=== block 1 ===
===== config.mk =====
export PLATFORM = sky130hd
export DESIGN_NAME = alu_resp_pipe
export DESIGN_NICKNAME = d
export VERILOG_FILES = /design/src/rtl/alu_resp_pipe.sv
export SDC_FILE = /design/constraint.sdc
export NUM_CORES = 1
export LEC_CHECK = 0
export CORE_MARGIN = 2
export CORE_UTILIZATION = 39
export CTS_BUF_LIST = sky130_fd_sc_hd__clkbuf_16
export CTS_CLUSTER_SIZE = 14
export DETAILED_ROUTE_END_ITERATION = 10
export PLACE_DENSITY_LB_ADDON = 0.08
export SLEW_MARGIN = 20
export SYNTH_ARGS = -nofsm -noshare
export SYNTH_HDL_FRONTEND = slang
export SYNTH_SLANG_ARGS = --single-unit

===== constraint.sdc =====
create_clock -name clk -period 11.5 [get_ports clk]
set_input_delay 2.3 -clock clk [delete_from_list [all_inputs] [get_ports clk]]
set_output_delay 2.3 -clock clk [all_outputs]
set_load 0.02 [all_outputs]

===== src/rtl/alu_resp_pipe.sv =====
// ALU responder: accepts {a, b, cntrl, tag} requests and returns {result, flags, tag}.
// Latency: a request accepted at edge k shows out_valid after edge k+1 and can retire at edge k+2.
// Backpressure: 2-stage elastic pipe with full throughput; in_ready falls only when both stages hold data and out_ready=0.
module alu_resp_pipe #(
   parameter int WIDTH = 64,
   parameter int TAG_W = 4,
   parameter int CNT_W = 16
) (
   input  logic             clk,
   input  logic             reset,
   input  logic             in_valid,
   output logic             in_ready,
   input  logic [WIDTH-1:0] in_a,
   input  logic [WIDTH-1:0] in_b,
   input  logic [2:0]       in_cntrl,
   input  logic [TAG_W-1:0] in_tag,
   output logic             out_valid,
   input  logic             out_ready,
   output logic [WIDTH-1:0] out_result,
   output logic             out_neg,
   output logic             out_zero,
   output logic             out_ovf,
   output logic             out_cout,
   output logic             out_err,
   output logic [TAG_W-1:0] out_tag,
   output logic [CNT_W-1:0] op_count
);

   localparam logic [2:0] OP_PASS = 3'b000;
   localparam logic [2:0] OP_ADD  = 3'b010;
   localparam logic [2:0] OP_SUB  = 3'b011;
   localparam logic [2:0] OP_AND  = 3'b100;
   localparam logic [2:0] OP_OR   = 3'b101;
   localparam logic [2:0] OP_XOR  = 3'b110;

   // S1: request register
   logic             s1_v_q,     s1_v_d;
   logic [WIDTH-1:0] s1_a_q,     s1_a_d;
   logic [WIDTH-1:0] s1_b_q,     s1_b_d;
   logic [2:0]       s1_cntrl_q, s1_cntrl_d;
   logic [TAG_W-1:0] s1_tag_q,   s1_tag_d;

   // S2: response register, drives the out_* port directly
   logic             s2_v_q,      s2_v_d;
   logic [WIDTH-1:0] s2_result_q, s2_result_d;
   logic             s2_neg_q,    s2_neg_d;
   logic             s2_zero_q,   s2_zero_d;
   logic             s2_ovf_q,    s2_ovf_d;
   logic             s2_cout_q,   s2_cout_d;
   logic             s2_err_q,    s2_err_d;
   logic [TAG_W-1:0] s2_tag_q,    s2_tag_d;

   logic [CNT_W-1:0] cnt_q, cnt_d;

   // ALU outputs for the operation held in S1
   logic [WIDTH-1:0] alu_result;
   logic             alu_ovf;
   logic             alu_cout;
   logic             alu_err;
   logic [WIDTH:0]   alu_sum;
   logic [WIDTH-1:0] alu_b_op;
   logic             alu_sub;

   logic s2_ready;
   logic in_fire;
   logic s1_adv;
   logic out_fire;

   assign s2_ready = !s2_v_q || out_ready;
   assign in_ready = !s1_v_q || s2_ready;
   assign in_fire  = in_valid && in_ready;
   assign s1_adv   = s1_v_q && s2_ready;
   assign out_fire = s2_v_q && out_ready;

   // Shared adder: subtraction is A + ~B + 1, so carry-out set means no borrow
   always_comb begin
      alu_sub    = (s1_cntrl_q == OP_SUB);
      alu_b_op   = alu_sub ? ~s1_b_q : s1_b_q;
      alu_sum    = {1'b0, s1_a_q} + {1'b0, alu_b_op} + {{WIDTH{1'b0}}, alu_sub};
      alu_result = '0;
      alu_ovf    = 1'b0;
      alu_cout   = 1'b0;
      alu_err    = 1'b0;
      case (s1_cntrl_q)
         OP_PASS: alu_result = s1_b_q;
         OP_ADD: begin
            alu_result = alu_sum[WIDTH-1:0];
            alu_cout   = alu_sum[WIDTH];
            alu_ovf    = (s1_a_q[WIDTH-1] == s1_b_q[WIDTH-1]) &&
                         (alu_sum[WIDTH-1] != s1_a_q[WIDTH-1]);
         end
         OP_SUB: begin
            alu_result = alu_sum[WIDTH-1:0];
            alu_cout   = alu_sum[WIDTH];
            alu_ovf    = (s1_a_q[WIDTH-1] != s1_b_q[WIDTH-1]) &&
                         (alu_sum[WIDTH-1] != s1_a_q[WIDTH-1]);
         end
         OP_AND:  alu_result = s1_a_q & s1_b_q;
         OP_OR:   alu_result = s1_a_q | s1_b_q;
         OP_XOR:  alu_result = s1_a_q ^ s1_b_q;
         default: alu_err    = 1'b1;
      endcase
   end

   // Next-state for both stages and the completion counter
   always_comb begin
      s1_v_d      = s1_v_q;
      s1_a_d      = s1_a_q;
      s1_b_d      = s1_b_q;
      s1_cntrl_d  = s1_cntrl_q;
      s1_tag_d    = s1_tag_q;
      s2_v_d      = s2_v_q;
      s2_result_d = s2_result_q;
      s2_neg_d    = s2_neg_q;
      s2_zero_d   = s2_zero_q;
      s2_ovf_d    = s2_ovf_q;
      s2_cout_d   = s2_cout_q;
      s2_err_d    = s2_err_q;
      s2_tag_d    = s2_tag_q;
      cnt_d       = cnt_q;

      // capture wins over drain so S1 can advance and refill in the same cycle
      if (in_fire) begin
         s1_v_d     = 1'b1;
         s1_a_d     = in_a;
         s1_b_d     = in_b;
         s1_cntrl_d = in_cntrl;
         s1_tag_d   = in_tag;
      end else if (s1_adv) begin
         s1_v_d = 1'b0;
      end

      // S2 payload only changes when S2 is free to take a new entry, keeping it stable while stalled
      if (s2_ready) begin
         s2_v_d = s1_v_q;
         if (s1_v_q) begin
            s2_result_d = alu_result;
            s2_neg_d    = alu_result[WIDTH-1];
            s2_zero_d   = (alu_result == '0);
            s2_ovf_d    = alu_ovf;
            s2_cout_d   = alu_cout;
            s2_err_d    = alu_err;
            s2_tag_d    = s1_tag_q;
         end
      end

      if (out_fire) begin
         cnt_d = cnt_q + 1'b1;
      end
   end

   // Pipeline and counter state; reset discards anything in flight
   always_ff @(posedge clk or posedge reset) begin
      if (reset) begin
         s1_v_q      <= 1'b0;
         s1_a_q      <= '0;
         s1_b_q      <= '0;
         s1_cntrl_q  <= '0;
         s1_tag_q    <= '0;
         s2_v_q      <= 1'b0;
         s2_result_q <= '0;
         s2_neg_q    <= 1'b0;
         s2_zero_q   <= 1'b0;
         s2_ovf_q    <= 1'b0;
         s2_cout_q   <= 1'b0;
         s2_err_q    <= 1'b0;
         s2_tag_q    <= '0;
         cnt_q       <= '0;
      end else begin
         s1_v_q      <= s1_v_d;
         s1_a_q      <= s1_a_d;
         s1_b_q      <= s1_b_d;
         s1_cntrl_q  <= s1_cntrl_d;
         s1_tag_q    <= s1_tag_d;
         s2_v_q      <= s2_v_d;
         s2_result_q <= s2_result_d;
         s2_neg_q    <= s2_neg_d;
         s2_zero_q   <= s2_zero_d;
         s2_ovf_q    <= s2_ovf_d;
         s2_cout_q   <= s2_cout_d;
         s2_err_q    <= s2_err_d;
         s2_tag_q    <= s2_tag_d;
         cnt_q       <= cnt_d;
      end
   end

   assign out_valid  = s2_v_q;
   assign out_result = s2_result_q;
   assign out_neg    = s2_neg_q;
   assign out_zero   = s2_zero_q;
   assign out_ovf    = s2_ovf_q;
   assign out_cout   = s2_cout_q;
   assign out_err    = s2_err_q;
   assign out_tag    = s2_tag_q;
   assign op_count   = cnt_q;

endmodule

=== block 2 ===
### config.mk
export PLATFORM = sky130hd
export DESIGN_NAME = multicycle_ctrl
export DESIGN_NICKNAME = d
export VERILOG_FILES = /design/src/rtl/multicycle_ctrl_pkg.sv /design/src/rtl/multicycle_ctrl_timeout_cnt.sv /design/src/rtl/multicycle_ctrl.sv
export SDC_FILE = /design/constraint.sdc
export NUM_CORES = 1
export LEC_CHECK = 0
export CAP_MARGIN = 20
export CORE_ASPECT_RATIO = 1.4
export CORE_MARGIN = 2
export CORE_UTILIZATION = 48
export CTS_BUF_LIST = sky130_fd_sc_hd__clkbuf_4 sky130_fd_sc_hd__clkbuf_8
export DETAILED_ROUTE_END_ITERATION = 16
export GPL_TIMING_DRIVEN = 0
export PLACE_DENSITY = 0.89
export SLEW_MARGIN = 20
export SYNTH_ARGS = -nofsm -noshare
export SYNTH_HDL_FRONTEND = slang
export SYNTH_SLANG_ARGS = --single-unit
### constraint.sdc
create_clock -name i_clk -period 2.23 [get_ports i_clk]
set_input_delay 0.446 -clock i_clk [delete_from_list [all_inputs] [get_ports i_clk]]
set_output_delay 0.446 -clock i_clk [all_outputs]
set_load 0.05 [all_outputs]
### src/rtl/multicycle_ctrl_pkg.sv
// Shared encodings for the multi-cycle RV32I-subset control FSM.
// State numbering is visible on o_state, so keep it stable.
package multicycle_ctrl_pkg;

   typedef enum logic [2:0] {
      S_FETCH  = 3'd0,
      S_DECODE = 3'd1,
      S_EXEC   = 3'd2,
      S_MEM    = 3'd3,
      S_WB     = 3'd4,
      S_TRAP   = 3'd5
   } state_t;

   localparam logic [1:0] ALUOP_ADD   = 2'b00;
   localparam logic [1:0] ALUOP_BR    = 2'b01;
   localparam logic [1:0] ALUOP_FUNCT = 2'b10;

   localparam logic [1:0] PC_SRC_PLUS4 = 2'd0;
   localparam logic [1:0] PC_SRC_IMM   = 2'd1;

   localparam logic [1:0] ALU_SRC_B_RS2 = 2'd0;
   localparam logic [1:0] ALU_SRC_B_IMM = 2'd1;

   localparam logic [1:0] WB_SEL_ALU = 2'd0;
   localparam logic [1:0] WB_SEL_MEM = 2'd1;
   localparam logic [1:0] WB_SEL_PC4 = 2'd2;

   localparam logic [6:0] OP_R    = 7'b0110011;
   localparam logic [6:0] OP_ADDI = 7'b0010011;
   localparam logic [6:0] OP_LW   = 7'b0000011;
   localparam logic [6:0] OP_SW   = 7'b0100011;
   localparam logic [6:0] OP_BR   = 7'b1100011;
   localparam logic [6:0] OP_JAL  = 7'b1101111;

   function automatic logic is_legal(input logic [6:0] op);
      return (op == OP_R) || (op == OP_ADDI) || (op == OP_LW) ||
             (op == OP_SW) || (op == OP_BR) || (op == OP_JAL);
   endfunction

endpackage

### src/rtl/multicycle_ctrl_timeout_cnt.sv
// Memory wait watchdog shared by FETCH and MEM; o_expired flags the
// wait cycle that brings the count up to LIMIT.
module multicycle_ctrl_timeout_cnt #(
   parameter int LIMIT = 255
) (
   input  logic i_clk,
   input  logic i_rst,
   input  logic i_clear,
   input  logic i_en,
   output logic o_expired
);

   localparam int W = $clog2(LIMIT + 1);
   localparam logic [W-1:0] LAST = W'(LIMIT - 1);

   logic [W-1:0] r_cnt;

   always_ff @(posedge i_clk) begin
      if (i_rst || i_clear)
         r_cnt <= '0;
      else if (i_en)
         r_cnt <= r_cnt + W'(1);
   end

   assign o_expired = i_en && (r_cnt == LAST);

endmodule

### src/rtl/multicycle_ctrl.sv
// Main control FSM of the multi-cycle core: sequences memory, IR, PC, ALU
// and register file, keeps cycle/instret counters, traps on errors.
module multicycle_ctrl
   import multicycle_ctrl_pkg::*;
#(
   parameter int CNT_WIDTH   = 32,
   parameter int MEM_TIMEOUT = 255
) (
   input  logic                 i_clk,
   input  logic                 i_rst,
   input  logic [31:0]          i_inst,
   input  logic                 i_branch_taken,
   input  logic                 i_mem_ready,
   output logic                 o_mem_req,
   output logic                 o_mem_we,
   output logic                 o_mem_addr_sel,
   output logic                 o_ir_we,
   output logic                 o_pc_we,
   output logic [1:0]           o_pc_src,
   output logic                 o_alu_src_a,
   output logic [1:0]           o_alu_src_b,
   output logic [1:0]           o_ALUOp,
   output logic                 o_reg_we,
   output logic [1:0]           o_wb_sel,
   output logic [2:0]           o_state,
   output logic                 o_illegal_inst,
   output logic                 o_bus_err,
   output logic [CNT_WIDTH-1:0] o_cycle_cnt,
   output logic [CNT_WIDTH-1:0] o_instret_cnt
);

   state_t                r_state, w_next;
   logic                  r_ill, r_berr;
   logic [CNT_WIDTH-1:0]  r_cycle, r_instret;
   logic                  w_retire, w_set_ill, w_set_berr, w_expired;
   logic [6:0]            w_op;
   logic                  w_unused_inst;

   assign w_op          = i_inst[6:0];
   assign w_unused_inst = ^i_inst[31:7];

   // The watchdog only runs while a request is outstanding and restarts per access.
   multicycle_ctrl_timeout_cnt #(.LIMIT(MEM_TIMEOUT)) u_tmo (
      .i_clk     (i_clk),
      .i_rst     (i_rst),
      .i_clear   (!o_mem_req || i_mem_ready),
      .i_en      (o_mem_req && !i_mem_ready),
      .o_expired (w_expired)
   );

   always_ff @(posedge i_clk) begin
      if (i_rst) begin
         r_state   <= S_FETCH;
         r_ill     <= 1'b0;
         r_berr    <= 1'b0;
         r_cycle   <= '0;
         r_instret <= '0;
      end else begin
         r_state <= w_next;
         if (w_set_ill)  r_ill  <= 1'b1;
         if (w_set_berr) r_berr <= 1'b1;
         if (r_state != S_TRAP) r_cycle <= r_cycle + CNT_WIDTH'(1);
         if (w_retire) r_instret <= r_instret + CNT_WIDTH'(1);
      end
   end

   always_comb begin
      w_next         = r_state;
      w_retire       = 1'b0;
      w_set_ill      = 1'b0;
      w_set_berr     = 1'b0;
      o_mem_req      = 1'b0;
      o_mem_we       = 1'b0;
      o_mem_addr_sel = 1'b0;
      o_ir_we        = 1'b0;
      o_pc_we        = 1'b0;
      o_pc_src       = PC_SRC_PLUS4;
      o_alu_src_a    = 1'b0;
      o_alu_src_b    = ALU_SRC_B_RS2;
      o_ALUOp        = ALUOP_ADD;
      o_reg_we       = 1'b0;
      o_wb_sel       = WB_SEL_ALU;
      case (r_state)
         S_FETCH: begin
            o_mem_req = 1'b1;
            if (i_mem_ready) begin
               o_ir_we = 1'b1;
               o_pc_we = 1'b1;
               w_next  = S_DECODE;
            end else if (w_expired) begin
               w_set_berr = 1'b1;
               w_next     = S_TRAP;
            end
         end
         S_DECODE: begin
            if (is_legal(w_op)) begin
               w_next = S_EXEC;
            end else begin
               w_set_ill = 1'b1;
               w_next    = S_TRAP;
            end
         end
         S_EXEC: begin
            case (w_op)
               OP_R, OP_ADDI: begin
                  o_alu_src_a = 1'b1;
                  o_alu_src_b = (w_op == OP_ADDI) ? ALU_SRC_B_IMM : ALU_SRC_B_RS2;
                  o_ALUOp     = ALUOP_FUNCT;
                  w_next      = S_WB;
               end
               OP_LW, OP_SW: begin
                  o_alu_src_a = 1'b1;
                  o_alu_src_b = ALU_SRC_B_IMM;
                  w_next      = S_MEM;
               end
               OP_BR: begin
                  o_alu_src_a = 1'b1;
                  o_ALUOp     = ALUOP_BR;
                  o_pc_we     = i_branch_taken;
                  o_pc_src    = PC_SRC_IMM;
                  w_retire    = 1'b1;
                  w_next      = S_FETCH;
               end
               OP_JAL: begin
                  o_pc_we  = 1'b1;
                  o_pc_src = PC_SRC_IMM;
                  o_reg_we = 1'b1;
                  o_wb_sel = WB_SEL_PC4;
                  w_retire = 1'b1;
                  w_next   = S_FETCH;
               end
               // IR only changes in FETCH, so this is unreachable unless i_inst is glitched
               default: begin
                  w_set_ill = 1'b1;
                  w_next    = S_TRAP;
               end
            endcase
         end
         S_MEM: begin
            o_mem_req      = 1'b1;
            o_mem_addr_sel = 1'b1;
            o_mem_we       = (w_op == OP_SW);
            if (i_mem_ready) begin
               w_retire = (w_op == OP_SW);
               w_next   = (w_op == OP_SW) ? S_FETCH : S_WB;
            end else if (w_expired) begin
               w_set_berr = 1'b1;
               w_next     = S_TRAP;
            end
         end
         S_WB: begin
            o_reg_we = 1'b1;
            o_wb_sel = (w_op == OP_LW) ? WB_SEL_MEM : WB_SEL_ALU;
            w_retire = 1'b1;
            w_next   = S_FETCH;
         end
         S_TRAP:  w_next = S_TRAP;
         default: w_next = S_FETCH;
      endcase
      // Reset silences the bus immediately, even mid-access.
      if (i_rst) begin
         o_mem_req      = 1'b0;
         o_mem_we       = 1'b0;
         o_mem_addr_sel = 1'b0;
         o_ir_we        = 1'b0;
         o_pc_we        = 1'b0;
         o_pc_src       = PC_SRC_PLUS4;
         o_alu_src_a    = 1'b0;
         o_alu_src_b    = ALU_SRC_B_RS2;
         o_ALUOp        = ALUOP_ADD;
         o_reg_we       = 1'b0;
         o_wb_sel       = WB_SEL_ALU;
      end
   end

   assign o_state        = r_state;
   assign o_illegal_inst = r_ill;
   assign o_bus_err      = r_berr;
   assign o_cycle_cnt    = r_cycle;
   assign o_instret_cnt  = r_instret;

endmodule
=== block 3 ===
==> config.mk <==
export PLATFORM = sky130hd
export DESIGN_NAME = led_zone_scheduler_flat
export DESIGN_NICKNAME = d
export VERILOG_FILES = /design/src/rtl/led_zone_scheduler_if.sv /design/src/rtl/led_zone_scheduler.sv /design/src/flat_wrapper.sv
export SDC_FILE = /design/constraint.sdc
export NUM_CORES = 2
export LEC_CHECK = 0
export CAP_MARGIN = 20
export CORE_MARGIN = 4
export CORE_UTILIZATION = 25
export CTS_BUF_LIST = sky130_fd_sc_hd__clkbuf_2 sky130_fd_sc_hd__clkbuf_4 sky130_fd_sc_hd__clkbuf_8
export DETAILED_ROUTE_END_ITERATION = 16
export PLACE_DENSITY = 0.39
export SYNTH_ARGS = -nofsm -noshare
export SYNTH_HDL_FRONTEND = slang
export SYNTH_SLANG_ARGS = --single-unit
==> constraint.sdc <==
create_clock -name clk -period 119.6 [get_ports clk]
set_input_delay 29.9 -clock clk [delete_from_list [all_inputs] [get_ports clk]]
set_output_delay 29.9 -clock clk [all_outputs]
set_load 0.02 [all_outputs]
==> src/rtl/led_zone_scheduler_if.sv <==
// led_zone_scheduler_if: bundles the accumulator-side inputs (frame pulse and
// zone sums) and the driver-side colour stream of the LED zone scheduler.
// The master modport is the scheduler's view; slave is the environment's view.
interface led_zone_scheduler_if #(
  parameter int ZONES = 16,
  parameter int SUM_W = 17
);
  logic             frame_done;
  logic [SUM_W-1:0] sum_r [ZONES];
  logic [SUM_W-1:0] sum_g [ZONES];
  logic [SUM_W-1:0] sum_b [ZONES];

  logic             m_valid;
  logic             m_ready;
  logic [23:0]      m_data;
  logic [3:0]       m_zone;
  logic             m_last;

  logic             busy;
  logic             overrun;

  modport master (
    input  frame_done, sum_r, sum_g, sum_b, m_ready,
    output m_valid, m_data, m_zone, m_last, busy, overrun
  );

  modport slave (
    output frame_done, sum_r, sum_g, sum_b, m_ready,
    input  m_valid, m_data, m_zone, m_last, busy, overrun
  );
endinterface

==> src/rtl/led_zone_scheduler.sv <==
// led_zone_scheduler: snapshots 16 RGB zone sums on each end-of-frame pulse,
// converts each to an 8-bit mean (one zone per cycle), then streams the 16
// zone colours to the LED driver over valid/ready. Frames arriving while one
// is still in flight are dropped and flagged on overrun.
// Optional build macro LED_SCHED_STATUS_EN adds frame_cnt/drop_cnt outputs.
module led_zone_scheduler #(
  parameter int ZONES = 16,
  parameter int SUM_W = 17,
  parameter int MUL_K = 5243,
  parameter int MUL_S = 21
) (
  input  logic                  clk,
  input  logic                  rst,
  led_zone_scheduler_if.master  bus
`ifdef LED_SCHED_STATUS_EN
  ,
  output logic [7:0]            frame_cnt,
  output logic [7:0]            drop_cnt
`endif
);

  localparam int          PROD_W    = SUM_W + 13;
  localparam logic [3:0]  LAST_ZONE = 4'(ZONES - 1);

  typedef enum logic [1:0] {
    IDLE,
    CALC,
    SEND
  } state_t;

  state_t           state;
  logic [3:0]       zc;

  logic [SUM_W-1:0] snap_r [ZONES];
  logic [SUM_W-1:0] snap_g [ZONES];
  logic [SUM_W-1:0] snap_b [ZONES];
  logic [23:0]      res_buf [ZONES];

  logic             m_valid_q;
  logic [23:0]      m_data_q;
  logic [3:0]       m_zone_q;
  logic             m_last_q;
  logic             busy_q;
  logic             overrun_q;

  logic             xfer;
  logic             last_xfer;
  logic             capture;
  logic             drop_frame;
  logic [23:0]      calc_rgb;
  logic [3:0]       zc_next;

  // Mean of one channel sum: multiply by the reciprocal, truncate, clamp to 255.
  function automatic logic [7:0] scale_mean(input logic [SUM_W-1:0] s);
    logic [PROD_W-1:0] prod;
    logic [PROD_W-1:0] q;
    prod = PROD_W'(s) * PROD_W'(MUL_K);
    q    = prod >> MUL_S;
    return (q > PROD_W'(255)) ? 8'hFF : q[7:0];
  endfunction

  assign xfer       = (state == SEND) && m_valid_q && bus.m_ready;
  assign last_xfer  = xfer && m_last_q;
  assign capture    = bus.frame_done && ((state == IDLE) || last_xfer);
  assign drop_frame = bus.frame_done && !capture;
  assign zc_next    = zc + 4'd1;

  // Colour for the zone currently being converted in CALC.
  always_comb begin
    calc_rgb = {scale_mean(snap_r[zc]), scale_mean(snap_g[zc]), scale_mean(snap_b[zc])};
  end

  // Snapshot all zone sums when a frame is accepted; upstream clears them on this edge.
  always_ff @(posedge clk or posedge rst) begin
    if (rst) begin
      for (int i = 0; i < ZONES; i++) begin
        snap_r[i] <= '0;
        snap_g[i] <= '0;
        snap_b[i] <= '0;
      end
    end else if (capture) begin
      for (int i = 0; i < ZONES; i++) begin
        snap_r[i] <= bus.sum_r[i];
        snap_g[i] <= bus.sum_g[i];
        snap_b[i] <= bus.sum_b[i];
      end
    end
  end

  // Result buffer filled one zone per cycle during CALC.
  always_ff @(posedge clk or posedge rst) begin
    if (rst) begin
      for (int i = 0; i < ZONES; i++) begin
        res_buf[i] <= '0;
      end
    end else if (state == CALC) begin
      res_buf[zc] <= calc_rgb;
    end
  end

  // Sequencer: IDLE waits for a frame, CALC converts zones, SEND streams beats.
  always_ff @(posedge clk or posedge rst) begin
    if (rst) begin
      state     <= IDLE;
      zc        <= '0;
      m_valid_q <= 1'b0;
      m_data_q  <= '0;
      m_zone_q  <= '0;
      m_last_q  <= 1'b0;
      busy_q    <= 1'b0;
      overrun_q <= 1'b0;
    end else begin
      overrun_q <= drop_frame;
      case (state)
        IDLE: begin
          if (bus.frame_done) begin
            state  <= CALC;
            zc     <= '0;
            busy_q <= 1'b1;
          end
        end
        CALC: begin
          if (zc == LAST_ZONE) begin
            state     <= SEND;
            zc        <= '0;
            m_valid_q <= 1'b1;
            m_data_q  <= res_buf[0];
            m_zone_q  <= '0;
            m_last_q  <= (LAST_ZONE == 4'd0);
          end else begin
            zc <= zc_next;
          end
        end
        SEND: begin
          if (xfer) begin
            if (m_last_q) begin
              m_valid_q <= 1'b0;
              m_last_q  <= 1'b0;
              zc        <= '0;
              if (bus.frame_done) begin
                state  <= CALC;
                busy_q <= 1'b1;
              end else begin
                state  <= IDLE;
                busy_q <= 1'b0;
              end
            end else begin
              zc       <= zc_next;
              m_data_q <= res_buf[zc_next];
              m_zone_q <= zc_next;
              m_last_q <= (zc_next == LAST_ZONE);
            end
          end
        end
        default: begin
          state     <= IDLE;
          zc        <= '0;
          m_valid_q <= 1'b0;
          m_last_q  <= 1'b0;
          busy_q    <= 1'b0;
        end
      endcase
    end
  end

  assign bus.m_valid = m_valid_q;
  assign bus.m_data  = m_data_q;
  assign bus.m_zone  = m_zone_q;
  assign bus.m_last  = m_last_q;
  assign bus.busy    = busy_q;
  assign bus.overrun = overrun_q;

`ifdef LED_SCHED_STATUS_EN
  // Status counters: delivered frames and dropped frames, both wrapping at 255.
  always_ff @(posedge clk or posedge rst) begin
    if (rst) begin
      frame_cnt <= '0;
      drop_cnt  <= '0;
    end else begin
      if (last_xfer) begin
        frame_cnt <= frame_cnt + 8'd1;
      end
      if (overrun_q) begin
        drop_cnt <= drop_cnt + 8'd1;
      end
    end
  end
`endif

endmodule

==> src/flat_wrapper.sv <==
// flat-port wrapper written by rule: the top's interface ports become plain ports
module led_zone_scheduler_flat 
#(
  parameter int ZONES = 16,
  parameter int SUM_W = 17,
  parameter int MUL_K = 5243,
  parameter int MUL_S = 21
)
  (clk, rst, bus_frame_done, bus_sum_r, bus_sum_g, bus_sum_b, bus_m_ready, bus_m_valid, bus_m_data, bus_m_zone, bus_m_last, bus_busy, bus_overrun);
  led_zone_scheduler_if #(.ZONES(ZONES), .SUM_W(SUM_W)) bus_i ();
  input  logic clk;
  input  logic rst;
  input wire logic [$bits(bus_i.frame_done)-1:0] bus_frame_done;
  input wire logic [$bits(bus_i.sum_r)-1:0] bus_sum_r;
  input wire logic [$bits(bus_i.sum_g)-1:0] bus_sum_g;
  input wire logic [$bits(bus_i.sum_b)-1:0] bus_sum_b;
  input wire logic [$bits(bus_i.m_ready)-1:0] bus_m_ready;
  output wire logic [$bits(bus_i.m_valid)-1:0] bus_m_valid;
  output wire logic [$bits(bus_i.m_data)-1:0] bus_m_data;
  output wire logic [$bits(bus_i.m_zone)-1:0] bus_m_zone;
  output wire logic [$bits(bus_i.m_last)-1:0] bus_m_last;
  output wire logic [$bits(bus_i.busy)-1:0] bus_busy;
  output wire logic [$bits(bus_i.overrun)-1:0] bus_overrun;
  assign bus_i.frame_done = bus_frame_done;
  assign bus_i.sum_r = {>>{bus_sum_r}};
  assign bus_i.sum_g = {>>{bus_sum_g}};
  assign bus_i.sum_b = {>>{bus_sum_b}};
  assign bus_i.m_ready = bus_m_ready;
  assign bus_m_valid = bus_i.m_valid;
  assign bus_m_data = bus_i.m_data;
  assign bus_m_zone = bus_i.m_zone;
  assign bus_m_last = bus_i.m_last;
  assign bus_busy = bus_i.busy;
  assign bus_overrun = bus_i.overrun;
  led_zone_scheduler #(.ZONES(ZONES), .SUM_W(SUM_W), .MUL_K(MUL_K), .MUL_S(MUL_S)) u_core (.clk(clk), .rst(rst), .bus(bus_i));
endmodule
=== block 4 ===
**src/rtl/lat_credit_buffer.sv**
```systemverilog
// Credit-gated reorder-free buffer sitting behind a fixed-latency, unstallable pipeline.
// Optional same-cycle bypass of an empty buffer: define LAT_CREDIT_BUFFER_FALLTHROUGH_EN.
module lat_credit_buffer #(
  parameter int DataWidth = 32,
  parameter int Depth     = 4,
  parameter int CntWidth  = $clog2(Depth + 1)
) (
  input  logic                 clk_i,
  input  logic                 rst_i,
  input  logic                 issue_valid_i,
  output logic                 issue_ready_o,
  input  logic                 rsp_valid_i,
  input  logic [DataWidth-1:0] rsp_data_i,
  output logic                 valid_o,
  input  logic                 ready_i,
  output logic [DataWidth-1:0] data_o,
  output logic [CntWidth-1:0]  credits_o,
  output logic                 overflow_o
);

  if (Depth < 1) begin : g_depth_chk
    $error("lat_credit_buffer: Depth must be >= 1");
  end

  localparam int PtrWidth = (Depth > 1) ? $clog2(Depth) : 1;
  localparam logic [CntWidth-1:0] DepthCnt = CntWidth'(Depth);
  localparam logic [PtrWidth-1:0] LastPtr  = PtrWidth'(Depth - 1);

  logic [CntWidth-1:0]  credits_q, credits_d;
  logic [CntWidth-1:0]  fill_q, fill_d;
  logic [PtrWidth-1:0]  wptr_q, wptr_d;
  logic [PtrWidth-1:0]  rptr_q, rptr_d;
  logic                 overflow_q, overflow_d;
  logic [DataWidth-1:0] mem_q [Depth];

  logic empty, full, issue, pop, rd, wr, drop, bypass;

  function automatic logic [PtrWidth-1:0] next_ptr(input logic [PtrWidth-1:0] p);
    return (p == LastPtr) ? '0 : p + PtrWidth'(1);
  endfunction

  assign empty         = (fill_q == '0);
  assign full          = (fill_q == DepthCnt);
  assign issue_ready_o = (credits_q != '0);
  assign issue         = issue_valid_i && issue_ready_o;
  assign credits_o     = credits_q;
  assign overflow_o    = overflow_q;

`ifdef LAT_CREDIT_BUFFER_FALLTHROUGH_EN
  // An empty buffer forwards the arriving response straight to the consumer.
  assign bypass  = rsp_valid_i && empty;
  assign valid_o = !empty || bypass;
  assign data_o  = empty ? rsp_data_i : mem_q[rptr_q];
`else
  assign bypass  = 1'b0;
  assign valid_o = !empty;
  assign data_o  = mem_q[rptr_q];
`endif

  assign pop  = valid_o && ready_i;
  assign rd   = pop && !empty;
  // A full buffer still accepts a response when the head leaves in the same cycle.
  assign wr   = rsp_valid_i && !(bypass && ready_i) && (!full || rd);
  assign drop = rsp_valid_i && full && !rd;

  always_comb begin
    credits_d  = credits_q;
    fill_d     = fill_q;
    wptr_d     = wptr_q;
    rptr_d     = rptr_q;
    overflow_d = overflow_q || drop;

    if (issue && !pop) begin
      credits_d = credits_q - CntWidth'(1);
    end else if (pop && !issue && (credits_q != DepthCnt)) begin
      credits_d = credits_q + CntWidth'(1);
    end

    if (wr && !rd) begin
      fill_d = fill_q + CntWidth'(1);
    end else if (rd && !wr) begin
      fill_d = fill_q - CntWidth'(1);
    end

    if (wr) wptr_d = next_ptr(wptr_q);
    if (rd) rptr_d = next_ptr(rptr_q);
  end

  always_ff @(posedge clk_i) begin
    if (rst_i) begin
      credits_q  <= DepthCnt;
      fill_q     <= '0;
      wptr_q     <= '0;
      rptr_q     <= '0;
      overflow_q <= 1'b0;
    end else begin
      credits_q  <= credits_d;
      fill_q     <= fill_d;
      wptr_q     <= wptr_d;
      rptr_q     <= rptr_d;
      overflow_q <= overflow_d;
    end
  end

  // Payload storage carries no reset; occupancy is tracked by fill_q alone.
  always_ff @(posedge clk_i) begin
    if (wr) mem_q[wptr_q] <= rsp_data_i;
  end

endmodule

```
**config.mk**
```make
export PLATFORM = sky130hd
export DESIGN_NAME = lat_credit_buffer
export DESIGN_NICKNAME = d
export VERILOG_FILES = /design/src/rtl/lat_credit_buffer.sv
export SDC_FILE = /design/constraint.sdc
export NUM_CORES = 1
export LEC_CHECK = 0
export CAP_MARGIN = 30
export CELL_PAD_IN_SITES_DETAIL_PLACEMENT = 1
export CELL_PAD_IN_SITES_GLOBAL_PLACEMENT = 2
export CORE_MARGIN = 2
export CORE_UTILIZATION = 44
export CTS_CLUSTER_SIZE = 40
export DETAILED_ROUTE_END_ITERATION = 8
export GPL_ROUTABILITY_DRIVEN = 0
export HOLD_SLACK_MARGIN = 0.05
export MAX_ROUTING_LAYER = met4
export PLACE_DENSITY_LB_ADDON = 0.1
export SLEW_MARGIN = 20
export SYNTH_ARGS = -nofsm -noshare
export SYNTH_HDL_FRONTEND = slang
export SYNTH_SLANG_ARGS = --single-unit
```
**constraint.sdc**
```tcl
create_clock -name clk_i -period 6.6 [get_ports clk_i]
set_clock_uncertainty 0.05 [all_clocks]
set_input_delay 0.66 -clock clk_i [delete_from_list [all_inputs] [get_ports clk_i]]
set_output_delay 0.66 -clock clk_i [all_outputs]
set_load 0.02 [all_outputs]
```
### Local utilization, block 1

22 x 22 tiles, from black (low) to pale yellow (high), 0 to 100% covered.
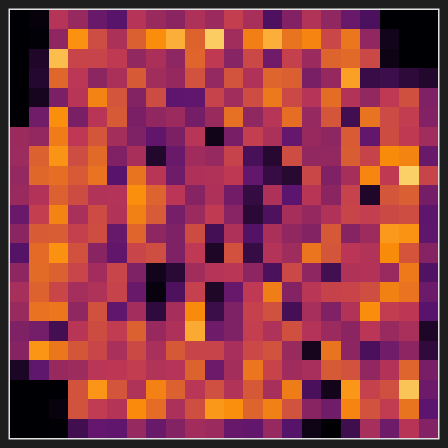
tiles over 75% full	4.5%
fullest tile	90%
nearly empty tiles	5.0%
mean over tiles	44%
area of the core region: 0.0452 mm^2
core occupancy in the finished layout: 0.471
initial cell density of the core: 0.393

==> metrics.log, block 1 <==
[flow] summary of implementation run
[metrics] Max clock buf depth: 3
[metrics] wire length of the first global-routing pass: 89.6 mm
[metrics] count leader, synth: dfrtp_1
[metrics] crit path from: s1_cntrl_q[1]$_DFFE_PP0P_
[metrics] summed standard-cell area reported by yosys: 0.0177 mm^2
[metrics] Multi-Input Combinational: 1454
[metrics] largest net degree at the start of global routing: 111
[metrics] launching element type of the critical path: flop
[metrics] most used cells in the layout excluding fill and tap cells: clkdlybuf4s50_1 (229), dfrtp_1 (222), ha_1 (205), nand2_1 (163), a21oi_1 (151)
[metrics] average via count per standard cell: 5.52
[metrics] clock tree from TritonCTS: yes
[metrics] CTS hold repair buffers: 0
[metrics] height of the die: 217 um
[metrics] horizontal die size: 217 um
[metrics] worst skew pair latency: 0.56 ns
[metrics] FMAX: 159 MHz
[metrics] router iterations before antenna repair: 5
[metrics] Largest area class, layout: logic gates
[metrics] number of pins with negative max-slew slack in the final report: 0
[metrics] number of non-clock buffers in the layout: 252
[metrics] clock buffer count from CTS: 27
[metrics] slew margin rel.: 0.339
[metrics] number of core rows: 78
[metrics] CP max stage delay: 0.58 ns
[metrics] clock slew seen by the registers of the worst setup and hold paths: 0.07 ns
[metrics] worst reg2reg path depth: 18
[metrics] number of diodes: 0
[metrics] status: finished clean
[metrics] simple-gate share of the synthesized area: 0.117
[metrics] Synth Area in Adders: 0.146
[metrics] Logic area: 0.0111 mm^2
[metrics] Commonest cells post-synth: dfrtp_1 (225), ha_1 (205), nand2_1 (167)
[metrics] sequential element share of the synthesized area: 0.317
[metrics] via count of the first global-routing pass: 14833
[metrics] number of nets in the synthesized netlist: 2271
[metrics] post-synthesis area per instance: 9.21 um^2
[metrics] initial antenna violation count: 0
## block 1: stage by stage
stage / std cells / area (um^2) / hold WS (ns) / setup WS, ns
after floorplan: 1926 / 17700 / 0.433 / 3.04
after global placement: 2676 / 20500 / 0.446 / 5.31
after detailed placement: 2676 / 20500 / 0.454 / 5.17
after CTS: 2722 / 21300 / 0.470 / 5.17
after global routing: 2722 / 21300 / 0.493 / 4.73
final: 2722 / 21300 / 0.472 / 5.19
## block 1: per-layer routing
| metal | global-route usage | wire (um) | share of wire | vias to the layer above |
|---|---|---|---|---|
| met5 | 0 | 0 | 0 | - |
| met4 | 0.0507 | 1020 | 0.018 | 0 |
| met3 | 0.0333 | 3330 | 0.058 | 64 |
| met2 | 0.383 | 25500 | 0.44 | 419 |
| met1 | 0.356 | 27900 | 0.48 | 7352 |
| li1 | - | - | - | 7197 |
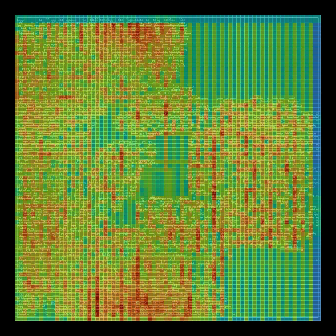
*Congestion heat map, block 3*
total track usage: 0.171
core occupancy in the finished layout: 0.320

### Cell classes on the final placement, block 3

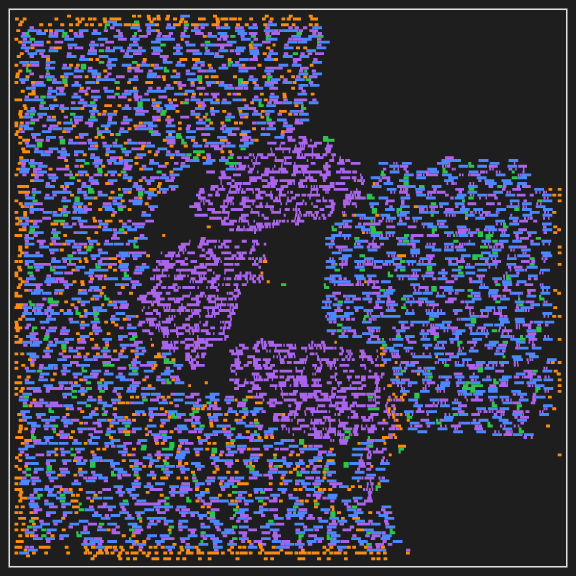
color	class	cells	share of their area
orange	other buffers and delay cells	930	11%
purple	all other logic	3455	43%
blue	flops	1238	39%
green	clock drivers and dummy loads	428	6.7%
share of the final layout cell area in sequential cells: 0.365
Finished Cell Area: 0.0848 mm^2

==> metrics.log, block 3 <==
[flow] summary of implementation run
[metrics] status: finished clean
[metrics] Routed met3 length: 16.9 mm
[metrics] worst reg2reg path depth: 22
[metrics] Largest area class, layout: logic gates
[metrics] critical path required time: 120.43 ns
[metrics] Signal buf overhead: 0.109
[metrics] horizontal die size: 524 um
[metrics] most used flip-flop cell after synthesis: dfrtp_1
[metrics] sequential element share of the synthesized area: 0.466
[metrics] M2 GR Usage: 0.287
[metrics] height of the die: 524 um
[metrics] most used cells in the layout excluding fill and tap cells: dfrtp_1 (1234), clkdlybuf4s50_1 (851), mux2_2 (816), inv_1 (439), mux4_2 (375)
[metrics] Post-Route WL: 236 mm
[metrics] met3 Resource Use GR: 0.0615
[metrics] number of pins with negative max-slew slack in the final report: 0
[metrics] largest delay contributor family on the critical path: buffers and inverters
[metrics] area fraction of clock buffers and clock inverters: 0.0638
[metrics] worst hold margin: 0.475 ns
[metrics] number of non-clock buffers in the layout: 930
[metrics] clock buffer count from CTS: 234
[metrics] DPL Wire Length: 174 mm
-- block 3: tightest hold or removal path, delay by kind of cell (launching register included) --
family	cells	cell delay (ns)
flip-flops	1	0.34
AND-OR/OR-AND	1	0.06
AND/OR/NAND/NOR	1	0.04
-- block 3: flip-flops by register name, summed over array words and instances, names as in the netlist --
signal	flops
u_core.res_buf	384
u_core.snap_b	272
u_core.snap_g	272
u_core.snap_r	272
u_core.bus.m_data	24
u_core.bus.m_zone	4
u_core.zc	4
u_core.state	2
u_core.bus.busy	1
u_core.bus.m_last	1
u_core.bus.m_valid	1
u_core.bus.overrun	1
-- block 3: per-stage QoR --
step / instances / setup WS (ns)
floorplan: 4975 / 54.82
global placement: 9143 / 83.36
detailed placement: 9147 / 83.41
CTS: 9575 / 84.49
global route: 9602 / 84.08
finish: 9639 / 84.35
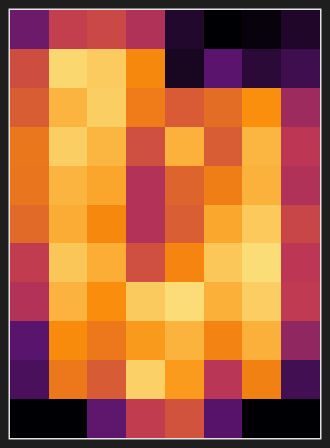
*Local utilization, block 2*
8 x 11 tiles, from black (low) to pale yellow (high), 0 to 100% covered.
emptiest ninth of the die	top right
tiles over 75% full	34%
mean over tiles	58%
nearly empty tiles	5.7%
fullest tile	93%
initial cell density of the core: 0.490
core occupancy in the finished layout: 0.665

==> metrics.log, block 2 <==
[flow] summary of implementation run
[metrics] portion of synthesized cell area occupied by the leading cell type: 0.389
[metrics] clock slew seen by the registers of the worst setup and hold paths: 0.08 ns
[metrics] cells along the critical path: dlygate4sd2_1 -> nand3b_1 -> o31a_1 -> nor3_2 -> buf_6
[metrics] sequential element share of the synthesized area: 0.389
[metrics] DR vias: 4179
[metrics] slew margin rel.: 0.606
[metrics] status: finished clean
[metrics] via count of the first global-routing pass: 3968
[metrics] reg-to-reg startpoint: o_instret_cnt[3]$_SDFFE_PP0P_
[metrics] crit path from: i_inst[4]
[metrics] number of pins with negative max-slew slack in the final report: 0
[metrics] initial antenna violation count: 0
[metrics] launching element type of the critical path: primary input
[metrics] Synth logic family: simple AND/OR/NAND/NOR gates
-- block 2: metal layers --
metal | vias to the layer above | track usage | wire, um
li1 | 1979 | - | -
met1 | 1989 | 0.275 | 4330
met2 | 179 | 0.447 | 6000
met3 | 32 | 0.0583 | 720
met4 | 0 | 0.113 | 288
met5 | - | 0 | 0
-- block 2: flip-flops by register name (all words and copies together), names as in the netlist --
register / cells
o_bus_err: 1
o_illegal_inst: 1
u_tmo.r_cnt: 8
o_cycle_cnt: 32
o_instret_cnt: 32
o_state: 3
-- block 2: worst register-to-register path: stages, from the launching register on --
cell and delay, ns:
dfxtp_1 0.41, and3_1 0.17, buf_4 0.15, and4_1 0.19, buf_4 0.16, nand2_2 0.12, buf_6 0.18, or4_1 0.46
a21oi_1 0.17
-- block 2: timing repair --
action | in CTS | in global routing
gates resized | 102 | 19
pin swaps | 1 | 2
endpoints found under the setup margin | 58 | 34
setup buffers | 0 | 3
cloned | 0 | 0
-- block 2: layout make-up --
cell class,instances,share of cell area
inverter,8,0.00558
buffer,30,0.0300
tap,102,0.0237
timing repair buffer,95,0.174
clock inverter,6,0.0163
multi-input combinational,373,0.439
sequential,77,0.287
clock buffer,10,0.0244
### Where the registers sit, block 4

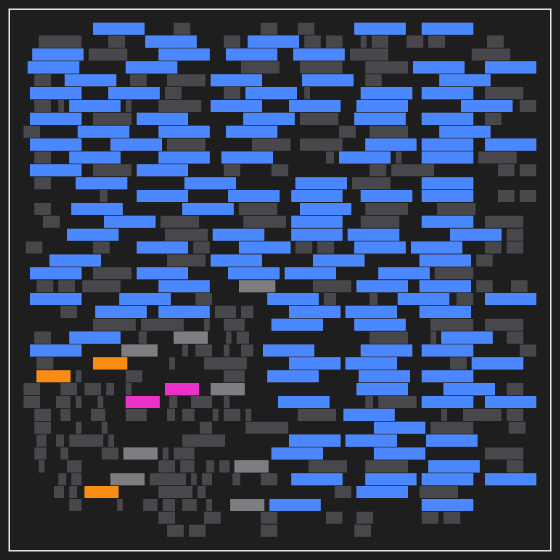
color	name in the netlist	flops
magenta	`rptr_q`	2
orange	`credits_o`	3
blue	`mem_q`	128
not colored	8
share of the final layout cell area in sequential cells: 0.611
FF/Latch Area: 0.00411 mm^2

==> metrics.log, block 4 <==
[flow] summary of implementation run
[metrics] top fanout value on the critical path: 24
[metrics] minimum setup slack in the final design: 3.27 ns
[metrics] largest net degree at the start of global routing: 33
[metrics] slew margin rel.: 0.393
[metrics] clock buffer count from CTS: 17
[metrics] Multi-Input Combinational: 89
[metrics] number of buffers added for setup after CTS: 0
[metrics] hold endpoint: overflow_o$_SDFF_PP0_
[metrics] total track usage: 0.166
[metrics] quantity of gates resized following cts: 0
[metrics] Post-Place Cells: 458
[metrics] number of setup violations in the final report: 0
[metrics] Slowest cell on crit path: clkdlybuf4s50_1
[metrics] inverter tally of the final layout excluding the clock network: 6
[metrics] worst min-delay path category: flop to flop
[metrics] status: finished clean
[metrics] GR Util met1: 0.201
[metrics] number of distinct library cells after synthesis: 30
[metrics] average wire per cell in the routed design: 19.8 um
[metrics] Die Area: 0.0130 mm^2
[metrics] post-synthesis area per instance: 21.6 um^2
-- block 4: logic make-up (layout without fill, tap and decap cells) --
logic type	Yosys count	in the layout	share of synthesized area
fa+ha+maj	8	8	0.0216
mux	37	37	0.144
xor+xnor	4	4	0.00656
buf+inv	17	113	0.0136
simple gates	29	29	0.0284
compound gates	11	11	0.0164
flops	141	141	0.769
-- block 4: critical path, delay by kind of cell (launching register included) --
family,cells,cell delay (ns)
DFF,1,0.54
buffers and inverters,2,1.08
muxes,1,0.58
-- block 4: layout by cell type, fill, tap and decap left out, types with 2 or more instances in the layout --
master / count
edfxtp_1: 128
clkdlybuf4s50_1: 74
mux4_2: 32
clkbuf_16: 17
dfxtp_1: 11
nor2_1: 10
inv_1: 6
ha_1: 6
clkinv_1: 6
mux2i_1: 5
clkinv_2: 5
and2_2: 4
xor2_1: 4
a21oi_1: 4
or3_1: 3
clkbuf_1: 3
nand3_1: 2
nand2_1: 2
nor3_1: 2
a32o_1: 2
o21ai_0: 2
fa_1: 2
dfxtp_2: 2
-- block 4: registers in the layout, indices dropped and copies added, names as in the netlist, named ones only --
signal      flops
fill_q          3
overflow_o      1
wptr_q          2
credits_o       3
rptr_q          2
mem_q         128

==> notes/layouts.md <==
Pictures saved along the way, in no particular order.

Drive-strength map.
(a)
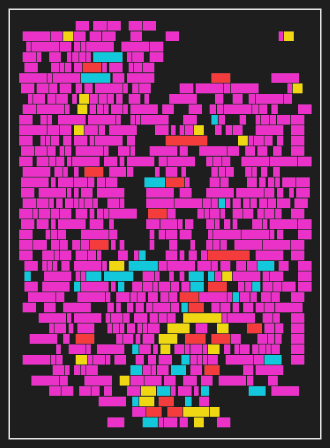
(b)
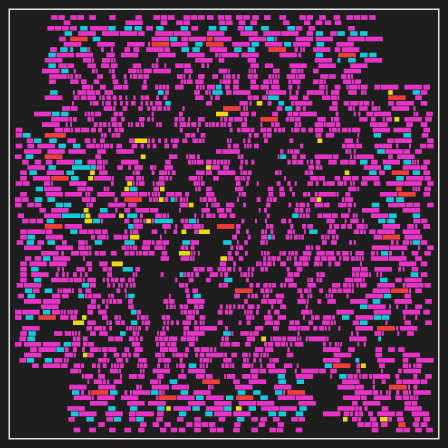
(c)
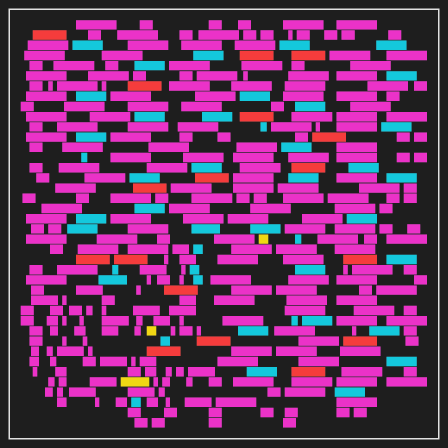
The one with the most cells is (b).
The one with the fewest cells is (c).
block 4 -> (c)
block 2 -> (a)
block 1 -> (b)


=== block 5 ===
### Wires at chosen ports, followed through buffers, block 5

The bar under the picture is 20 um long.
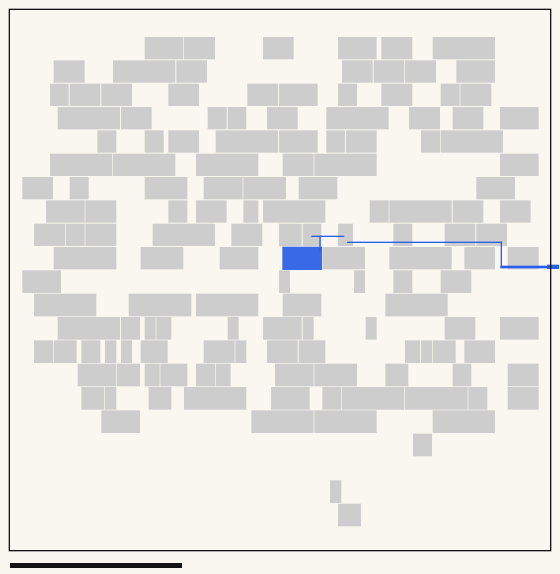

<file path="config.mk">
export PLATFORM = sky130hd
export DESIGN_NAME = div_operand_sequencer
export DESIGN_NICKNAME = d
export VERILOG_FILES = /design/src/rtl/div_pkg.sv /design/src/rtl/key_sync_edge.sv /design/src/rtl/div_operand_sequencer.sv
export SDC_FILE = /design/constraint.sdc
export NUM_CORES = 1
export LEC_CHECK = 0
export CAP_MARGIN = 5
export CORE_UTILIZATION = 30
export DETAILED_ROUTE_END_ITERATION = 10
export GPL_TIMING_DRIVEN = 0
export SLEW_MARGIN = 20
export SYNTH_ARGS = -nofsm -noshare
export SYNTH_HDL_FRONTEND = slang
export SYNTH_SLANG_ARGS = --single-unit
</file>
<file path="constraint.sdc">
create_clock -name clk -period 1.8 [get_ports clk]
set_input_delay 0.36 -clock clk [delete_from_list [all_inputs] [get_ports clk]]
set_output_delay 0.36 -clock clk [all_outputs]
set_load 0.05 [all_outputs]
</file>
<file path="src/rtl/div_pkg.sv">
// rtl/div_pkg.sv - shared types and defaults for the divider operand sequencer
package div_pkg;

  typedef enum logic [1:0] {
    IDLE    = 2'd0,
    ISSUE   = 2'd1,
    WAIT    = 2'd2,
    CAPTURE = 2'd3
  } state_t;

  localparam int DEF_WIDTH      = 4;
  localparam int DEF_RESULT_LAT = 10;

  // Quotient reported for a zero divisor; sliced to the operand width at use.
  localparam logic [31:0] QUOT_ALL_ONES = '1;

endpackage

</file>
<file path="src/rtl/key_sync_edge.sv">
// rtl/key_sync_edge.sv - push-button synchroniser with one-cycle falling-edge start
module key_sync_edge (
  input  logic clk,
  input  logic resetn,
  input  logic key_n_i,
  output logic start_o
);

  logic sync1_q;
  logic sync2_q;
  logic prev_q;

  // Two-flop synchroniser and edge register; reset level is the released button.
  always_ff @(posedge clk) begin
    if (!resetn) begin
      sync1_q <= 1'b1;
      sync2_q <= 1'b1;
      prev_q  <= 1'b1;
    end else begin
      sync1_q <= key_n_i;
      sync2_q <= sync1_q;
      prev_q  <= sync2_q;
    end
  end

  // Press is a high-to-low transition of the synchronised level.
  always_comb begin
    start_o = prev_q & ~sync2_q;
  end

endmodule

</file>
<file path="src/rtl/div_operand_sequencer.sv">
// rtl/div_operand_sequencer.sv - captures operands, pulses go, holds divider result (option: DIV_ZERO_CHECK_EN)
module div_operand_sequencer
  import div_pkg::*;
#(
  parameter int WIDTH      = DEF_WIDTH,
  parameter int RESULT_LAT = DEF_RESULT_LAT
) (
  input  logic             clk,
  input  logic             resetn,
  input  logic             key_n,
  input  logic [WIDTH-1:0] sw_divisor,
  input  logic [WIDTH-1:0] sw_dividend,
  output logic [WIDTH-1:0] op_divisor,
  output logic [WIDTH-1:0] op_dividend,
  output logic             go,
  input  logic [WIDTH-1:0] div_quotient,
  input  logic [WIDTH-1:0] div_remainder,
  output logic [WIDTH-1:0] quotient,
  output logic [WIDTH-1:0] remainder,
  output logic             valid,
  output logic             busy,
  output logic             div_by_zero
);

  // Counter holds RESULT_LAT-1 at most.
  localparam int               CNT_W    = (RESULT_LAT > 1) ? $clog2(RESULT_LAT) : 1;
  localparam logic [CNT_W-1:0] CNT_LOAD = CNT_W'(RESULT_LAT - 1);
  localparam logic [CNT_W-1:0] CNT_ONE  = CNT_W'(1);

  state_t           state_q, state_d;
  logic [CNT_W-1:0] cnt_q, cnt_d;
  logic [WIDTH-1:0] op_divisor_q, op_divisor_d;
  logic [WIDTH-1:0] op_dividend_q, op_dividend_d;
  logic [WIDTH-1:0] quotient_q, quotient_d;
  logic [WIDTH-1:0] remainder_q, remainder_d;
  logic             valid_q, valid_d;
  logic             start;

`ifdef DIV_ZERO_CHECK_EN
  logic dz_q, dz_d;
  logic dz_pend_q, dz_pend_d;
`endif

  key_sync_edge u_key_sync_edge (
    .clk     (clk),
    .resetn  (resetn),
    .key_n_i (key_n),
    .start_o (start)
  );

  // State, operand and result registers.
  always_ff @(posedge clk) begin
    if (!resetn) begin
      state_q       <= IDLE;
      cnt_q         <= '0;
      op_divisor_q  <= '0;
      op_dividend_q <= '0;
      quotient_q    <= '0;
      remainder_q   <= '0;
      valid_q       <= 1'b0;
`ifdef DIV_ZERO_CHECK_EN
      dz_q          <= 1'b0;
      dz_pend_q     <= 1'b0;
`endif
    end else begin
      state_q       <= state_d;
      cnt_q         <= cnt_d;
      op_divisor_q  <= op_divisor_d;
      op_dividend_q <= op_dividend_d;
      quotient_q    <= quotient_d;
      remainder_q   <= remainder_d;
      valid_q       <= valid_d;
`ifdef DIV_ZERO_CHECK_EN
      dz_q          <= dz_d;
      dz_pend_q     <= dz_pend_d;
`endif
    end
  end

  // Next-state logic; presses outside IDLE fall through the default and are dropped.
  always_comb begin
    state_d       = state_q;
    cnt_d         = cnt_q;
    op_divisor_d  = op_divisor_q;
    op_dividend_d = op_dividend_q;
    quotient_d    = quotient_q;
    remainder_d   = remainder_q;
    valid_d       = valid_q;
`ifdef DIV_ZERO_CHECK_EN
    dz_d          = dz_q;
    dz_pend_d     = dz_pend_q;
`endif
    case (state_q)
      IDLE: begin
        if (start) begin
          op_divisor_d  = sw_divisor;
          op_dividend_d = sw_dividend;
`ifdef DIV_ZERO_CHECK_EN
          if (sw_divisor == '0) begin
            dz_pend_d = 1'b1;
            state_d   = CAPTURE;
          end else begin
            state_d = ISSUE;
          end
`else
          state_d = ISSUE;
`endif
        end
      end
      ISSUE: begin
        valid_d = 1'b0;
`ifdef DIV_ZERO_CHECK_EN
        dz_d    = 1'b0;
`endif
        cnt_d   = CNT_LOAD;
        state_d = (RESULT_LAT == 1) ? CAPTURE : WAIT;
      end
      WAIT: begin
        // Leaving on the final decrement makes CAPTURE land RESULT_LAT cycles after go.
        cnt_d = cnt_q - CNT_ONE;
        if (cnt_q == CNT_ONE) begin
          state_d = CAPTURE;
        end
      end
      CAPTURE: begin
        quotient_d  = div_quotient;
        remainder_d = div_remainder;
        valid_d     = 1'b1;
`ifdef DIV_ZERO_CHECK_EN
        if (dz_pend_q) begin
          quotient_d  = QUOT_ALL_ONES[WIDTH-1:0];
          remainder_d = op_dividend_q;
          dz_d        = 1'b1;
          dz_pend_d   = 1'b0;
        end
`endif
        state_d = IDLE;
      end
      default: begin
        state_d = IDLE;
      end
    endcase
  end

  // Outputs decoded from registered state only, so reset clears go on the same edge.
  always_comb begin
    op_divisor  = op_divisor_q;
    op_dividend = op_dividend_q;
    go          = (state_q == ISSUE);
    busy        = (state_q != IDLE);
    quotient    = quotient_q;
    remainder   = remainder_q;
    valid       = valid_q;
`ifdef DIV_ZERO_CHECK_EN
    div_by_zero = dz_q;
`else
    div_by_zero = 1'b0;
`endif
  end

endmodule

</file>
=== block 6 ===
**src/rtl/string_avalon_front_if.sv**
```systemverilog
// Avalon-MM slave bus plus accelerator go/done handshake, bundled for string_avalon_front.
// slave = the register front end's view; master = the system/accelerator side.
interface string_avalon_front_if #(
    parameter int STR_BYTES = 2,
    parameter int LEN_W     = 2
);
    logic [2:0]             avs_address;
    logic                   avs_read;
    logic                   avs_write;
    logic [31:0]            avs_writedata;
    logic [31:0]            avs_readdata;
    logic                   acc_go;
    logic [2:0]             acc_index;
    logic [8*STR_BYTES-1:0] acc_a;
    logic [8*STR_BYTES-1:0] acc_b;
    logic [LEN_W-1:0]       acc_len_a;
    logic [LEN_W-1:0]       acc_len_b;
    logic                   acc_done;
    logic [8*STR_BYTES-1:0] acc_result;
    logic                   irq;

    modport slave (
        input  avs_address, avs_read, avs_write, avs_writedata,
        output avs_readdata,
        output acc_go, acc_index, acc_a, acc_b, acc_len_a, acc_len_b,
        input  acc_done, acc_result,
        output irq
    );

    modport master (
        output avs_address, avs_read, avs_write, avs_writedata,
        input  avs_readdata,
        input  acc_go, acc_index, acc_a, acc_b, acc_len_a, acc_len_b,
        output acc_done, acc_result,
        input  irq
    );
endinterface

```
**src/rtl/string_avalon_front.sv**
```systemverilog
// Register front end for the string accelerator: operand/ctrl/status regs, go/done handshake, timeout.
// Latency: 1-cycle read data; acc_go rises the cycle after a valid START write. Optional irq: STRING_FRONT_IRQ_EN.
// Backpressure: none on Avalon (no waitrequest); A/B/CTRL writes are dropped while BUSY.
module string_avalon_front #(
    parameter int STR_BYTES = 2,
    parameter int LEN_W     = 2,
    parameter int TIMEOUT   = 255
) (
    input  logic clk,
    input  logic reset,
    string_avalon_front_if.slave bus
);
    localparam int OP_W  = 8 * STR_BYTES;
    localparam int CNT_W = $clog2(TIMEOUT + 1);

    typedef enum logic [1:0] {IDLE, GO, DRAIN} state_t;

    state_t            state, state_nxt;
    logic [OP_W-1:0]   reg_a, reg_b, result;
    logic [2:0]        idx;
    logic [LEN_W-1:0]  len_a, len_b;
    logic              ie;
    logic              done, err_idx, err_tmo;
    logic [CNT_W-1:0]  cnt, cnt_inc;
    logic              busy;
    logic              wr_a, wr_b, wr_ctrl, wr_clr;
    logic              start_ok, start_bad, capture, timeout;
    logic [31:0]       rd_mux;
    logic              wd_unused;

    assign busy    = (state != IDLE);
    assign cnt_inc = cnt + 1'b1;
    assign wr_a    = bus.avs_write && (bus.avs_address == 3'd0) && !busy;
    assign wr_b    = bus.avs_write && (bus.avs_address == 3'd1) && !busy;
    assign wr_ctrl = bus.avs_write && (bus.avs_address == 3'd2) && !busy;
    assign wr_clr  = bus.avs_write && (bus.avs_address == 3'd4);
    assign wd_unused = &{1'b0, bus.avs_writedata[31:19]};

    always_ff @(posedge clk or posedge reset) begin
        if (reset) state <= IDLE;
        else       state <= state_nxt;
    end

    always_comb begin
        state_nxt = state;
        start_ok  = 1'b0;
        start_bad = 1'b0;
        capture   = 1'b0;
        timeout   = 1'b0;
        case (state)
            IDLE: begin
                // An out-of-range index would hang the accelerator, so it never sees go
                if (wr_ctrl && bus.avs_writedata[0]) begin
                    if (bus.avs_writedata[3:1] <= 3'd1) begin
                        start_ok  = 1'b1;
                        state_nxt = GO;
                    end else begin
                        start_bad = 1'b1;
                    end
                end
            end
            GO: begin
                if (bus.acc_done) begin
                    capture   = 1'b1;
                    state_nxt = DRAIN;
                end else if (cnt_inc == CNT_W'(TIMEOUT)) begin
                    timeout   = 1'b1;
                    state_nxt = DRAIN;
                end
            end
            DRAIN: begin
                if (!bus.acc_done) state_nxt = IDLE;
            end
            default: state_nxt = IDLE;
        endcase
    end

    always_ff @(posedge clk or posedge reset) begin
        if (reset) begin
            reg_a   <= '0;
            reg_b   <= '0;
            idx     <= '0;
            len_a   <= '0;
            len_b   <= '0;
            result  <= '0;
            done    <= 1'b0;
            err_idx <= 1'b0;
            err_tmo <= 1'b0;
            cnt     <= '0;
        end else begin
            if (wr_a) reg_a <= bus.avs_writedata[OP_W-1:0];
            if (wr_b) reg_b <= bus.avs_writedata[OP_W-1:0];
            if (wr_ctrl && !start_bad) begin
                idx   <= bus.avs_writedata[3:1];
                len_a <= bus.avs_writedata[4 +: LEN_W];
                len_b <= bus.avs_writedata[6 +: LEN_W];
            end
            if (capture) result <= bus.acc_result;
            cnt <= (state == GO && state_nxt == GO) ? cnt_inc : '0;
            // Setting a flag outranks a CLEAR in the same cycle
            if (capture)                                done <= 1'b1;
            else if (start_ok)                          done <= 1'b0;
            else if (wr_clr && bus.avs_writedata[16])   done <= 1'b0;
            if (start_bad)                              err_idx <= 1'b1;
            else if (wr_clr && bus.avs_writedata[17])   err_idx <= 1'b0;
            if (timeout)                                err_tmo <= 1'b1;
            else if (wr_clr && bus.avs_writedata[18])   err_tmo <= 1'b0;
        end
    end

`ifdef STRING_FRONT_IRQ_EN
    logic irq_q;
    always_ff @(posedge clk or posedge reset) begin
        if (reset) begin
            ie    <= 1'b0;
            irq_q <= 1'b0;
        end else begin
            if (wr_ctrl && !start_bad) ie <= bus.avs_writedata[9];
            irq_q <= (done | err_idx | err_tmo) & ie;
        end
    end
    assign bus.irq = irq_q;
`else
    assign ie      = 1'b0;
    assign bus.irq = 1'b0;
`endif

    always_comb begin
        rd_mux = '0;
        case (bus.avs_address)
            3'd0: rd_mux[OP_W-1:0] = reg_a;
            3'd1: rd_mux[OP_W-1:0] = reg_b;
            3'd2: begin
                rd_mux[3:1]        = idx;
                rd_mux[4 +: LEN_W] = len_a;
                rd_mux[6 +: LEN_W] = len_b;
                rd_mux[8]          = busy;
                rd_mux[9]          = ie;
            end
            3'd3: begin
                rd_mux[OP_W-1:0] = result;
                rd_mux[16]       = done;
                rd_mux[17]       = err_idx;
                rd_mux[18]       = err_tmo;
            end
            default: rd_mux = '0;
        endcase
    end

    always_ff @(posedge clk or posedge reset) begin
        if (reset)             bus.avs_readdata <= '0;
        else if (bus.avs_read) bus.avs_readdata <= rd_mux;
    end

    assign bus.acc_go    = (state == GO);
    assign bus.acc_index = idx;
    assign bus.acc_a     = reg_a;
    assign bus.acc_b     = reg_b;
    assign bus.acc_len_a = len_a;
    assign bus.acc_len_b = len_b;
endmodule

```
**src/flat_wrapper.sv**
```systemverilog
// flat-port wrapper written by rule: the top's interface ports become plain ports
module string_avalon_front_flat 
#(
    parameter int STR_BYTES = 2,
    parameter int LEN_W     = 2,
    parameter int TIMEOUT   = 255
)
  (clk, reset, bus_avs_address, bus_avs_read, bus_avs_write, bus_avs_writedata, bus_avs_readdata, bus_acc_go, bus_acc_index, bus_acc_a, bus_acc_b, bus_acc_len_a, bus_acc_len_b, bus_acc_done, bus_acc_result, bus_irq);
  string_avalon_front_if #(.STR_BYTES(STR_BYTES), .LEN_W(LEN_W)) bus_i ();
  input  logic clk;
  input  logic reset;
  input wire logic [$bits(bus_i.avs_address)-1:0] bus_avs_address;
  input wire logic [$bits(bus_i.avs_read)-1:0] bus_avs_read;
  input wire logic [$bits(bus_i.avs_write)-1:0] bus_avs_write;
  input wire logic [$bits(bus_i.avs_writedata)-1:0] bus_avs_writedata;
  output wire logic [$bits(bus_i.avs_readdata)-1:0] bus_avs_readdata;
  output wire logic [$bits(bus_i.acc_go)-1:0] bus_acc_go;
  output wire logic [$bits(bus_i.acc_index)-1:0] bus_acc_index;
  output wire logic [$bits(bus_i.acc_a)-1:0] bus_acc_a;
  output wire logic [$bits(bus_i.acc_b)-1:0] bus_acc_b;
  output wire logic [$bits(bus_i.acc_len_a)-1:0] bus_acc_len_a;
  output wire logic [$bits(bus_i.acc_len_b)-1:0] bus_acc_len_b;
  input wire logic [$bits(bus_i.acc_done)-1:0] bus_acc_done;
  input wire logic [$bits(bus_i.acc_result)-1:0] bus_acc_result;
  output wire logic [$bits(bus_i.irq)-1:0] bus_irq;
  assign bus_i.avs_address = bus_avs_address;
  assign bus_i.avs_read = bus_avs_read;
  assign bus_i.avs_write = bus_avs_write;
  assign bus_i.avs_writedata = bus_avs_writedata;
  assign bus_avs_readdata = bus_i.avs_readdata;
  assign bus_acc_go = bus_i.acc_go;
  assign bus_acc_index = bus_i.acc_index;
  assign bus_acc_a = bus_i.acc_a;
  assign bus_acc_b = bus_i.acc_b;
  assign bus_acc_len_a = bus_i.acc_len_a;
  assign bus_acc_len_b = bus_i.acc_len_b;
  assign bus_i.acc_done = bus_acc_done;
  assign bus_i.acc_result = bus_acc_result;
  assign bus_irq = bus_i.irq;
  string_avalon_front #(.STR_BYTES(STR_BYTES), .LEN_W(LEN_W), .TIMEOUT(TIMEOUT)) u_core (.clk(clk), .reset(reset), .bus(bus_i));
endmodule
```
**config.mk**
```make
export PLATFORM = sky130hd
export DESIGN_NAME = string_avalon_front_flat
export DESIGN_NICKNAME = d
export VERILOG_FILES = /design/src/rtl/string_avalon_front_if.sv /design/src/rtl/string_avalon_front.sv /design/src/flat_wrapper.sv
export SDC_FILE = /design/constraint.sdc
export NUM_CORES = 1
export LEC_CHECK = 0
export CAP_MARGIN = 0
export CORE_MARGIN = 1.5
export CORE_UTILIZATION = 35
export CTS_BUF_LIST = sky130_fd_sc_hd__clkbuf_4 sky130_fd_sc_hd__clkbuf_8
export DETAILED_ROUTE_END_ITERATION = 10
export PLACE_DENSITY = 0.68
export RECOVER_POWER = 50
export SLEW_MARGIN = 40
export SYNTH_ARGS = -nofsm -noshare
export SYNTH_HDL_FRONTEND = slang
export SYNTH_SLANG_ARGS = --single-unit
export TNS_END_PERCENT = 5
```
**constraint.sdc**
```tcl
create_clock -name clk -period 3.5 [get_ports clk]
set_input_delay 0.525 -clock clk [delete_from_list [all_inputs] [get_ports clk]]
set_output_delay 0.525 -clock clk [all_outputs]
set_load 0.02 [all_outputs]
```
=== block 7 ===
### src/rtl/digit_serial_adder.sv
// digit_serial_adder: WIDTH-bit add/subtract processed DIGIT bits per clock, LSB digit first,
// with valid/ready handshakes on both sides. Define DSA_SATURATE_EN to saturate SUM on signed overflow.
module digit_serial_adder #(
   parameter int WIDTH = 16,
   parameter int DIGIT = 4
) (
   input  logic             clk,
   input  logic             rst_n,
   input  logic             in_valid,
   output logic             in_ready,
   input  logic [WIDTH-1:0] A,
   input  logic [WIDTH-1:0] B,
   input  logic             Cin,
   input  logic             SUB,
   output logic             out_valid,
   input  logic             out_ready,
   output logic [WIDTH-1:0] SUM,
   output logic             Cout,
   output logic             OVF
);

   localparam int            N    = WIDTH / DIGIT;
   localparam int            CW   = (N > 1) ? $clog2(N) : 1;
   localparam logic [CW-1:0] LAST = CW'(N - 1);

   typedef enum logic [1:0] {IDLE, RUN, DONE} state_e;

   state_e           state_q;
   logic [WIDTH-1:0] a_q, b_q, sum_q;
   logic [CW-1:0]    cnt_q;
   logic             carry_q, cout_q, ovf_q;

   logic [DIGIT-1:0] dig_a, dig_b, dig_s;
   logic             dig_c, c_in_msb, ovf_d;
   logic [WIDTH-1:0] sum_d;

   // Operands shift right each digit so the slice always reads bits [DIGIT-1:0];
   // the result shifts in from the top and is complete after N digits.
   always_comb begin
      // NOTE: sum_d is assigned unconditionally before the optional override, so no latch is inferred.
      dig_a          = a_q[DIGIT-1:0];
      dig_b          = b_q[DIGIT-1:0];
      {dig_c, dig_s} = {1'b0, dig_a} + {1'b0, dig_b} + {{DIGIT{1'b0}}, carry_q};
      c_in_msb       = dig_a[DIGIT-1] ^ dig_b[DIGIT-1] ^ dig_s[DIGIT-1];
      ovf_d          = c_in_msb ^ dig_c;
      sum_d          = WIDTH'({dig_s, sum_q} >> DIGIT);
`ifdef DSA_SATURATE_EN
      // On the last digit dig_a holds the top digit, so its MSB is the sign of A.
      if ((cnt_q == LAST) && ovf_d) begin
         sum_d = dig_a[DIGIT-1] ? {1'b1, {(WIDTH-1){1'b0}}} : {1'b0, {(WIDTH-1){1'b1}}};
      end
`endif
   end

   // NOTE: sequential state uses non-blocking assignments so every register samples pre-edge values.
   always_ff @(posedge clk or negedge rst_n) begin
      if (!rst_n) begin
         state_q <= IDLE;
         a_q     <= '0;
         b_q     <= '0;
         sum_q   <= '0;
         cnt_q   <= '0;
         carry_q <= 1'b0;
         cout_q  <= 1'b0;
         ovf_q   <= 1'b0;
      end else begin
         unique case (state_q)
            IDLE: begin
               if (in_valid) begin
                  a_q     <= A;
                  b_q     <= B ^ {WIDTH{SUB}};
                  carry_q <= SUB | Cin;
                  sum_q   <= '0;
                  cnt_q   <= '0;
                  state_q <= RUN;
               end
            end
            RUN: begin
               a_q     <= a_q >> DIGIT;
               b_q     <= b_q >> DIGIT;
               sum_q   <= sum_d;
               carry_q <= dig_c;
               cnt_q   <= cnt_q + 1'b1;
               if (cnt_q == LAST) begin
                  cout_q  <= dig_c;
                  ovf_q   <= ovf_d;
                  cnt_q   <= '0;
                  state_q <= DONE;
               end
            end
            DONE: begin
               if (out_ready) state_q <= IDLE;
            end
            default: state_q <= IDLE;
         endcase
      end
   end

   assign in_ready  = (state_q == IDLE);
   assign out_valid = (state_q == DONE);
   assign SUM       = sum_q;
   assign Cout      = cout_q;
   assign OVF       = ovf_q;

endmodule

### config.mk
export PLATFORM = sky130hd
export DESIGN_NAME = digit_serial_adder
export DESIGN_NICKNAME = d
export VERILOG_FILES = /design/src/rtl/digit_serial_adder.sv
export SDC_FILE = /design/constraint.sdc
export NUM_CORES = 1
export LEC_CHECK = 0
export ABC_AREA = 0
export CAP_MARGIN = 5
export CORE_MARGIN = 2
export CORE_UTILIZATION = 55
export CTS_CLUSTER_SIZE = 12
export DETAILED_ROUTE_END_ITERATION = 12
export GPL_TIMING_DRIVEN = 1
export PLACE_DENSITY_LB_ADDON = 0.08
export SYNTH_ARGS = -nofsm -noshare
export SYNTH_HDL_FRONTEND = slang
export SYNTH_SLANG_ARGS = --single-unit
### constraint.sdc
create_clock -name clk -period 6 [get_ports clk]
set_clock_uncertainty 0.05 [all_clocks]
set_input_delay 1.8 -clock clk [delete_from_list [all_inputs] [get_ports clk]]
set_output_delay 1.8 -clock clk [all_outputs]
set_load 0.05 [all_outputs]
### Local utilization, block 7

7 x 7 tiles, from black (low) to pale yellow (high), 0 to 100% covered.
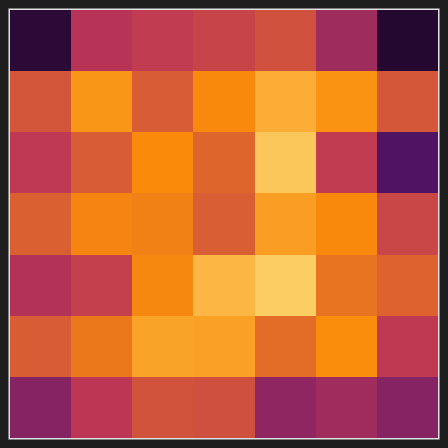
tiles over 75% full	20%
densest ninth of the die	middle
mean over tiles	60%
fullest tile	89%
area of the core region: 0.00475 mm^2
core occupancy in the finished layout: 0.711
initial cell density of the core: 0.571

==> metrics.log, block 7 <==
[flow] summary of implementation run
[metrics] quantity of I/O buffers inserted on ports: 57
[metrics] post-synthesis register bit count: 55
[metrics] FMAX: 256 MHz
[metrics] worst min-delay path category: flop to flop
[metrics] setup slack, reg-to-reg: 3.73 ns
[metrics] Max clock buf depth: 2
[metrics] number of DRC violations after detailed-routing iteration 0: 76
[metrics] via count of the first global-routing pass: 1900
[metrics] Largest area class, layout: sequential cells
[metrics] clock buffer count from CTS: 5
[metrics] horizontal die size: 74.3 um
[metrics] final hold violation count: 0
[metrics] wire length of the first global-routing pass: 8.51 mm
[metrics] fraction of area in multi-input gates: 0.364
[metrics] hold path startpoint: Cout$_DFFE_PN0P_
[metrics] Critical Path End: in_ready
[metrics] filler cell count: 381
[metrics] critical path type: flop to output port
[metrics] total power of the final layout: 0.00179 W
[metrics] # H-tree levels: 2
[metrics] worst supply voltage drop on vdd: 0.262 mV
[metrics] Min-Delay Path Depth: 2
[metrics] Synth area leader: dfrtp_1
[metrics] top fanout value on the critical path: 28
[metrics] clock slew seen by the registers of the worst setup and hold paths: 0.09 ns
[metrics] largest net degree at the start of global routing: 56
[metrics] number of buffers added for setup after CTS: 0
[metrics] number of nets in the synthesized netlist: 305
[metrics] time the worst path needs with I/O delays and setup: 3.90 ns
[metrics] number of non-clock buffers in the layout: 61
[metrics] number of sequential storage elements: 55
[metrics] most used cells in the layout excluding fill and tap cells: clkdlybuf4s50_1 (56), dfrtp_1 (55), a21oi_1 (36), nand2_1 (24)
[metrics] crit path from: state_q[1]$_DFFE_PN0P_
[metrics] most frequently placed logic cell in the final layout: clkdlybuf4s50_1
[metrics] Logic area: 0.00123 mm^2
[metrics] minimum setup slack in the final design: 2.10 ns
[metrics] summed standard-cell area reported by yosys: 0.00272 mm^2
[metrics] status: finished clean
[metrics] layer carrying the most global-route usage: met2
[metrics] total track usage: 0.202
==> block 7: power groups by stage <==
stage	Combinational, W	Clock, W	Sequential (W)
final	0.000946	0.000204	0.000643
after floorplan	0.000549	0	0.000813
after detailed placement	0.000953	0	0.000652
after global routing	0.00104	0.000222	0.000664
after CTS	0.000956	0.000209	0.000644
after global placement	0.000938	0	0.000647
==> block 7: routing by layer <==
| metal | up-vias | routed length (um) |
|---|---|---|
| met2 | 44 | 2480 |
| met1 | 955 | 2350 |
| met3 | 7 | 166 |
| li1 | 1004 | - |
| met5 | - | 0 |
| met4 | 0 | 98 |
==> block 7: cell families (layout without fill, tap and decap cells) <==
group           count (synthesis)  count (layout)  share of synthesized area
compound gates                 92              92                      0.218
xor+xnor                       19              19                     0.0613
fa+ha+maj                       6               6                     0.0332
buf+inv                        22              69                     0.0396
flops                          55              55                      0.507
simple gates                   67              67                      0.141
==> block 7: critical path, stage by stage (launching register included) <==
cell,delay (ns)
dfrtp_1,0.52
buf_4,0.29
nor2_1,0.12
clkdlybuf4s50_1,0.81
### Drive-strength map, block 6

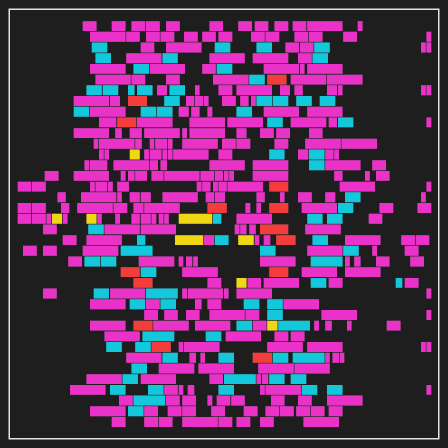
color	size	cells	share
magenta	drive 1 or less	312	76%
cyan	drive 2	76	19%
red	drive 6 and up	14	3.4%
yellow	drive 3 to 4	8	2.0%
minimum setup slack in the final design: 0.722 ns
number of non-clock buffers in the layout: 106
Finished Cell Area: 0.00522 mm^2

==> metrics.log, block 6 <==
[flow] summary of implementation run
[metrics] status: complete, but fails checks
[metrics] violations in the final reports: capacitance limit, slew limit
[metrics] critical path type: primary input to flop
[metrics] initial antenna violation count: 0
[metrics] FMAX: 360 MHz
[metrics] worst min-delay path category: flop to flop
[metrics] via count of the first global-routing pass: 2815
[metrics] slew margin rel.: -0.367
[metrics] M2 GR Usage: 0.267
[metrics] OpenROAD warnings: 40
[metrics] number of pins with negative max-slew slack in the final report: 45
[metrics] # Max-Cap Violations: 1
[metrics] largest delay contributor family on the critical path: buffers and inverters
[metrics] post-synthesis register bit count: 87
[metrics] cell types occupying the most area after synthesis: dfrtp_1 (56%), mux2_2 (18%), mux4_2 (4.6%), buf_4 (2.9%), inv_1 (2.4%)
-- block 6: cells in the mapped netlist, types with 3 or more instances --
cell      number
xnor2_1        5
inv_1         25
o22ai_1       11
o21ai_0       10
buf_2          5
mux4_2         8
nor2_1        12
clkbuf_1       3
nand3_1        4
buf_4         15
mux2_2        63
dfrtp_1       87
nand4_1        3
nand2_1       17
a22oi_1        8
-- block 6: cell families (layout without fill, tap and decap cells) --
| logic type | after synthesis | after routing | share of synthesized area |
|---|---|---|---|
| AOI/OAI and AO/OA | 33 | 33 | 0.0562 |
| xor gates and xnor gates | 6 | 6 | 0.0134 |
| adders and majority gates | 2 | 2 | 0.00638 |
| buffers and inverters | 51 | 147 | 0.0693 |
| DFF | 87 | 87 | 0.556 |
| muxes | 71 | 71 | 0.227 |
| other | 1 | 14 | 0.000957 |
| and+or+nand+nor | 50 | 50 | 0.0712 |
-- block 6: state kept, by name, summed over array words and instances (netlist names) --
name and count:
u_core.bus.avs_readdata 19, u_core.bus.acc_a 16, u_core.bus.acc_b 16, u_core.result 16, u_core.cnt 8, u_core.bus.acc_index 3, u_core.bus.acc_len_a 2, u_core.bus.acc_len_b 2
u_core.state 2, u_core.done 1, u_core.err_idx 1, u_core.err_tmo 1
### Congestion heat map, block 5

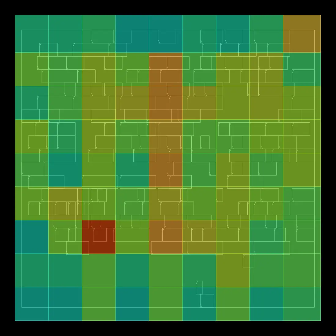
M2 GR Usage: 0.183
core occupancy in the finished layout: 0.471
total track usage: 0.116

Notes on 'Wires at chosen ports, followed through buffers' of block 5 above:
color	port	bits	direction	end cells	buffers	wire
blue	`go`	1	output	1	1	31.5 um
Top Ports: 39
quantity of I/O buffers inserted on ports: 37

==> metrics.log, block 5 <==
[flow] summary of implementation run
[metrics] worst skew pair latency: 0.26 ns
[metrics] switching power summed over all nets: 0.000636 W
[metrics] height of the die: 62.9 um
[metrics] summed standard-cell area reported by yosys: 0.00111 mm^2
[metrics] DPL Wire Length: 1.63 mm
[metrics] Slowest cell on crit path: clkdlybuf4s50_1
[metrics] total power of the final layout: 0.00175 W
[metrics] post-synthesis register bit count: 26
[metrics] Commonest cells post-synth: dfxtp_1 (26), mux2i_1 (17), nor2b_1 (17)
[metrics] Finished Cell Area: 0.00162 mm^2
[metrics] worst min-delay path category: flop to flop
[metrics] ys cells: 104
[metrics] # Max-Cap Violations: 0
[metrics] number of distinct library cells after synthesis: 29
[metrics] Netlist Area Pre-Place: 0.00111 mm^2
[metrics] worst supply voltage drop on vdd: 0.619 mV
[metrics] status: finished clean
[metrics] horizontal die size: 62.9 um
[metrics] Die Area: 0.00396 mm^2
[metrics] critical path required time: 1.44 ns
[metrics] dominant power group: sequential cells
[metrics] setup slack at placement: -0.157 ns
[metrics] clock tree sinks: 26
[block 5: per-layer routing]
metal | global-route usage | up-vias | part of all wire
met5 | 0 | - | 0
li1 | - | 424 | -
met4 | 0.0349 | 0 | 0
met3 | 0.0438 | 0 | 0.047
met2 | 0.183 | 19 | 0.48
met1 | 0.146 | 383 | 0.47
[block 5: worst max-delay path by stage]
stage                           endpoint  depth (start not counted)  slack, ns
after detailed placement            busy                          4      -0.16
after CTS                 op_dividend[0]                          1       0.01
after global placement              busy                          4      -0.13
after floorplan                     busy                          3       0.45
after global routing       op_divisor[1]                          1     0.0001
final                     op_dividend[1]                          1       0.04
[block 5: logic make-up after synthesis]
kind of cell	count (synthesis)	synth area share
adders and majority gates	7	0.0786
buffers and inverters	10	0.0393
other	1	0.00337
DFF	26	0.467
muxes	17	0.153
and+or+nand+nor	31	0.175
AOI/OAI and AO/OA	12	0.0831
[block 5: layout make-up]
| cell class | count | area share |
|---|---|---|
| Timing Repair Buffer | 37 | 0.244 |
| Multi-Input combinational cell | 68 | 0.339 |
| Clock buffer | 4 | 0.0340 |
| Inverter | 5 | 0.0116 |
| Tap cell | 46 | 0.0355 |
| Buffer | 5 | 0.0154 |
| Sequential cell | 26 | 0.321 |

=== block 8 ===
### Drive-strength map, block 8

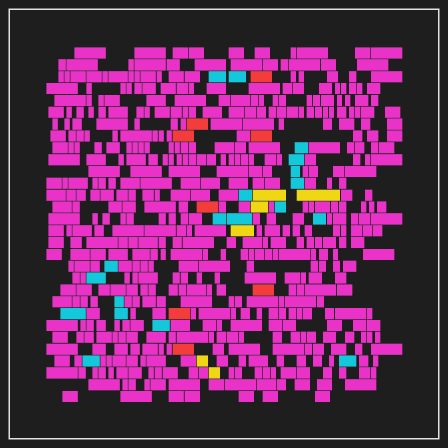

File: src/rtl/score_counter.sv
// Level-weighted score keeper with a base-100 split score word {hi, lo}.
// Also tracks total cleared lines and the current level.
module score_counter #(
    parameter int LINES_PER_LEVEL = 10,
    parameter int MAX_LEVEL       = 9
) (
    input  logic        clk,
    input  logic        rst_n,
    input  logic        new_game,
    input  logic        clr_valid,
    input  logic [2:0]  clr_lines,
    output logic        clr_ready,
    input  logic        drop_pulse,
    output logic [15:0] score,
    output logic [9:0]  lines,
    output logic [3:0]  level,
    output logic [1:0]  fsm_state
);

    localparam logic [1:0] IDLE   = 2'd0;
    localparam logic [1:0] MUL    = 2'd1;
    localparam logic [1:0] ADD_LO = 2'd2;
    localparam logic [1:0] ADD_HI = 2'd3;

    logic [1:0] state;
    logic [2:0] n_r;
    logic       is_drop;
    logic [6:0] pts;
    logic       carry;
    logic [7:0] lo;
    logic [7:0] hi;
    logic       sat;
    logic [9:0] lines_r;
    logic [3:0] level_r;
    logic [7:0] lines_in_lvl;
    logic       drop_pend;

    logic       clear_ok;
    logic       drop_take;
    logic [2:0] n_clamp;
    logic [3:0] base_pts;
    logic [6:0] prod;
    logic [7:0] lo_sum;
    logic [8:0] hi_sum;
    logic [10:0] lines_sum;
    logic [7:0] lvl_sum;

    // Handshake: an event transfers on a rising edge where clr_valid && clr_ready;
    // the source holds clr_valid (and clr_lines) stable until that edge.
    assign clr_ready = (state == IDLE) && !new_game;
    assign clear_ok  = clr_valid && clr_ready;
    assign drop_take = (state == IDLE) && !clear_ok && drop_pend;
    assign n_clamp   = (clr_lines > 3'd4) ? 3'd4 : clr_lines;

    always_comb begin
        base_pts = 4'd0;
        case (n_r)
            3'd0:    base_pts = 4'd0;
            3'd1:    base_pts = 4'd1;
            3'd2:    base_pts = 4'd3;
            3'd3:    base_pts = 4'd5;
            default: base_pts = 4'd8;
        endcase
    end

    assign prod      = {3'd0, base_pts} * {3'd0, level_r};
    assign lo_sum    = lo + {1'b0, pts};
    assign hi_sum    = {1'b0, hi} + {8'd0, carry};
    assign lines_sum = {1'b0, lines_r} + {8'd0, n_r};
    assign lvl_sum   = lines_in_lvl + {5'd0, n_r};

    always_ff @(posedge clk) begin
        if (!rst_n || new_game) begin
            state        <= IDLE;
            n_r          <= 3'd0;
            is_drop      <= 1'b0;
            pts          <= 7'd0;
            carry        <= 1'b0;
            lo           <= 8'd0;
            hi           <= 8'd0;
            sat          <= 1'b0;
            lines_r      <= 10'd0;
            level_r      <= 4'd1;
            lines_in_lvl <= 8'd0;
            drop_pend    <= 1'b0;
        end else begin
            // A new pulse wins over consumption so a drop is never lost.
            if (drop_pulse) begin
                drop_pend <= 1'b1;
            end else if (drop_take) begin
                drop_pend <= 1'b0;
            end

            case (state)
                IDLE: begin
                    if (clear_ok) begin
                        n_r     <= n_clamp;
                        is_drop <= 1'b0;
                        state   <= MUL;
                    end else if (drop_pend) begin
                        n_r     <= 3'd0;
                        is_drop <= 1'b1;
                        state   <= MUL;
                    end
                end
                MUL: begin
                    pts   <= is_drop ? 7'd1 : prod;
                    state <= ADD_LO;
                end
                ADD_LO: begin
                    if (!sat) begin
                        if (lo_sum >= 8'd100) begin
                            lo    <= lo_sum - 8'd100;
                            carry <= 1'b1;
                        end else begin
                            lo    <= lo_sum;
                            carry <= 1'b0;
                        end
                    end
                    state <= ADD_HI;
                end
                ADD_HI: begin
                    // Once saturated the score is frozen at 99:99 until a new game.
                    if (!sat) begin
                        if (hi_sum > 9'd99) begin
                            hi  <= 8'd99;
                            lo  <= 8'd99;
                            sat <= 1'b1;
                        end else begin
                            hi <= hi_sum[7:0];
                        end
                    end
                    if (!is_drop) begin
                        lines_r <= (lines_sum > 11'd999) ? 10'd999 : lines_sum[9:0];
                        if (lvl_sum >= LINES_PER_LEVEL[7:0]) begin
                            lines_in_lvl <= lvl_sum - LINES_PER_LEVEL[7:0];
                            if (level_r < MAX_LEVEL[3:0]) begin
                                level_r <= level_r + 4'd1;
                            end
                        end else begin
                            lines_in_lvl <= lvl_sum;
                        end
                    end
                    state <= IDLE;
                end
                default: state <= IDLE;
            endcase
        end
    end

    assign score     = {hi, lo};
    assign lines     = lines_r;
    assign level     = level_r;
    assign fsm_state = state;

endmodule
File: config.mk
export PLATFORM = sky130hd
export DESIGN_NAME = score_counter
export DESIGN_NICKNAME = d
export VERILOG_FILES = /design/src/rtl/score_counter.sv
export SDC_FILE = /design/constraint.sdc
export NUM_CORES = 1
export LEC_CHECK = 0
export CORE_MARGIN = 8
export CORE_UTILIZATION = 60
export DETAILED_ROUTE_END_ITERATION = 7
export PLACE_DENSITY_LB_ADDON = 0.05
export SKIP_LAST_GASP = 1
export SYNTH_ARGS = -nofsm -noshare
export SYNTH_HDL_FRONTEND = slang
export SYNTH_SLANG_ARGS = --single-unit
File: constraint.sdc
create_clock -name clk -period 5.1 [get_ports clk]
set_input_delay 0.765 -clock clk [delete_from_list [all_inputs] [get_ports clk]]
set_output_delay 0.765 -clock clk [all_outputs]
set_load 0.02 [all_outputs]
=== block 9 ===
`src/rtl/trace_repository_datatypes.sv`:
```
// Shared trace-repository types: entry count, mark-done payload
// and the channel state encoding used by the port arbiter.
package trace_repository_datatypes;

  localparam int TRACE_ENTRIES = 64;
  localparam int IDX_W = $clog2(TRACE_ENTRIES);
  localparam int PL_AW = 16;

  typedef struct packed {
    logic [IDX_W-1:0] index;
    logic             processing;
    logic             mem_trace;
    logic [PL_AW-1:0] addr;
  } done_payload_t;

  typedef enum logic [1:0] {
    CH_IDLE    = 2'd0,
    CH_ISSUE   = 2'd1,
    CH_RELEASE = 2'd2
  } ch_state_e;

  function automatic int ptr_w(input int n);
    return (n > 1) ? $clog2(n) : 1;
  endfunction

endpackage

```
`src/rtl/trace_repo_port_arbiter_if.sv`:
```
// Repository-side port bundle: mark-done channel and index lookup.
// master = arbiter, slave = repository.
interface trace_repo_port_arbiter_if #(
  parameter int AW = 16
);
  import trace_repository_datatypes::*;

  logic             mark_done_o;
  logic [IDX_W-1:0] index_done_o;
  logic             processing_flag_o;
  logic             mem_trace_flag_o;
  logic [AW-1:0]    mem_addr_o;
  logic             mark_done_valid_i;

  logic             get_index_o;
  logic [AW-1:0]    addr_o;
  logic [IDX_W-1:0] index_i;
  logic             index_valid_i;

  modport master (
    output mark_done_o,
    output index_done_o,
    output processing_flag_o,
    output mem_trace_flag_o,
    output mem_addr_o,
    input  mark_done_valid_i,
    output get_index_o,
    output addr_o,
    input  index_i,
    input  index_valid_i
  );

  modport slave (
    input  mark_done_o,
    input  index_done_o,
    input  processing_flag_o,
    input  mem_trace_flag_o,
    input  mem_addr_o,
    output mark_done_valid_i,
    input  get_index_o,
    input  addr_o,
    output index_i,
    output index_valid_i
  );

endinterface

```
`src/rtl/rr_arbiter.sv`:
```
// Round-robin pick: first pending requester at or after base_i,
// wrapping at NUM_REQ. One-hot grant plus binary index.
module rr_arbiter
  import trace_repository_datatypes::*;
#(
  parameter int NUM_REQ = 2,
  parameter int IW = ptr_w(NUM_REQ)
) (
  input  logic [NUM_REQ-1:0] req_i,
  input  logic [IW-1:0]      base_i,
  output logic [NUM_REQ-1:0] gnt_o,
  output logic [IW-1:0]      idx_o
);

  logic found;
  int   j;

  always_comb begin
    gnt_o = '0;
    idx_o = '0;
    found = 1'b0;
    j     = 0;
    for (int i = 0; i < NUM_REQ; i++) begin
      j = int'(base_i) + i;
      if (j >= NUM_REQ) j = j - NUM_REQ;
      if (!found && req_i[j]) begin
        found    = 1'b1;
        gnt_o[j] = 1'b1;
        idx_o    = IW'(j);
      end
    end
  end

endmodule

```
`src/rtl/trace_repo_port_arbiter_chan.sv`:
```
// One repository channel: IDLE -> ISSUE -> RELEASE with round-robin
// grant, payload capture, lock abort and sticky timeout.
module trace_repo_port_arbiter_chan
  import trace_repository_datatypes::*;
#(
  parameter int NUM_REQ = 2,
  parameter int PW = 16,
  parameter int TIMEOUT_CYCLES = 255
) (
  input  logic                       clk,
  input  logic                       rst_n,
  input  logic                       lock_i,
  input  logic [NUM_REQ-1:0]         req_i,
  input  logic [NUM_REQ-1:0][PW-1:0] pl_i,
  input  logic                       valid_i,
  output logic                       strobe_o,
  output logic [PW-1:0]              pl_o,
  output logic [NUM_REQ-1:0]         ack_o,
  output logic                       accept_o,
  output logic                       tmo_o
);

  localparam int IW = ptr_w(NUM_REQ);
  localparam int CW = $clog2(TIMEOUT_CYCLES + 1);
  localparam logic [IW-1:0] LAST = IW'(NUM_REQ - 1);
  localparam logic [CW-1:0] TMAX = CW'(TIMEOUT_CYCLES - 1);

  ch_state_e          state_q, state_d;
  logic [IW-1:0]      last_q, last_d;
  logic [IW-1:0]      gidx_q, gidx_d;
  logic [NUM_REQ-1:0] gnt_q, gnt_d;
  logic [NUM_REQ-1:0] ack_q, ack_d;
  logic [CW-1:0]      cnt_q, cnt_d;
  logic               strobe_q, strobe_d;
  logic               tmo_q, tmo_d;
  logic [PW-1:0]      pl_q, pl_d;

  logic [IW-1:0]      base;
  logic [IW-1:0]      arb_idx;
  logic [NUM_REQ-1:0] arb_gnt;

  assign base = (last_q == LAST) ? '0 : last_q + 1'b1;

  rr_arbiter #(
    .NUM_REQ(NUM_REQ)
  ) u_rr (
    .req_i (req_i),
    .base_i(base),
    .gnt_o (arb_gnt),
    .idx_o (arb_idx)
  );

  always_comb begin
    state_d  = state_q;
    last_d   = last_q;
    gidx_d   = gidx_q;
    gnt_d    = gnt_q;
    cnt_d    = cnt_q;
    strobe_d = strobe_q;
    tmo_d    = tmo_q;
    pl_d     = pl_q;
    ack_d    = '0;
    accept_o = 1'b0;
    unique case (state_q)
      CH_IDLE: begin
        if (lock_i && |req_i) begin
          gnt_d    = arb_gnt;
          gidx_d   = arb_idx;
          pl_d     = pl_i[arb_idx];
          strobe_d = 1'b1;
          cnt_d    = '0;
          state_d  = CH_ISSUE;
        end
      end
      CH_ISSUE: begin
        // lock loss abandons the grant; last_q stays so it re-wins
        if (!lock_i) begin
          strobe_d = 1'b0;
          state_d  = CH_IDLE;
        end else if (valid_i || cnt_q == TMAX) begin
          strobe_d = 1'b0;
          ack_d    = gnt_q;
          last_d   = gidx_q;
          accept_o = valid_i;
          tmo_d    = tmo_q | ~valid_i;
          state_d  = CH_RELEASE;
        end else begin
          cnt_d = cnt_q + 1'b1;
        end
      end
      CH_RELEASE: state_d = CH_IDLE;
      default:    state_d = CH_IDLE;
    endcase
  end

  always_ff @(posedge clk or negedge rst_n) begin
    if (!rst_n) begin
      state_q  <= CH_IDLE;
      last_q   <= LAST;
      gidx_q   <= '0;
      gnt_q    <= '0;
      ack_q    <= '0;
      cnt_q    <= '0;
      strobe_q <= 1'b0;
      tmo_q    <= 1'b0;
      pl_q     <= '0;
    end else begin
      state_q  <= state_d;
      last_q   <= last_d;
      gidx_q   <= gidx_d;
      gnt_q    <= gnt_d;
      ack_q    <= ack_d;
      cnt_q    <= cnt_d;
      strobe_q <= strobe_d;
      tmo_q    <= tmo_d;
      pl_q     <= pl_d;
    end
  end

  assign strobe_o = strobe_q;
  assign pl_o     = pl_q;
  assign ack_o    = ack_q;
  assign tmo_o    = tmo_q;

endmodule

```
`src/rtl/trace_repo_port_arbiter.sv`:
```
// Shares the repository mark-done and index-lookup ports among
// NUM_REQ requesters with two independent channel FSMs.
module trace_repo_port_arbiter
  import trace_repository_datatypes::*;
#(
  parameter int NUM_REQ = 2,
  parameter int DATA_ADDR_WIDTH = 16,
  parameter int TIMEOUT_CYCLES = 255
) (
  input  logic                                    clk,
  input  logic                                    rst_n,
  input  logic                                    lock,
  input  logic [NUM_REQ-1:0]                      done_req_i,
  input  done_payload_t [NUM_REQ-1:0]             done_payload_i,
  output logic [NUM_REQ-1:0]                      done_ack_o,
  input  logic [NUM_REQ-1:0]                      idx_req_i,
  input  logic [NUM_REQ-1:0][DATA_ADDR_WIDTH-1:0] idx_addr_i,
  output logic [NUM_REQ-1:0]                      idx_ack_o,
  output logic [IDX_W-1:0]                        idx_index_o,
  trace_repo_port_arbiter_if.master               repo,
  output logic [1:0]                              timeout_err_o
);

  localparam int PLW = $bits(done_payload_t);

  logic                       done_strobe;
  logic [PLW-1:0]             done_pl_w;
  done_payload_t              done_pl;
  logic                       unused_done_acc;
  logic                       idx_strobe;
  logic [DATA_ADDR_WIDTH-1:0] idx_addr_q;
  logic                       idx_acc;
  logic [IDX_W-1:0]           idx_index_q;

  trace_repo_port_arbiter_chan #(
    .NUM_REQ       (NUM_REQ),
    .PW            (PLW),
    .TIMEOUT_CYCLES(TIMEOUT_CYCLES)
  ) u_done (
    .clk     (clk),
    .rst_n   (rst_n),
    .lock_i  (lock),
    .req_i   (done_req_i),
    .pl_i    (done_payload_i),
    .valid_i (repo.mark_done_valid_i),
    .strobe_o(done_strobe),
    .pl_o    (done_pl_w),
    .ack_o   (done_ack_o),
    .accept_o(unused_done_acc),
    .tmo_o   (timeout_err_o[0])
  );

  trace_repo_port_arbiter_chan #(
    .NUM_REQ       (NUM_REQ),
    .PW            (DATA_ADDR_WIDTH),
    .TIMEOUT_CYCLES(TIMEOUT_CYCLES)
  ) u_idx (
    .clk     (clk),
    .rst_n   (rst_n),
    .lock_i  (lock),
    .req_i   (idx_req_i),
    .pl_i    (idx_addr_i),
    .valid_i (repo.index_valid_i),
    .strobe_o(idx_strobe),
    .pl_o    (idx_addr_q),
    .ack_o   (idx_ack_o),
    .accept_o(idx_acc),
    .tmo_o   (timeout_err_o[1])
  );

  // lookup result lands in the same cycle as idx_ack_o
  always_ff @(posedge clk or negedge rst_n) begin
    if (!rst_n) begin
      idx_index_q <= '0;
    end else if (idx_acc) begin
      idx_index_q <= repo.index_i;
    end
  end

  assign done_pl     = done_payload_t'(done_pl_w);
  assign idx_index_o = idx_index_q;

  assign repo.mark_done_o       = done_strobe;
  assign repo.index_done_o      = done_pl.index;
  assign repo.processing_flag_o = done_pl.processing;
  assign repo.mem_trace_flag_o  = done_pl.mem_trace;
  assign repo.mem_addr_o        = DATA_ADDR_WIDTH'(done_pl.addr);
  assign repo.get_index_o       = idx_strobe;
  assign repo.addr_o            = idx_addr_q;

endmodule

```
`src/flat_wrapper.sv`:
```
// flat-port wrapper written by rule: the top's interface ports become plain ports
module trace_repo_port_arbiter_flat import trace_repository_datatypes::*;
#(
  parameter int NUM_REQ = 2,
  parameter int DATA_ADDR_WIDTH = 16,
  parameter int TIMEOUT_CYCLES = 255
)
  (clk, rst_n, lock, done_req_i, done_payload_i, done_ack_o, idx_req_i, idx_addr_i, idx_ack_o, idx_index_o, timeout_err_o, repo_mark_done_o, repo_index_done_o, repo_processing_flag_o, repo_mem_trace_flag_o, repo_mem_addr_o, repo_mark_done_valid_i, repo_get_index_o, repo_addr_o, repo_index_i, repo_index_valid_i);
  trace_repo_port_arbiter_if #(.AW(16)) repo_i ();
  input  logic clk;
  input  logic rst_n;
  input  logic lock;
  input  logic [NUM_REQ-1:0] done_req_i;
  input  done_payload_t [NUM_REQ-1:0] done_payload_i;
  output logic [NUM_REQ-1:0] done_ack_o;
  input  logic [NUM_REQ-1:0] idx_req_i;
  input  logic [NUM_REQ-1:0][DATA_ADDR_WIDTH-1:0] idx_addr_i;
  output logic [NUM_REQ-1:0] idx_ack_o;
  output logic [IDX_W-1:0] idx_index_o;
  output logic [1:0] timeout_err_o;
  output wire logic [$bits(repo_i.mark_done_o)-1:0] repo_mark_done_o;
  output wire logic [$bits(repo_i.index_done_o)-1:0] repo_index_done_o;
  output wire logic [$bits(repo_i.processing_flag_o)-1:0] repo_processing_flag_o;
  output wire logic [$bits(repo_i.mem_trace_flag_o)-1:0] repo_mem_trace_flag_o;
  output wire logic [$bits(repo_i.mem_addr_o)-1:0] repo_mem_addr_o;
  input wire logic [$bits(repo_i.mark_done_valid_i)-1:0] repo_mark_done_valid_i;
  output wire logic [$bits(repo_i.get_index_o)-1:0] repo_get_index_o;
  output wire logic [$bits(repo_i.addr_o)-1:0] repo_addr_o;
  input wire logic [$bits(repo_i.index_i)-1:0] repo_index_i;
  input wire logic [$bits(repo_i.index_valid_i)-1:0] repo_index_valid_i;
  assign repo_mark_done_o = repo_i.mark_done_o;
  assign repo_index_done_o = repo_i.index_done_o;
  assign repo_processing_flag_o = repo_i.processing_flag_o;
  assign repo_mem_trace_flag_o = repo_i.mem_trace_flag_o;
  assign repo_mem_addr_o = repo_i.mem_addr_o;
  assign repo_i.mark_done_valid_i = repo_mark_done_valid_i;
  assign repo_get_index_o = repo_i.get_index_o;
  assign repo_addr_o = repo_i.addr_o;
  assign repo_i.index_i = repo_index_i;
  assign repo_i.index_valid_i = repo_index_valid_i;
  trace_repo_port_arbiter #(.NUM_REQ(NUM_REQ), .DATA_ADDR_WIDTH(DATA_ADDR_WIDTH), .TIMEOUT_CYCLES(TIMEOUT_CYCLES)) u_core (.clk(clk), .rst_n(rst_n), .lock(lock), .done_req_i(done_req_i), .done_payload_i(done_payload_i), .done_ack_o(done_ack_o), .idx_req_i(idx_req_i), .idx_addr_i(idx_addr_i), .idx_ack_o(idx_ack_o), .idx_index_o(idx_index_o), .repo(repo_i), .timeout_err_o(timeout_err_o));
endmodule
```
`config.mk`:
```
export PLATFORM = sky130hd
export DESIGN_NAME = trace_repo_port_arbiter_flat
export DESIGN_NICKNAME = d
export VERILOG_FILES = /design/src/rtl/trace_repository_datatypes.sv /design/src/rtl/trace_repo_port_arbiter_if.sv /design/src/rtl/rr_arbiter.sv /design/src/rtl/trace_repo_port_arbiter_chan.sv /design/src/rtl/trace_repo_port_arbiter.sv /design/src/flat_wrapper.sv
export SDC_FILE = /design/constraint.sdc
export NUM_CORES = 1
export LEC_CHECK = 0
export CAP_MARGIN = 20
export CORE_ASPECT_RATIO = 1.75
export CORE_MARGIN = 10
export CORE_UTILIZATION = 32
export DETAILED_ROUTE_END_ITERATION = 6
export SETUP_SLACK_MARGIN = 0.4
export SLEW_MARGIN = 20
export SYNTH_ARGS = -nofsm -noshare
export SYNTH_HDL_FRONTEND = slang
export SYNTH_SLANG_ARGS = --single-unit
```
`constraint.sdc`:
```
create_clock -name clk -period 2.06 [get_ports clk]
set_input_delay 0.618 -clock clk [delete_from_list [all_inputs] [get_ports clk]]
set_output_delay 0.618 -clock clk [all_outputs]
set_load 0.1 [all_outputs]
```
=== block 10 ===
--- config.mk ---
export PLATFORM = sky130hd
export DESIGN_NAME = branch_redirect_unit
export DESIGN_NICKNAME = d
export VERILOG_FILES = /design/src/rtl/branch_redirect_unit.sv
export SDC_FILE = /design/constraint.sdc
export NUM_CORES = 1
export LEC_CHECK = 0
export ABC_CLOCK_PERIOD_IN_PS = 2850
export CORE_ASPECT_RATIO = 0.8
export CORE_MARGIN = 10
export CORE_UTILIZATION = 40
export CTS_CLUSTER_DIAMETER = 60
export DETAILED_ROUTE_END_ITERATION = 12
export PLACE_DENSITY = 0.64
export SLEW_MARGIN = 20
export SYNTH_ARGS = -nofsm -noshare
export SYNTH_HDL_FRONTEND = slang
export SYNTH_SLANG_ARGS = --single-unit
--- constraint.sdc ---
create_clock -name clk -period 2.85 [get_ports clk]
set_input_delay 0.57 -clock clk [delete_from_list [all_inputs] [get_ports clk]]
set_output_delay 0.57 -clock clk [all_outputs]
set_load 0.02 [all_outputs]
--- src/rtl/branch_redirect_unit.sv ---
// Branch redirect unit: resolves control transfers in EX for a predict-not-taken
// front end. It issues a registered redirect, holds flush for a fixed number of
// cycles to kill wrong-path work, and counts resolved and taken transfers.
module branch_redirect_unit #(
    parameter int XLEN          = 32,
    parameter int SQUASH_CYCLES = 2,
    parameter int CNT_W         = 32
) (
    input  logic            clk,
    input  logic            rst_n,
    input  logic            ex_valid,
    input  logic            ex_stall,
    input  logic [XLEN-1:0] ex_pc,
    input  logic [XLEN-1:0] ex_imm,
    input  logic [XLEN-1:0] ex_rs1,
    input  logic            is_branch,
    input  logic            is_jal,
    input  logic            is_jalr,
    input  logic            condition_result,
    output logic            redirect_valid,
    output logic [XLEN-1:0] redirect_pc,
    output logic            flush,
    output logic            misalign_exc,
    output logic [XLEN-1:0] misalign_addr,
    output logic [CNT_W-1:0] branch_count,
    output logic [CNT_W-1:0] taken_count
);

    // Handshake: a resolve happens on a clock edge where ex_valid is high,
    // ex_stall is low and the FSM is IDLE. There is no backpressure from fetch;
    // redirect_valid and misalign_exc are single-cycle pulses, and their data
    // outputs hold the last value while the pulse is low.

    localparam logic [0:0] ST_IDLE   = 1'b0;
    localparam logic [0:0] ST_SQUASH = 1'b1;
    localparam logic [3:0] SQ_INIT   = 4'(SQUASH_CYCLES - 1);

    // FSM state is a plain named signal so checkers can bind to it directly.
    logic [0:0]      state;
    logic [3:0]      squash_cnt;
    logic            resolve;
    logic            taken;
    logic            misaligned;
    logic            do_redirect;
    logic [XLEN-1:0] pc_target;
    logic [XLEN-1:0] jalr_sum;
    logic [XLEN-1:0] target;

    assign resolve = ex_valid & ~ex_stall & (state == ST_IDLE);

    // Target selection: JALR takes priority and clears bit 0, as the ISA requires.
    always_comb begin
        pc_target = ex_pc + ex_imm;
        jalr_sum  = ex_rs1 + ex_imm;
        if (is_jalr) begin
            target = jalr_sum & ~{{(XLEN-1){1'b0}}, 1'b1};
        end else begin
            target = pc_target;
        end
    end

    assign taken       = (is_branch & condition_result) | is_jal | is_jalr;
    assign misaligned  = taken & (target[1:0] != 2'b00);
    assign do_redirect = resolve & taken & ~misaligned;

    // flush tracks the SQUASH state directly, so an async reset drops it at once.
    assign flush = (state == ST_SQUASH);

    // Squash FSM: count down SQUASH_CYCLES cycles after each redirect, ignoring
    // EX traffic (wrong path) and ex_stall.
    always_ff @(posedge clk or negedge rst_n) begin
        if (!rst_n) begin
            state      <= ST_IDLE;
            squash_cnt <= 4'd0;
        end else begin
            case (state)
                ST_IDLE: begin
                    if (do_redirect) begin
                        state      <= ST_SQUASH;
                        squash_cnt <= SQ_INIT;
                    end
                end
                ST_SQUASH: begin
                    if (squash_cnt == 4'd0) begin
                        state <= ST_IDLE;
                    end else begin
                        squash_cnt <= squash_cnt - 4'd1;
                    end
                end
                default: begin
                    state      <= ST_IDLE;
                    squash_cnt <= 4'd0;
                end
            endcase
        end
    end

    // Registered redirect and misalign pulses; the addresses only load when they fire.
    always_ff @(posedge clk or negedge rst_n) begin
        if (!rst_n) begin
            redirect_valid <= 1'b0;
            redirect_pc    <= '0;
            misalign_exc   <= 1'b0;
            misalign_addr  <= '0;
        end else begin
            redirect_valid <= do_redirect;
            misalign_exc   <= resolve & misaligned;
            if (do_redirect) begin
                redirect_pc <= target;
            end
            if (resolve & misaligned) begin
                misalign_addr <= target;
            end
        end
    end

    // Performance counters: wrap naturally, cleared only by reset.
    always_ff @(posedge clk or negedge rst_n) begin
        if (!rst_n) begin
            branch_count <= '0;
            taken_count  <= '0;
        end else if (resolve) begin
            if (is_branch) begin
                branch_count <= branch_count + 1'b1;
            end
            if (taken) begin
                taken_count <= taken_count + 1'b1;
            end
        end
    end

endmodule
### Drive-strength map, block 10

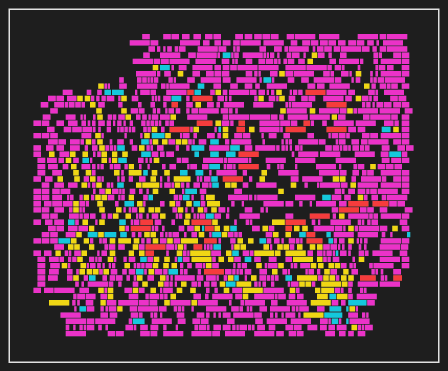
color	size	cells	share
red	drive 6 and up	34	2.3%
cyan	drive 2	72	4.8%
magenta	drive 1 or less	1142	76%
yellow	drive 3 to 4	245	16%
Finished Cell Area: 0.0144 mm^2
minimum setup slack in the final design: 0.0161 ns
area growth from synthesis to final layout: 59.0%
number of non-clock buffers in the layout: 457

==> metrics.log, block 10 <==
[flow] summary of implementation run
[metrics] DPL Wire Length: 26.8 mm
[metrics] number of DRC violations after detailed-routing iteration 0: 753
[metrics] cells along the critical path: clkdlybuf4s50_1 -> ha_1 -> buf_4 -> nand2_1 -> nor2_2 -> nand3_1 -> a21o_1 -> a31oi_4 -> a41oi_2 -> mux2i_1 -> a211oi_2 -> a31oi_1
[metrics] final hold violation count: 0
[metrics] OpenROAD warnings: 28
[metrics] cell types occupying the most area after synthesis: dfrtp_1 (37%), ha_1 (8.8%), xnor2_1 (7.3%), nand2_1 (6.0%), o21ai_0 (4.7%)
[metrics] initial cell density of the core: 0.404
[metrics] clock power share: 0.242
[metrics] number of setup violations in the final report: 0
[metrics] number of distinct library cells after synthesis: 65
[metrics] clock tree from TritonCTS: yes
[metrics] DR vias: 9432
[metrics] simple-gate share of the synthesized area: 0.190
[metrics] setup repair after global routing missed its margin: true
[metrics] yosys xor share: 0.112
[metrics] most frequently placed logic cell in the final layout: buf_4
[metrics] Post-synth EDFFs: 0
[metrics] share of total power in sequential cells: 0.309
[metrics] via count of the first global-routing pass: 9286
[metrics] post-synthesis register bit count: 135
[metrics] average wire per cell in the routed design: 18.4 um
[metrics] router iterations before antenna repair: 5
[metrics] Post-Route WL: 33.0 mm
[metrics] status: finished clean
[metrics] Buf/Inv on CP: 2
[metrics] area of the core region: 0.0224 mm^2
-- block 10: repair_timing --
action	CTS	global route
hold buffers	0	0
resized	53	54
pin swaps	33	34
endpoints found under the setup margin	34	34
buffers inserted	3	2
-- block 10: area by class of cell --
type,instances,area [um^2]
clock buffers,17,425
clock inverters,15,153
fillers,1874,7990
inverters,37,139
multi-input cells,832,5840
flip-flops and latches,135,3380
well taps,306,383
repair buffers,457,4070
-- block 10: power by group through the flow --
stage               clock network, W  registers, W  logic (W)
finish                       0.00217       0.00276    0.00401
CTS                          0.00221       0.00276    0.00396
global route                 0.00229       0.00282    0.00432
detailed placement                 0       0.00280    0.00390
floorplan                          0       0.00332    0.00124
global placement                   0       0.00277    0.00384
-- block 10: state kept, by name, indices dropped and copies added (netlist names) --
signal          flops
branch_count       32
misalign_addr      32
redirect_pc        32
taken_count        32
squash_cnt          4
flush               1
misalign_exc        1
redirect_valid      1
-- block 10: per-stage QoR --
stage / std cells / power [W] / util
after detailed placement: 1763 / 0.00669 / 0.596
after floorplan: 1037 / 0.00456 / -
after global routing: 1799 / 0.00943 / 0.643
after CTS: 1798 / 0.00893 / 0.632
final: 1799 / 0.00895 / 0.643
after global placement: 1763 / 0.00661 / 0.596
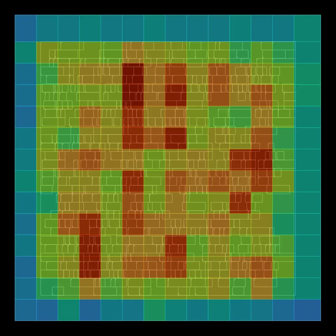
*Congestion heat map, block 8*
GR Util met1: 0.259
core occupancy in the finished layout: 0.684

## Picture notes: 'Drive-strength map' of block 8
color	size	cells	share
yellow	drive 3 to 4	6	1.1%
cyan	drive 2	19	3.6%
magenta	drive 1 or less	499	94%
red	drive 6 and up	8	1.5%
Finished Cell Area: 0.00457 mm^2
number of non-clock buffers in the layout: 42
minimum setup slack in the final design: 1.75 ns

==> metrics.log, block 8 <==
[flow] summary of implementation run
[metrics] Die Area: 0.00966 mm^2
[metrics] Post-synth mux share: 0.0286
[metrics] Clock net power: 0.000280 W
[metrics] routability congestion estimate from global placement: 0.905
[metrics] critical path required time: 5.29 ns
[metrics] count leader, synth: dfxtp_1
[metrics] average via count per standard cell: 6.09
[metrics] Slowest cell on crit path: fa_1
[metrics] pwr dens: 165 mW/mm^2
[metrics] initial antenna violation count: 0
[metrics] time the worst path needs with I/O delays and setup: 3.35 ns
[metrics] DR vias: 3729
[metrics] Min-Delay Path Depth: 2
[metrics] cells along the critical path: inv_1 -> nor3_1 -> nand2_1 -> fa_1 -> inv_1 -> fa_1 -> fa_1 -> a21o_1 -> a21oi_1 -> xnor2_1 -> a21oi_1 -> nor2_1
[metrics] CTS hold repair buffers: 0
[metrics] horizontal die size: 98.3 um
[metrics] Critical Path End: pts[6]$_SDFFE_PP0N_
[metrics] height of the die: 98.3 um
[metrics] leakage power figure: 1.89 nW
[metrics] top fanout value on the critical path: 8
[metrics] area growth from synthesis to final layout: 12.5%
[metrics] quantity of I/O buffers inserted on ports: 40
[metrics] # H-tree levels: 2
[metrics] OpenROAD warnings: 31
[metrics] yosys xor share: 0.0277
[metrics] total track usage: 0.204
[metrics] worst skew pair latency: 0.31 ns
[metrics] status: finished clean
==> block 8: critical path: cells and delay by family (launching register included) <==
family                   cells  cell delay [ns]
AND/OR/NAND/NOR              3             0.43
AND-OR/OR-AND                3             0.47
adder cells (fa/ha/maj)      3             1.53
buffers and inverters        2             0.21
flip-flops                   1             0.51
XOR/XNOR                     1             0.10
==> block 8: through the flow <==
stage               instances  cell area, um^2  utilization
floorplan                 506             4060            -
global placement          604             4460        0.667
detailed placement        604             4460        0.667
CTS                       612             4570        0.684
global route              612             4570        0.684
finish                    612             4570        0.684
==> block 8: sequential cells by signal, indices dropped and copies added (netlist names) <==
register,flops
sat,1
lines,10
is_drop,1
pts,7
lo,8
hi,8
fsm_state,2
carry,1
lines_in_lvl,8
level,4
n_r,3
drop_pend,1
==> block 8: routing by layer <==
layer,share of wire,vias up,track usage
met2,0.48,87,0.333
li1,-,1881,-
met3,0.044,16,0.0391
met5,0,-,0
met1,0.45,1745,0.259
met4,0.021,0,0.0767
==> block 8: area by class of cell <==
type | instances | area [um^2]
multi-input cells | 397 | 2750
repair buffers | 42 | 415
flip-flops and latches | 54 | 1080
clock buffers | 8 | 110
well taps | 80 | 100
fillers | 576 | 2110
inverters | 31 | 116
### Drive-strength map, block 9

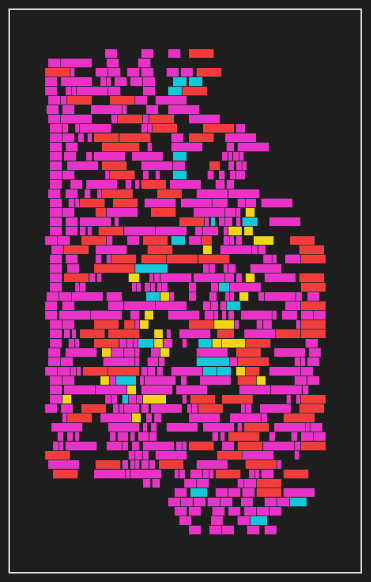
color	size	cells	share
red	drive 6 and up	83	15%
magenta	drive 1 or less	408	76%
yellow	drive 3 to 4	25	4.6%
cyan	drive 2	22	4.1%
number of non-clock buffers in the layout: 180
minimum setup slack in the final design: 0.428 ns
area growth from synthesis to final layout: 77.1%
Finished Cell Area: 0.00668 mm^2

### Local utilization, block 9

10 x 16 tiles, from black (low) to pale yellow (high), 0 to 100% covered.
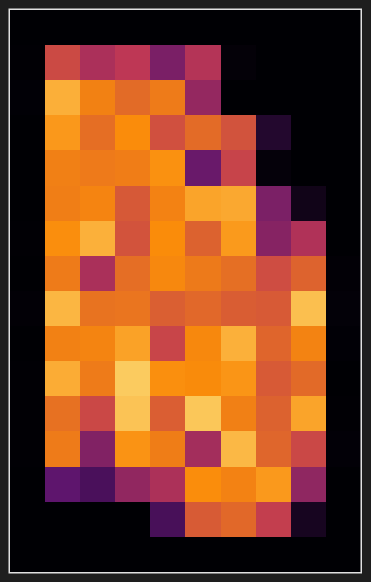
mean over tiles	39%
nearly empty tiles	38%
emptiest ninth of the die	top right
tiles over 75% full	15%
fullest tile	89%
densest ninth of the die	middle
core occupancy in the finished layout: 0.577
initial cell density of the core: 0.326

==> metrics.log, block 9 <==
[flow] summary of implementation run
[metrics] status: finished clean
[metrics] DPL Wire Length: 9.00 mm
[metrics] M2 GR Usage: 0.250
[metrics] launching element type of the critical path: flop
[metrics] Slowest cell on crit path: dfrtp_1
[metrics] share of flip-flops with an asynchronous set or reset: 1.00
[metrics] GR Util met1: 0.127
[metrics] number of pins with negative max-slew slack in the final report: 0
[metrics] proportion of total power due to net switching: 0.429
[metrics] setup slack at placement: -0.178 ns
[metrics] total negative setup slack: 0 ns
[metrics] synthesis warning total: 0
[metrics] time the worst path needs with I/O delays and setup: 1.63 ns
[metrics] Critical Path AT: 1.91 ns
[metrics] clock buffer count from CTS: 9
[metrics] FMAX: 613 MHz
[metrics] Synth logic family: simple AND/OR/NAND/NOR gates
[metrics] critical path endpoint category: flop
[metrics] number of buffers added for setup after CTS: 2
[metrics] ys cells: 360
[metrics] skew final: 0.0101 ns
[metrics] Max clock buf depth: 2
[metrics] count leader, synth: dfrtp_1
[metrics] Routed met2 length: 6.36 mm
[metrics] met3 Resource Use GR: 0.0656
[metrics] cell-internal power: 0.00438 W
[metrics] Critical Path End: u_core.u_done.cnt_q[6]$_DFFE_PN0P_
[metrics] # Max-Cap Violations: 0
[metrics] initial antenna violation count: 1
[metrics] wire length on met1: 3.96 mm
[metrics] global route overflow: 0
[metrics] Top Ports: 149
[metrics] crit path from: u_core.u_done.cnt_q[0]$_DFFE_PN0P_
[metrics] highest metal used: met4
[block 9: final cells by class]
cell class                      count  area [um^2]  area share
Clock buffer                       10          239      0.0358
Tap cell                          135          169      0.0253
Sequential cell                    82         2050       0.307
Multi-Input combinational cell    250         1650       0.247
Antenna cell                        1         2.50    0.000375
Clock inverter                      6         70.1      0.0105
Inverter                           10         37.5     0.00562
Timing Repair Buffer              180         2460       0.368
[block 9: flip-flops by register name (all words and copies together) (netlist names)]
| signal | cells |
|---|---|
| u_core.u_done.strobe_o | 1 |
| u_core.u_done.last_q | 1 |
| u_core.u_idx.gidx_q | 1 |
| u_core.u_done.pl_o | 24 |
| u_core.u_idx.gnt_q | 2 |
| u_core.u_idx.last_q | 1 |
| u_core.u_idx.cnt_q | 8 |
| u_core.idx_index_o | 6 |
| u_core.u_done.tmo_o | 1 |
| u_core.u_idx.strobe_o | 1 |
| u_core.u_done.cnt_q | 8 |
| u_core.u_idx.ack_o | 2 |
| u_core.u_done.state_q | 2 |
| u_core.u_idx.tmo_o | 1 |
| u_core.u_idx.pl_o | 16 |
| u_core.u_done.ack_o | 2 |
| u_core.u_done.gnt_q | 2 |
| u_core.u_idx.state_q | 2 |
| u_core.u_done.gidx_q | 1 |


==> screenshots <==
Cell classes on the final placement.
picture 1
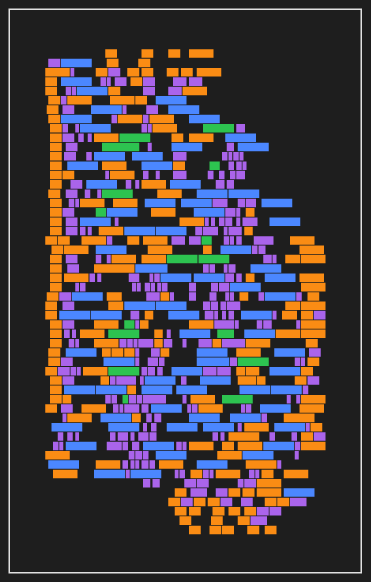
picture 2
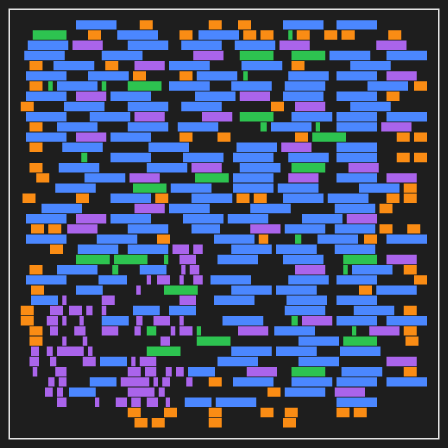
picture 3
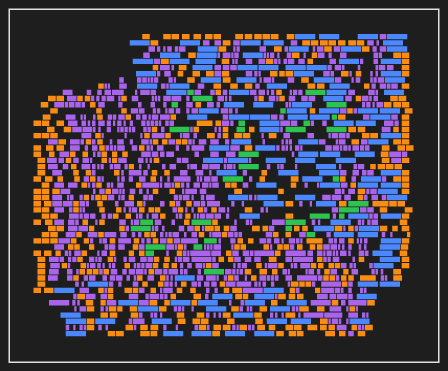
picture 4
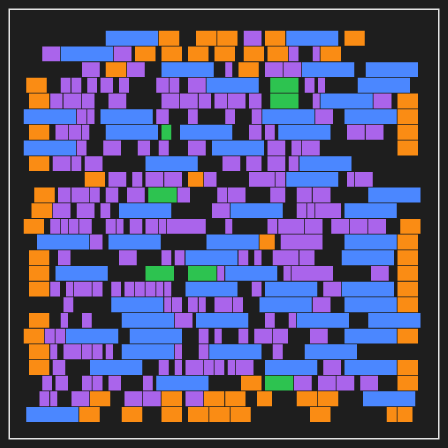
picture 5
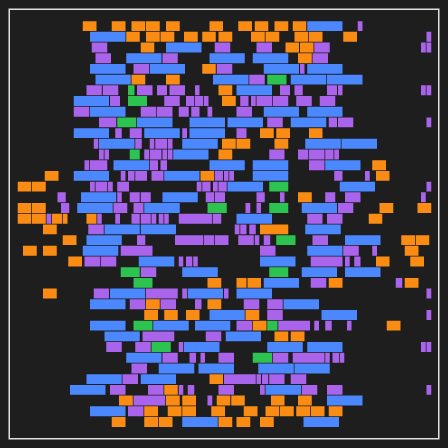
picture 6
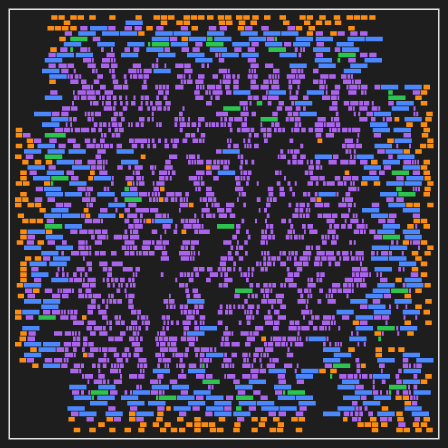
picture 4 -> block 7
picture 6 -> block 1
picture 2 -> block 4
picture 5 -> block 6
picture 1 -> block 9
picture 3 -> block 10
Of these, fewest sequential cells: picture 4
Of these, most sequential cells: picture 6


==> notes/layouts.md <==
Pictures saved along the way, in no particular order.

Congestion heat map.
shot_01.png
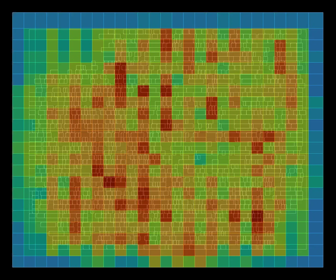
shot_02.png
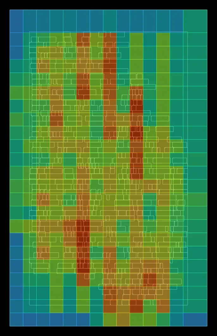
shot_03.png
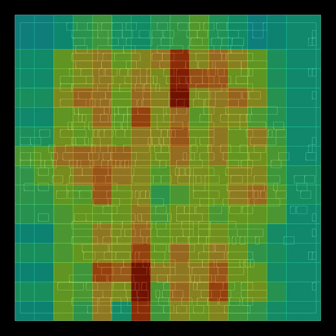
shot_04.png
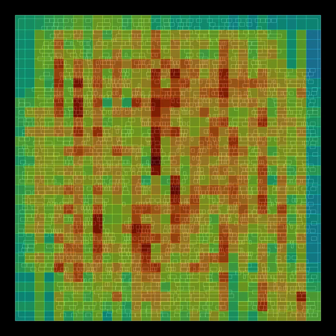
shot_05.png
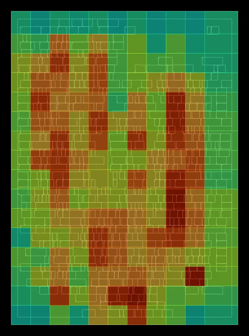
shot_06.png
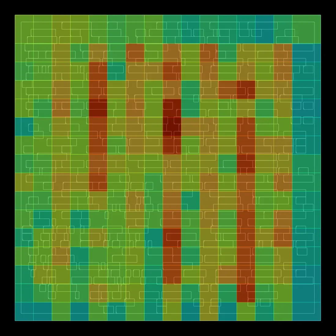
shot_04.png comes from block 1.
shot_03.png comes from block 6.
shot_05.png comes from block 2.
shot_02.png comes from block 9.
shot_06.png comes from block 4.
shot_01.png comes from block 10.
The one with the lowest track usage is shot_02.png.

Power figures rest on the tool's default switching activity, not on a simulated workload.
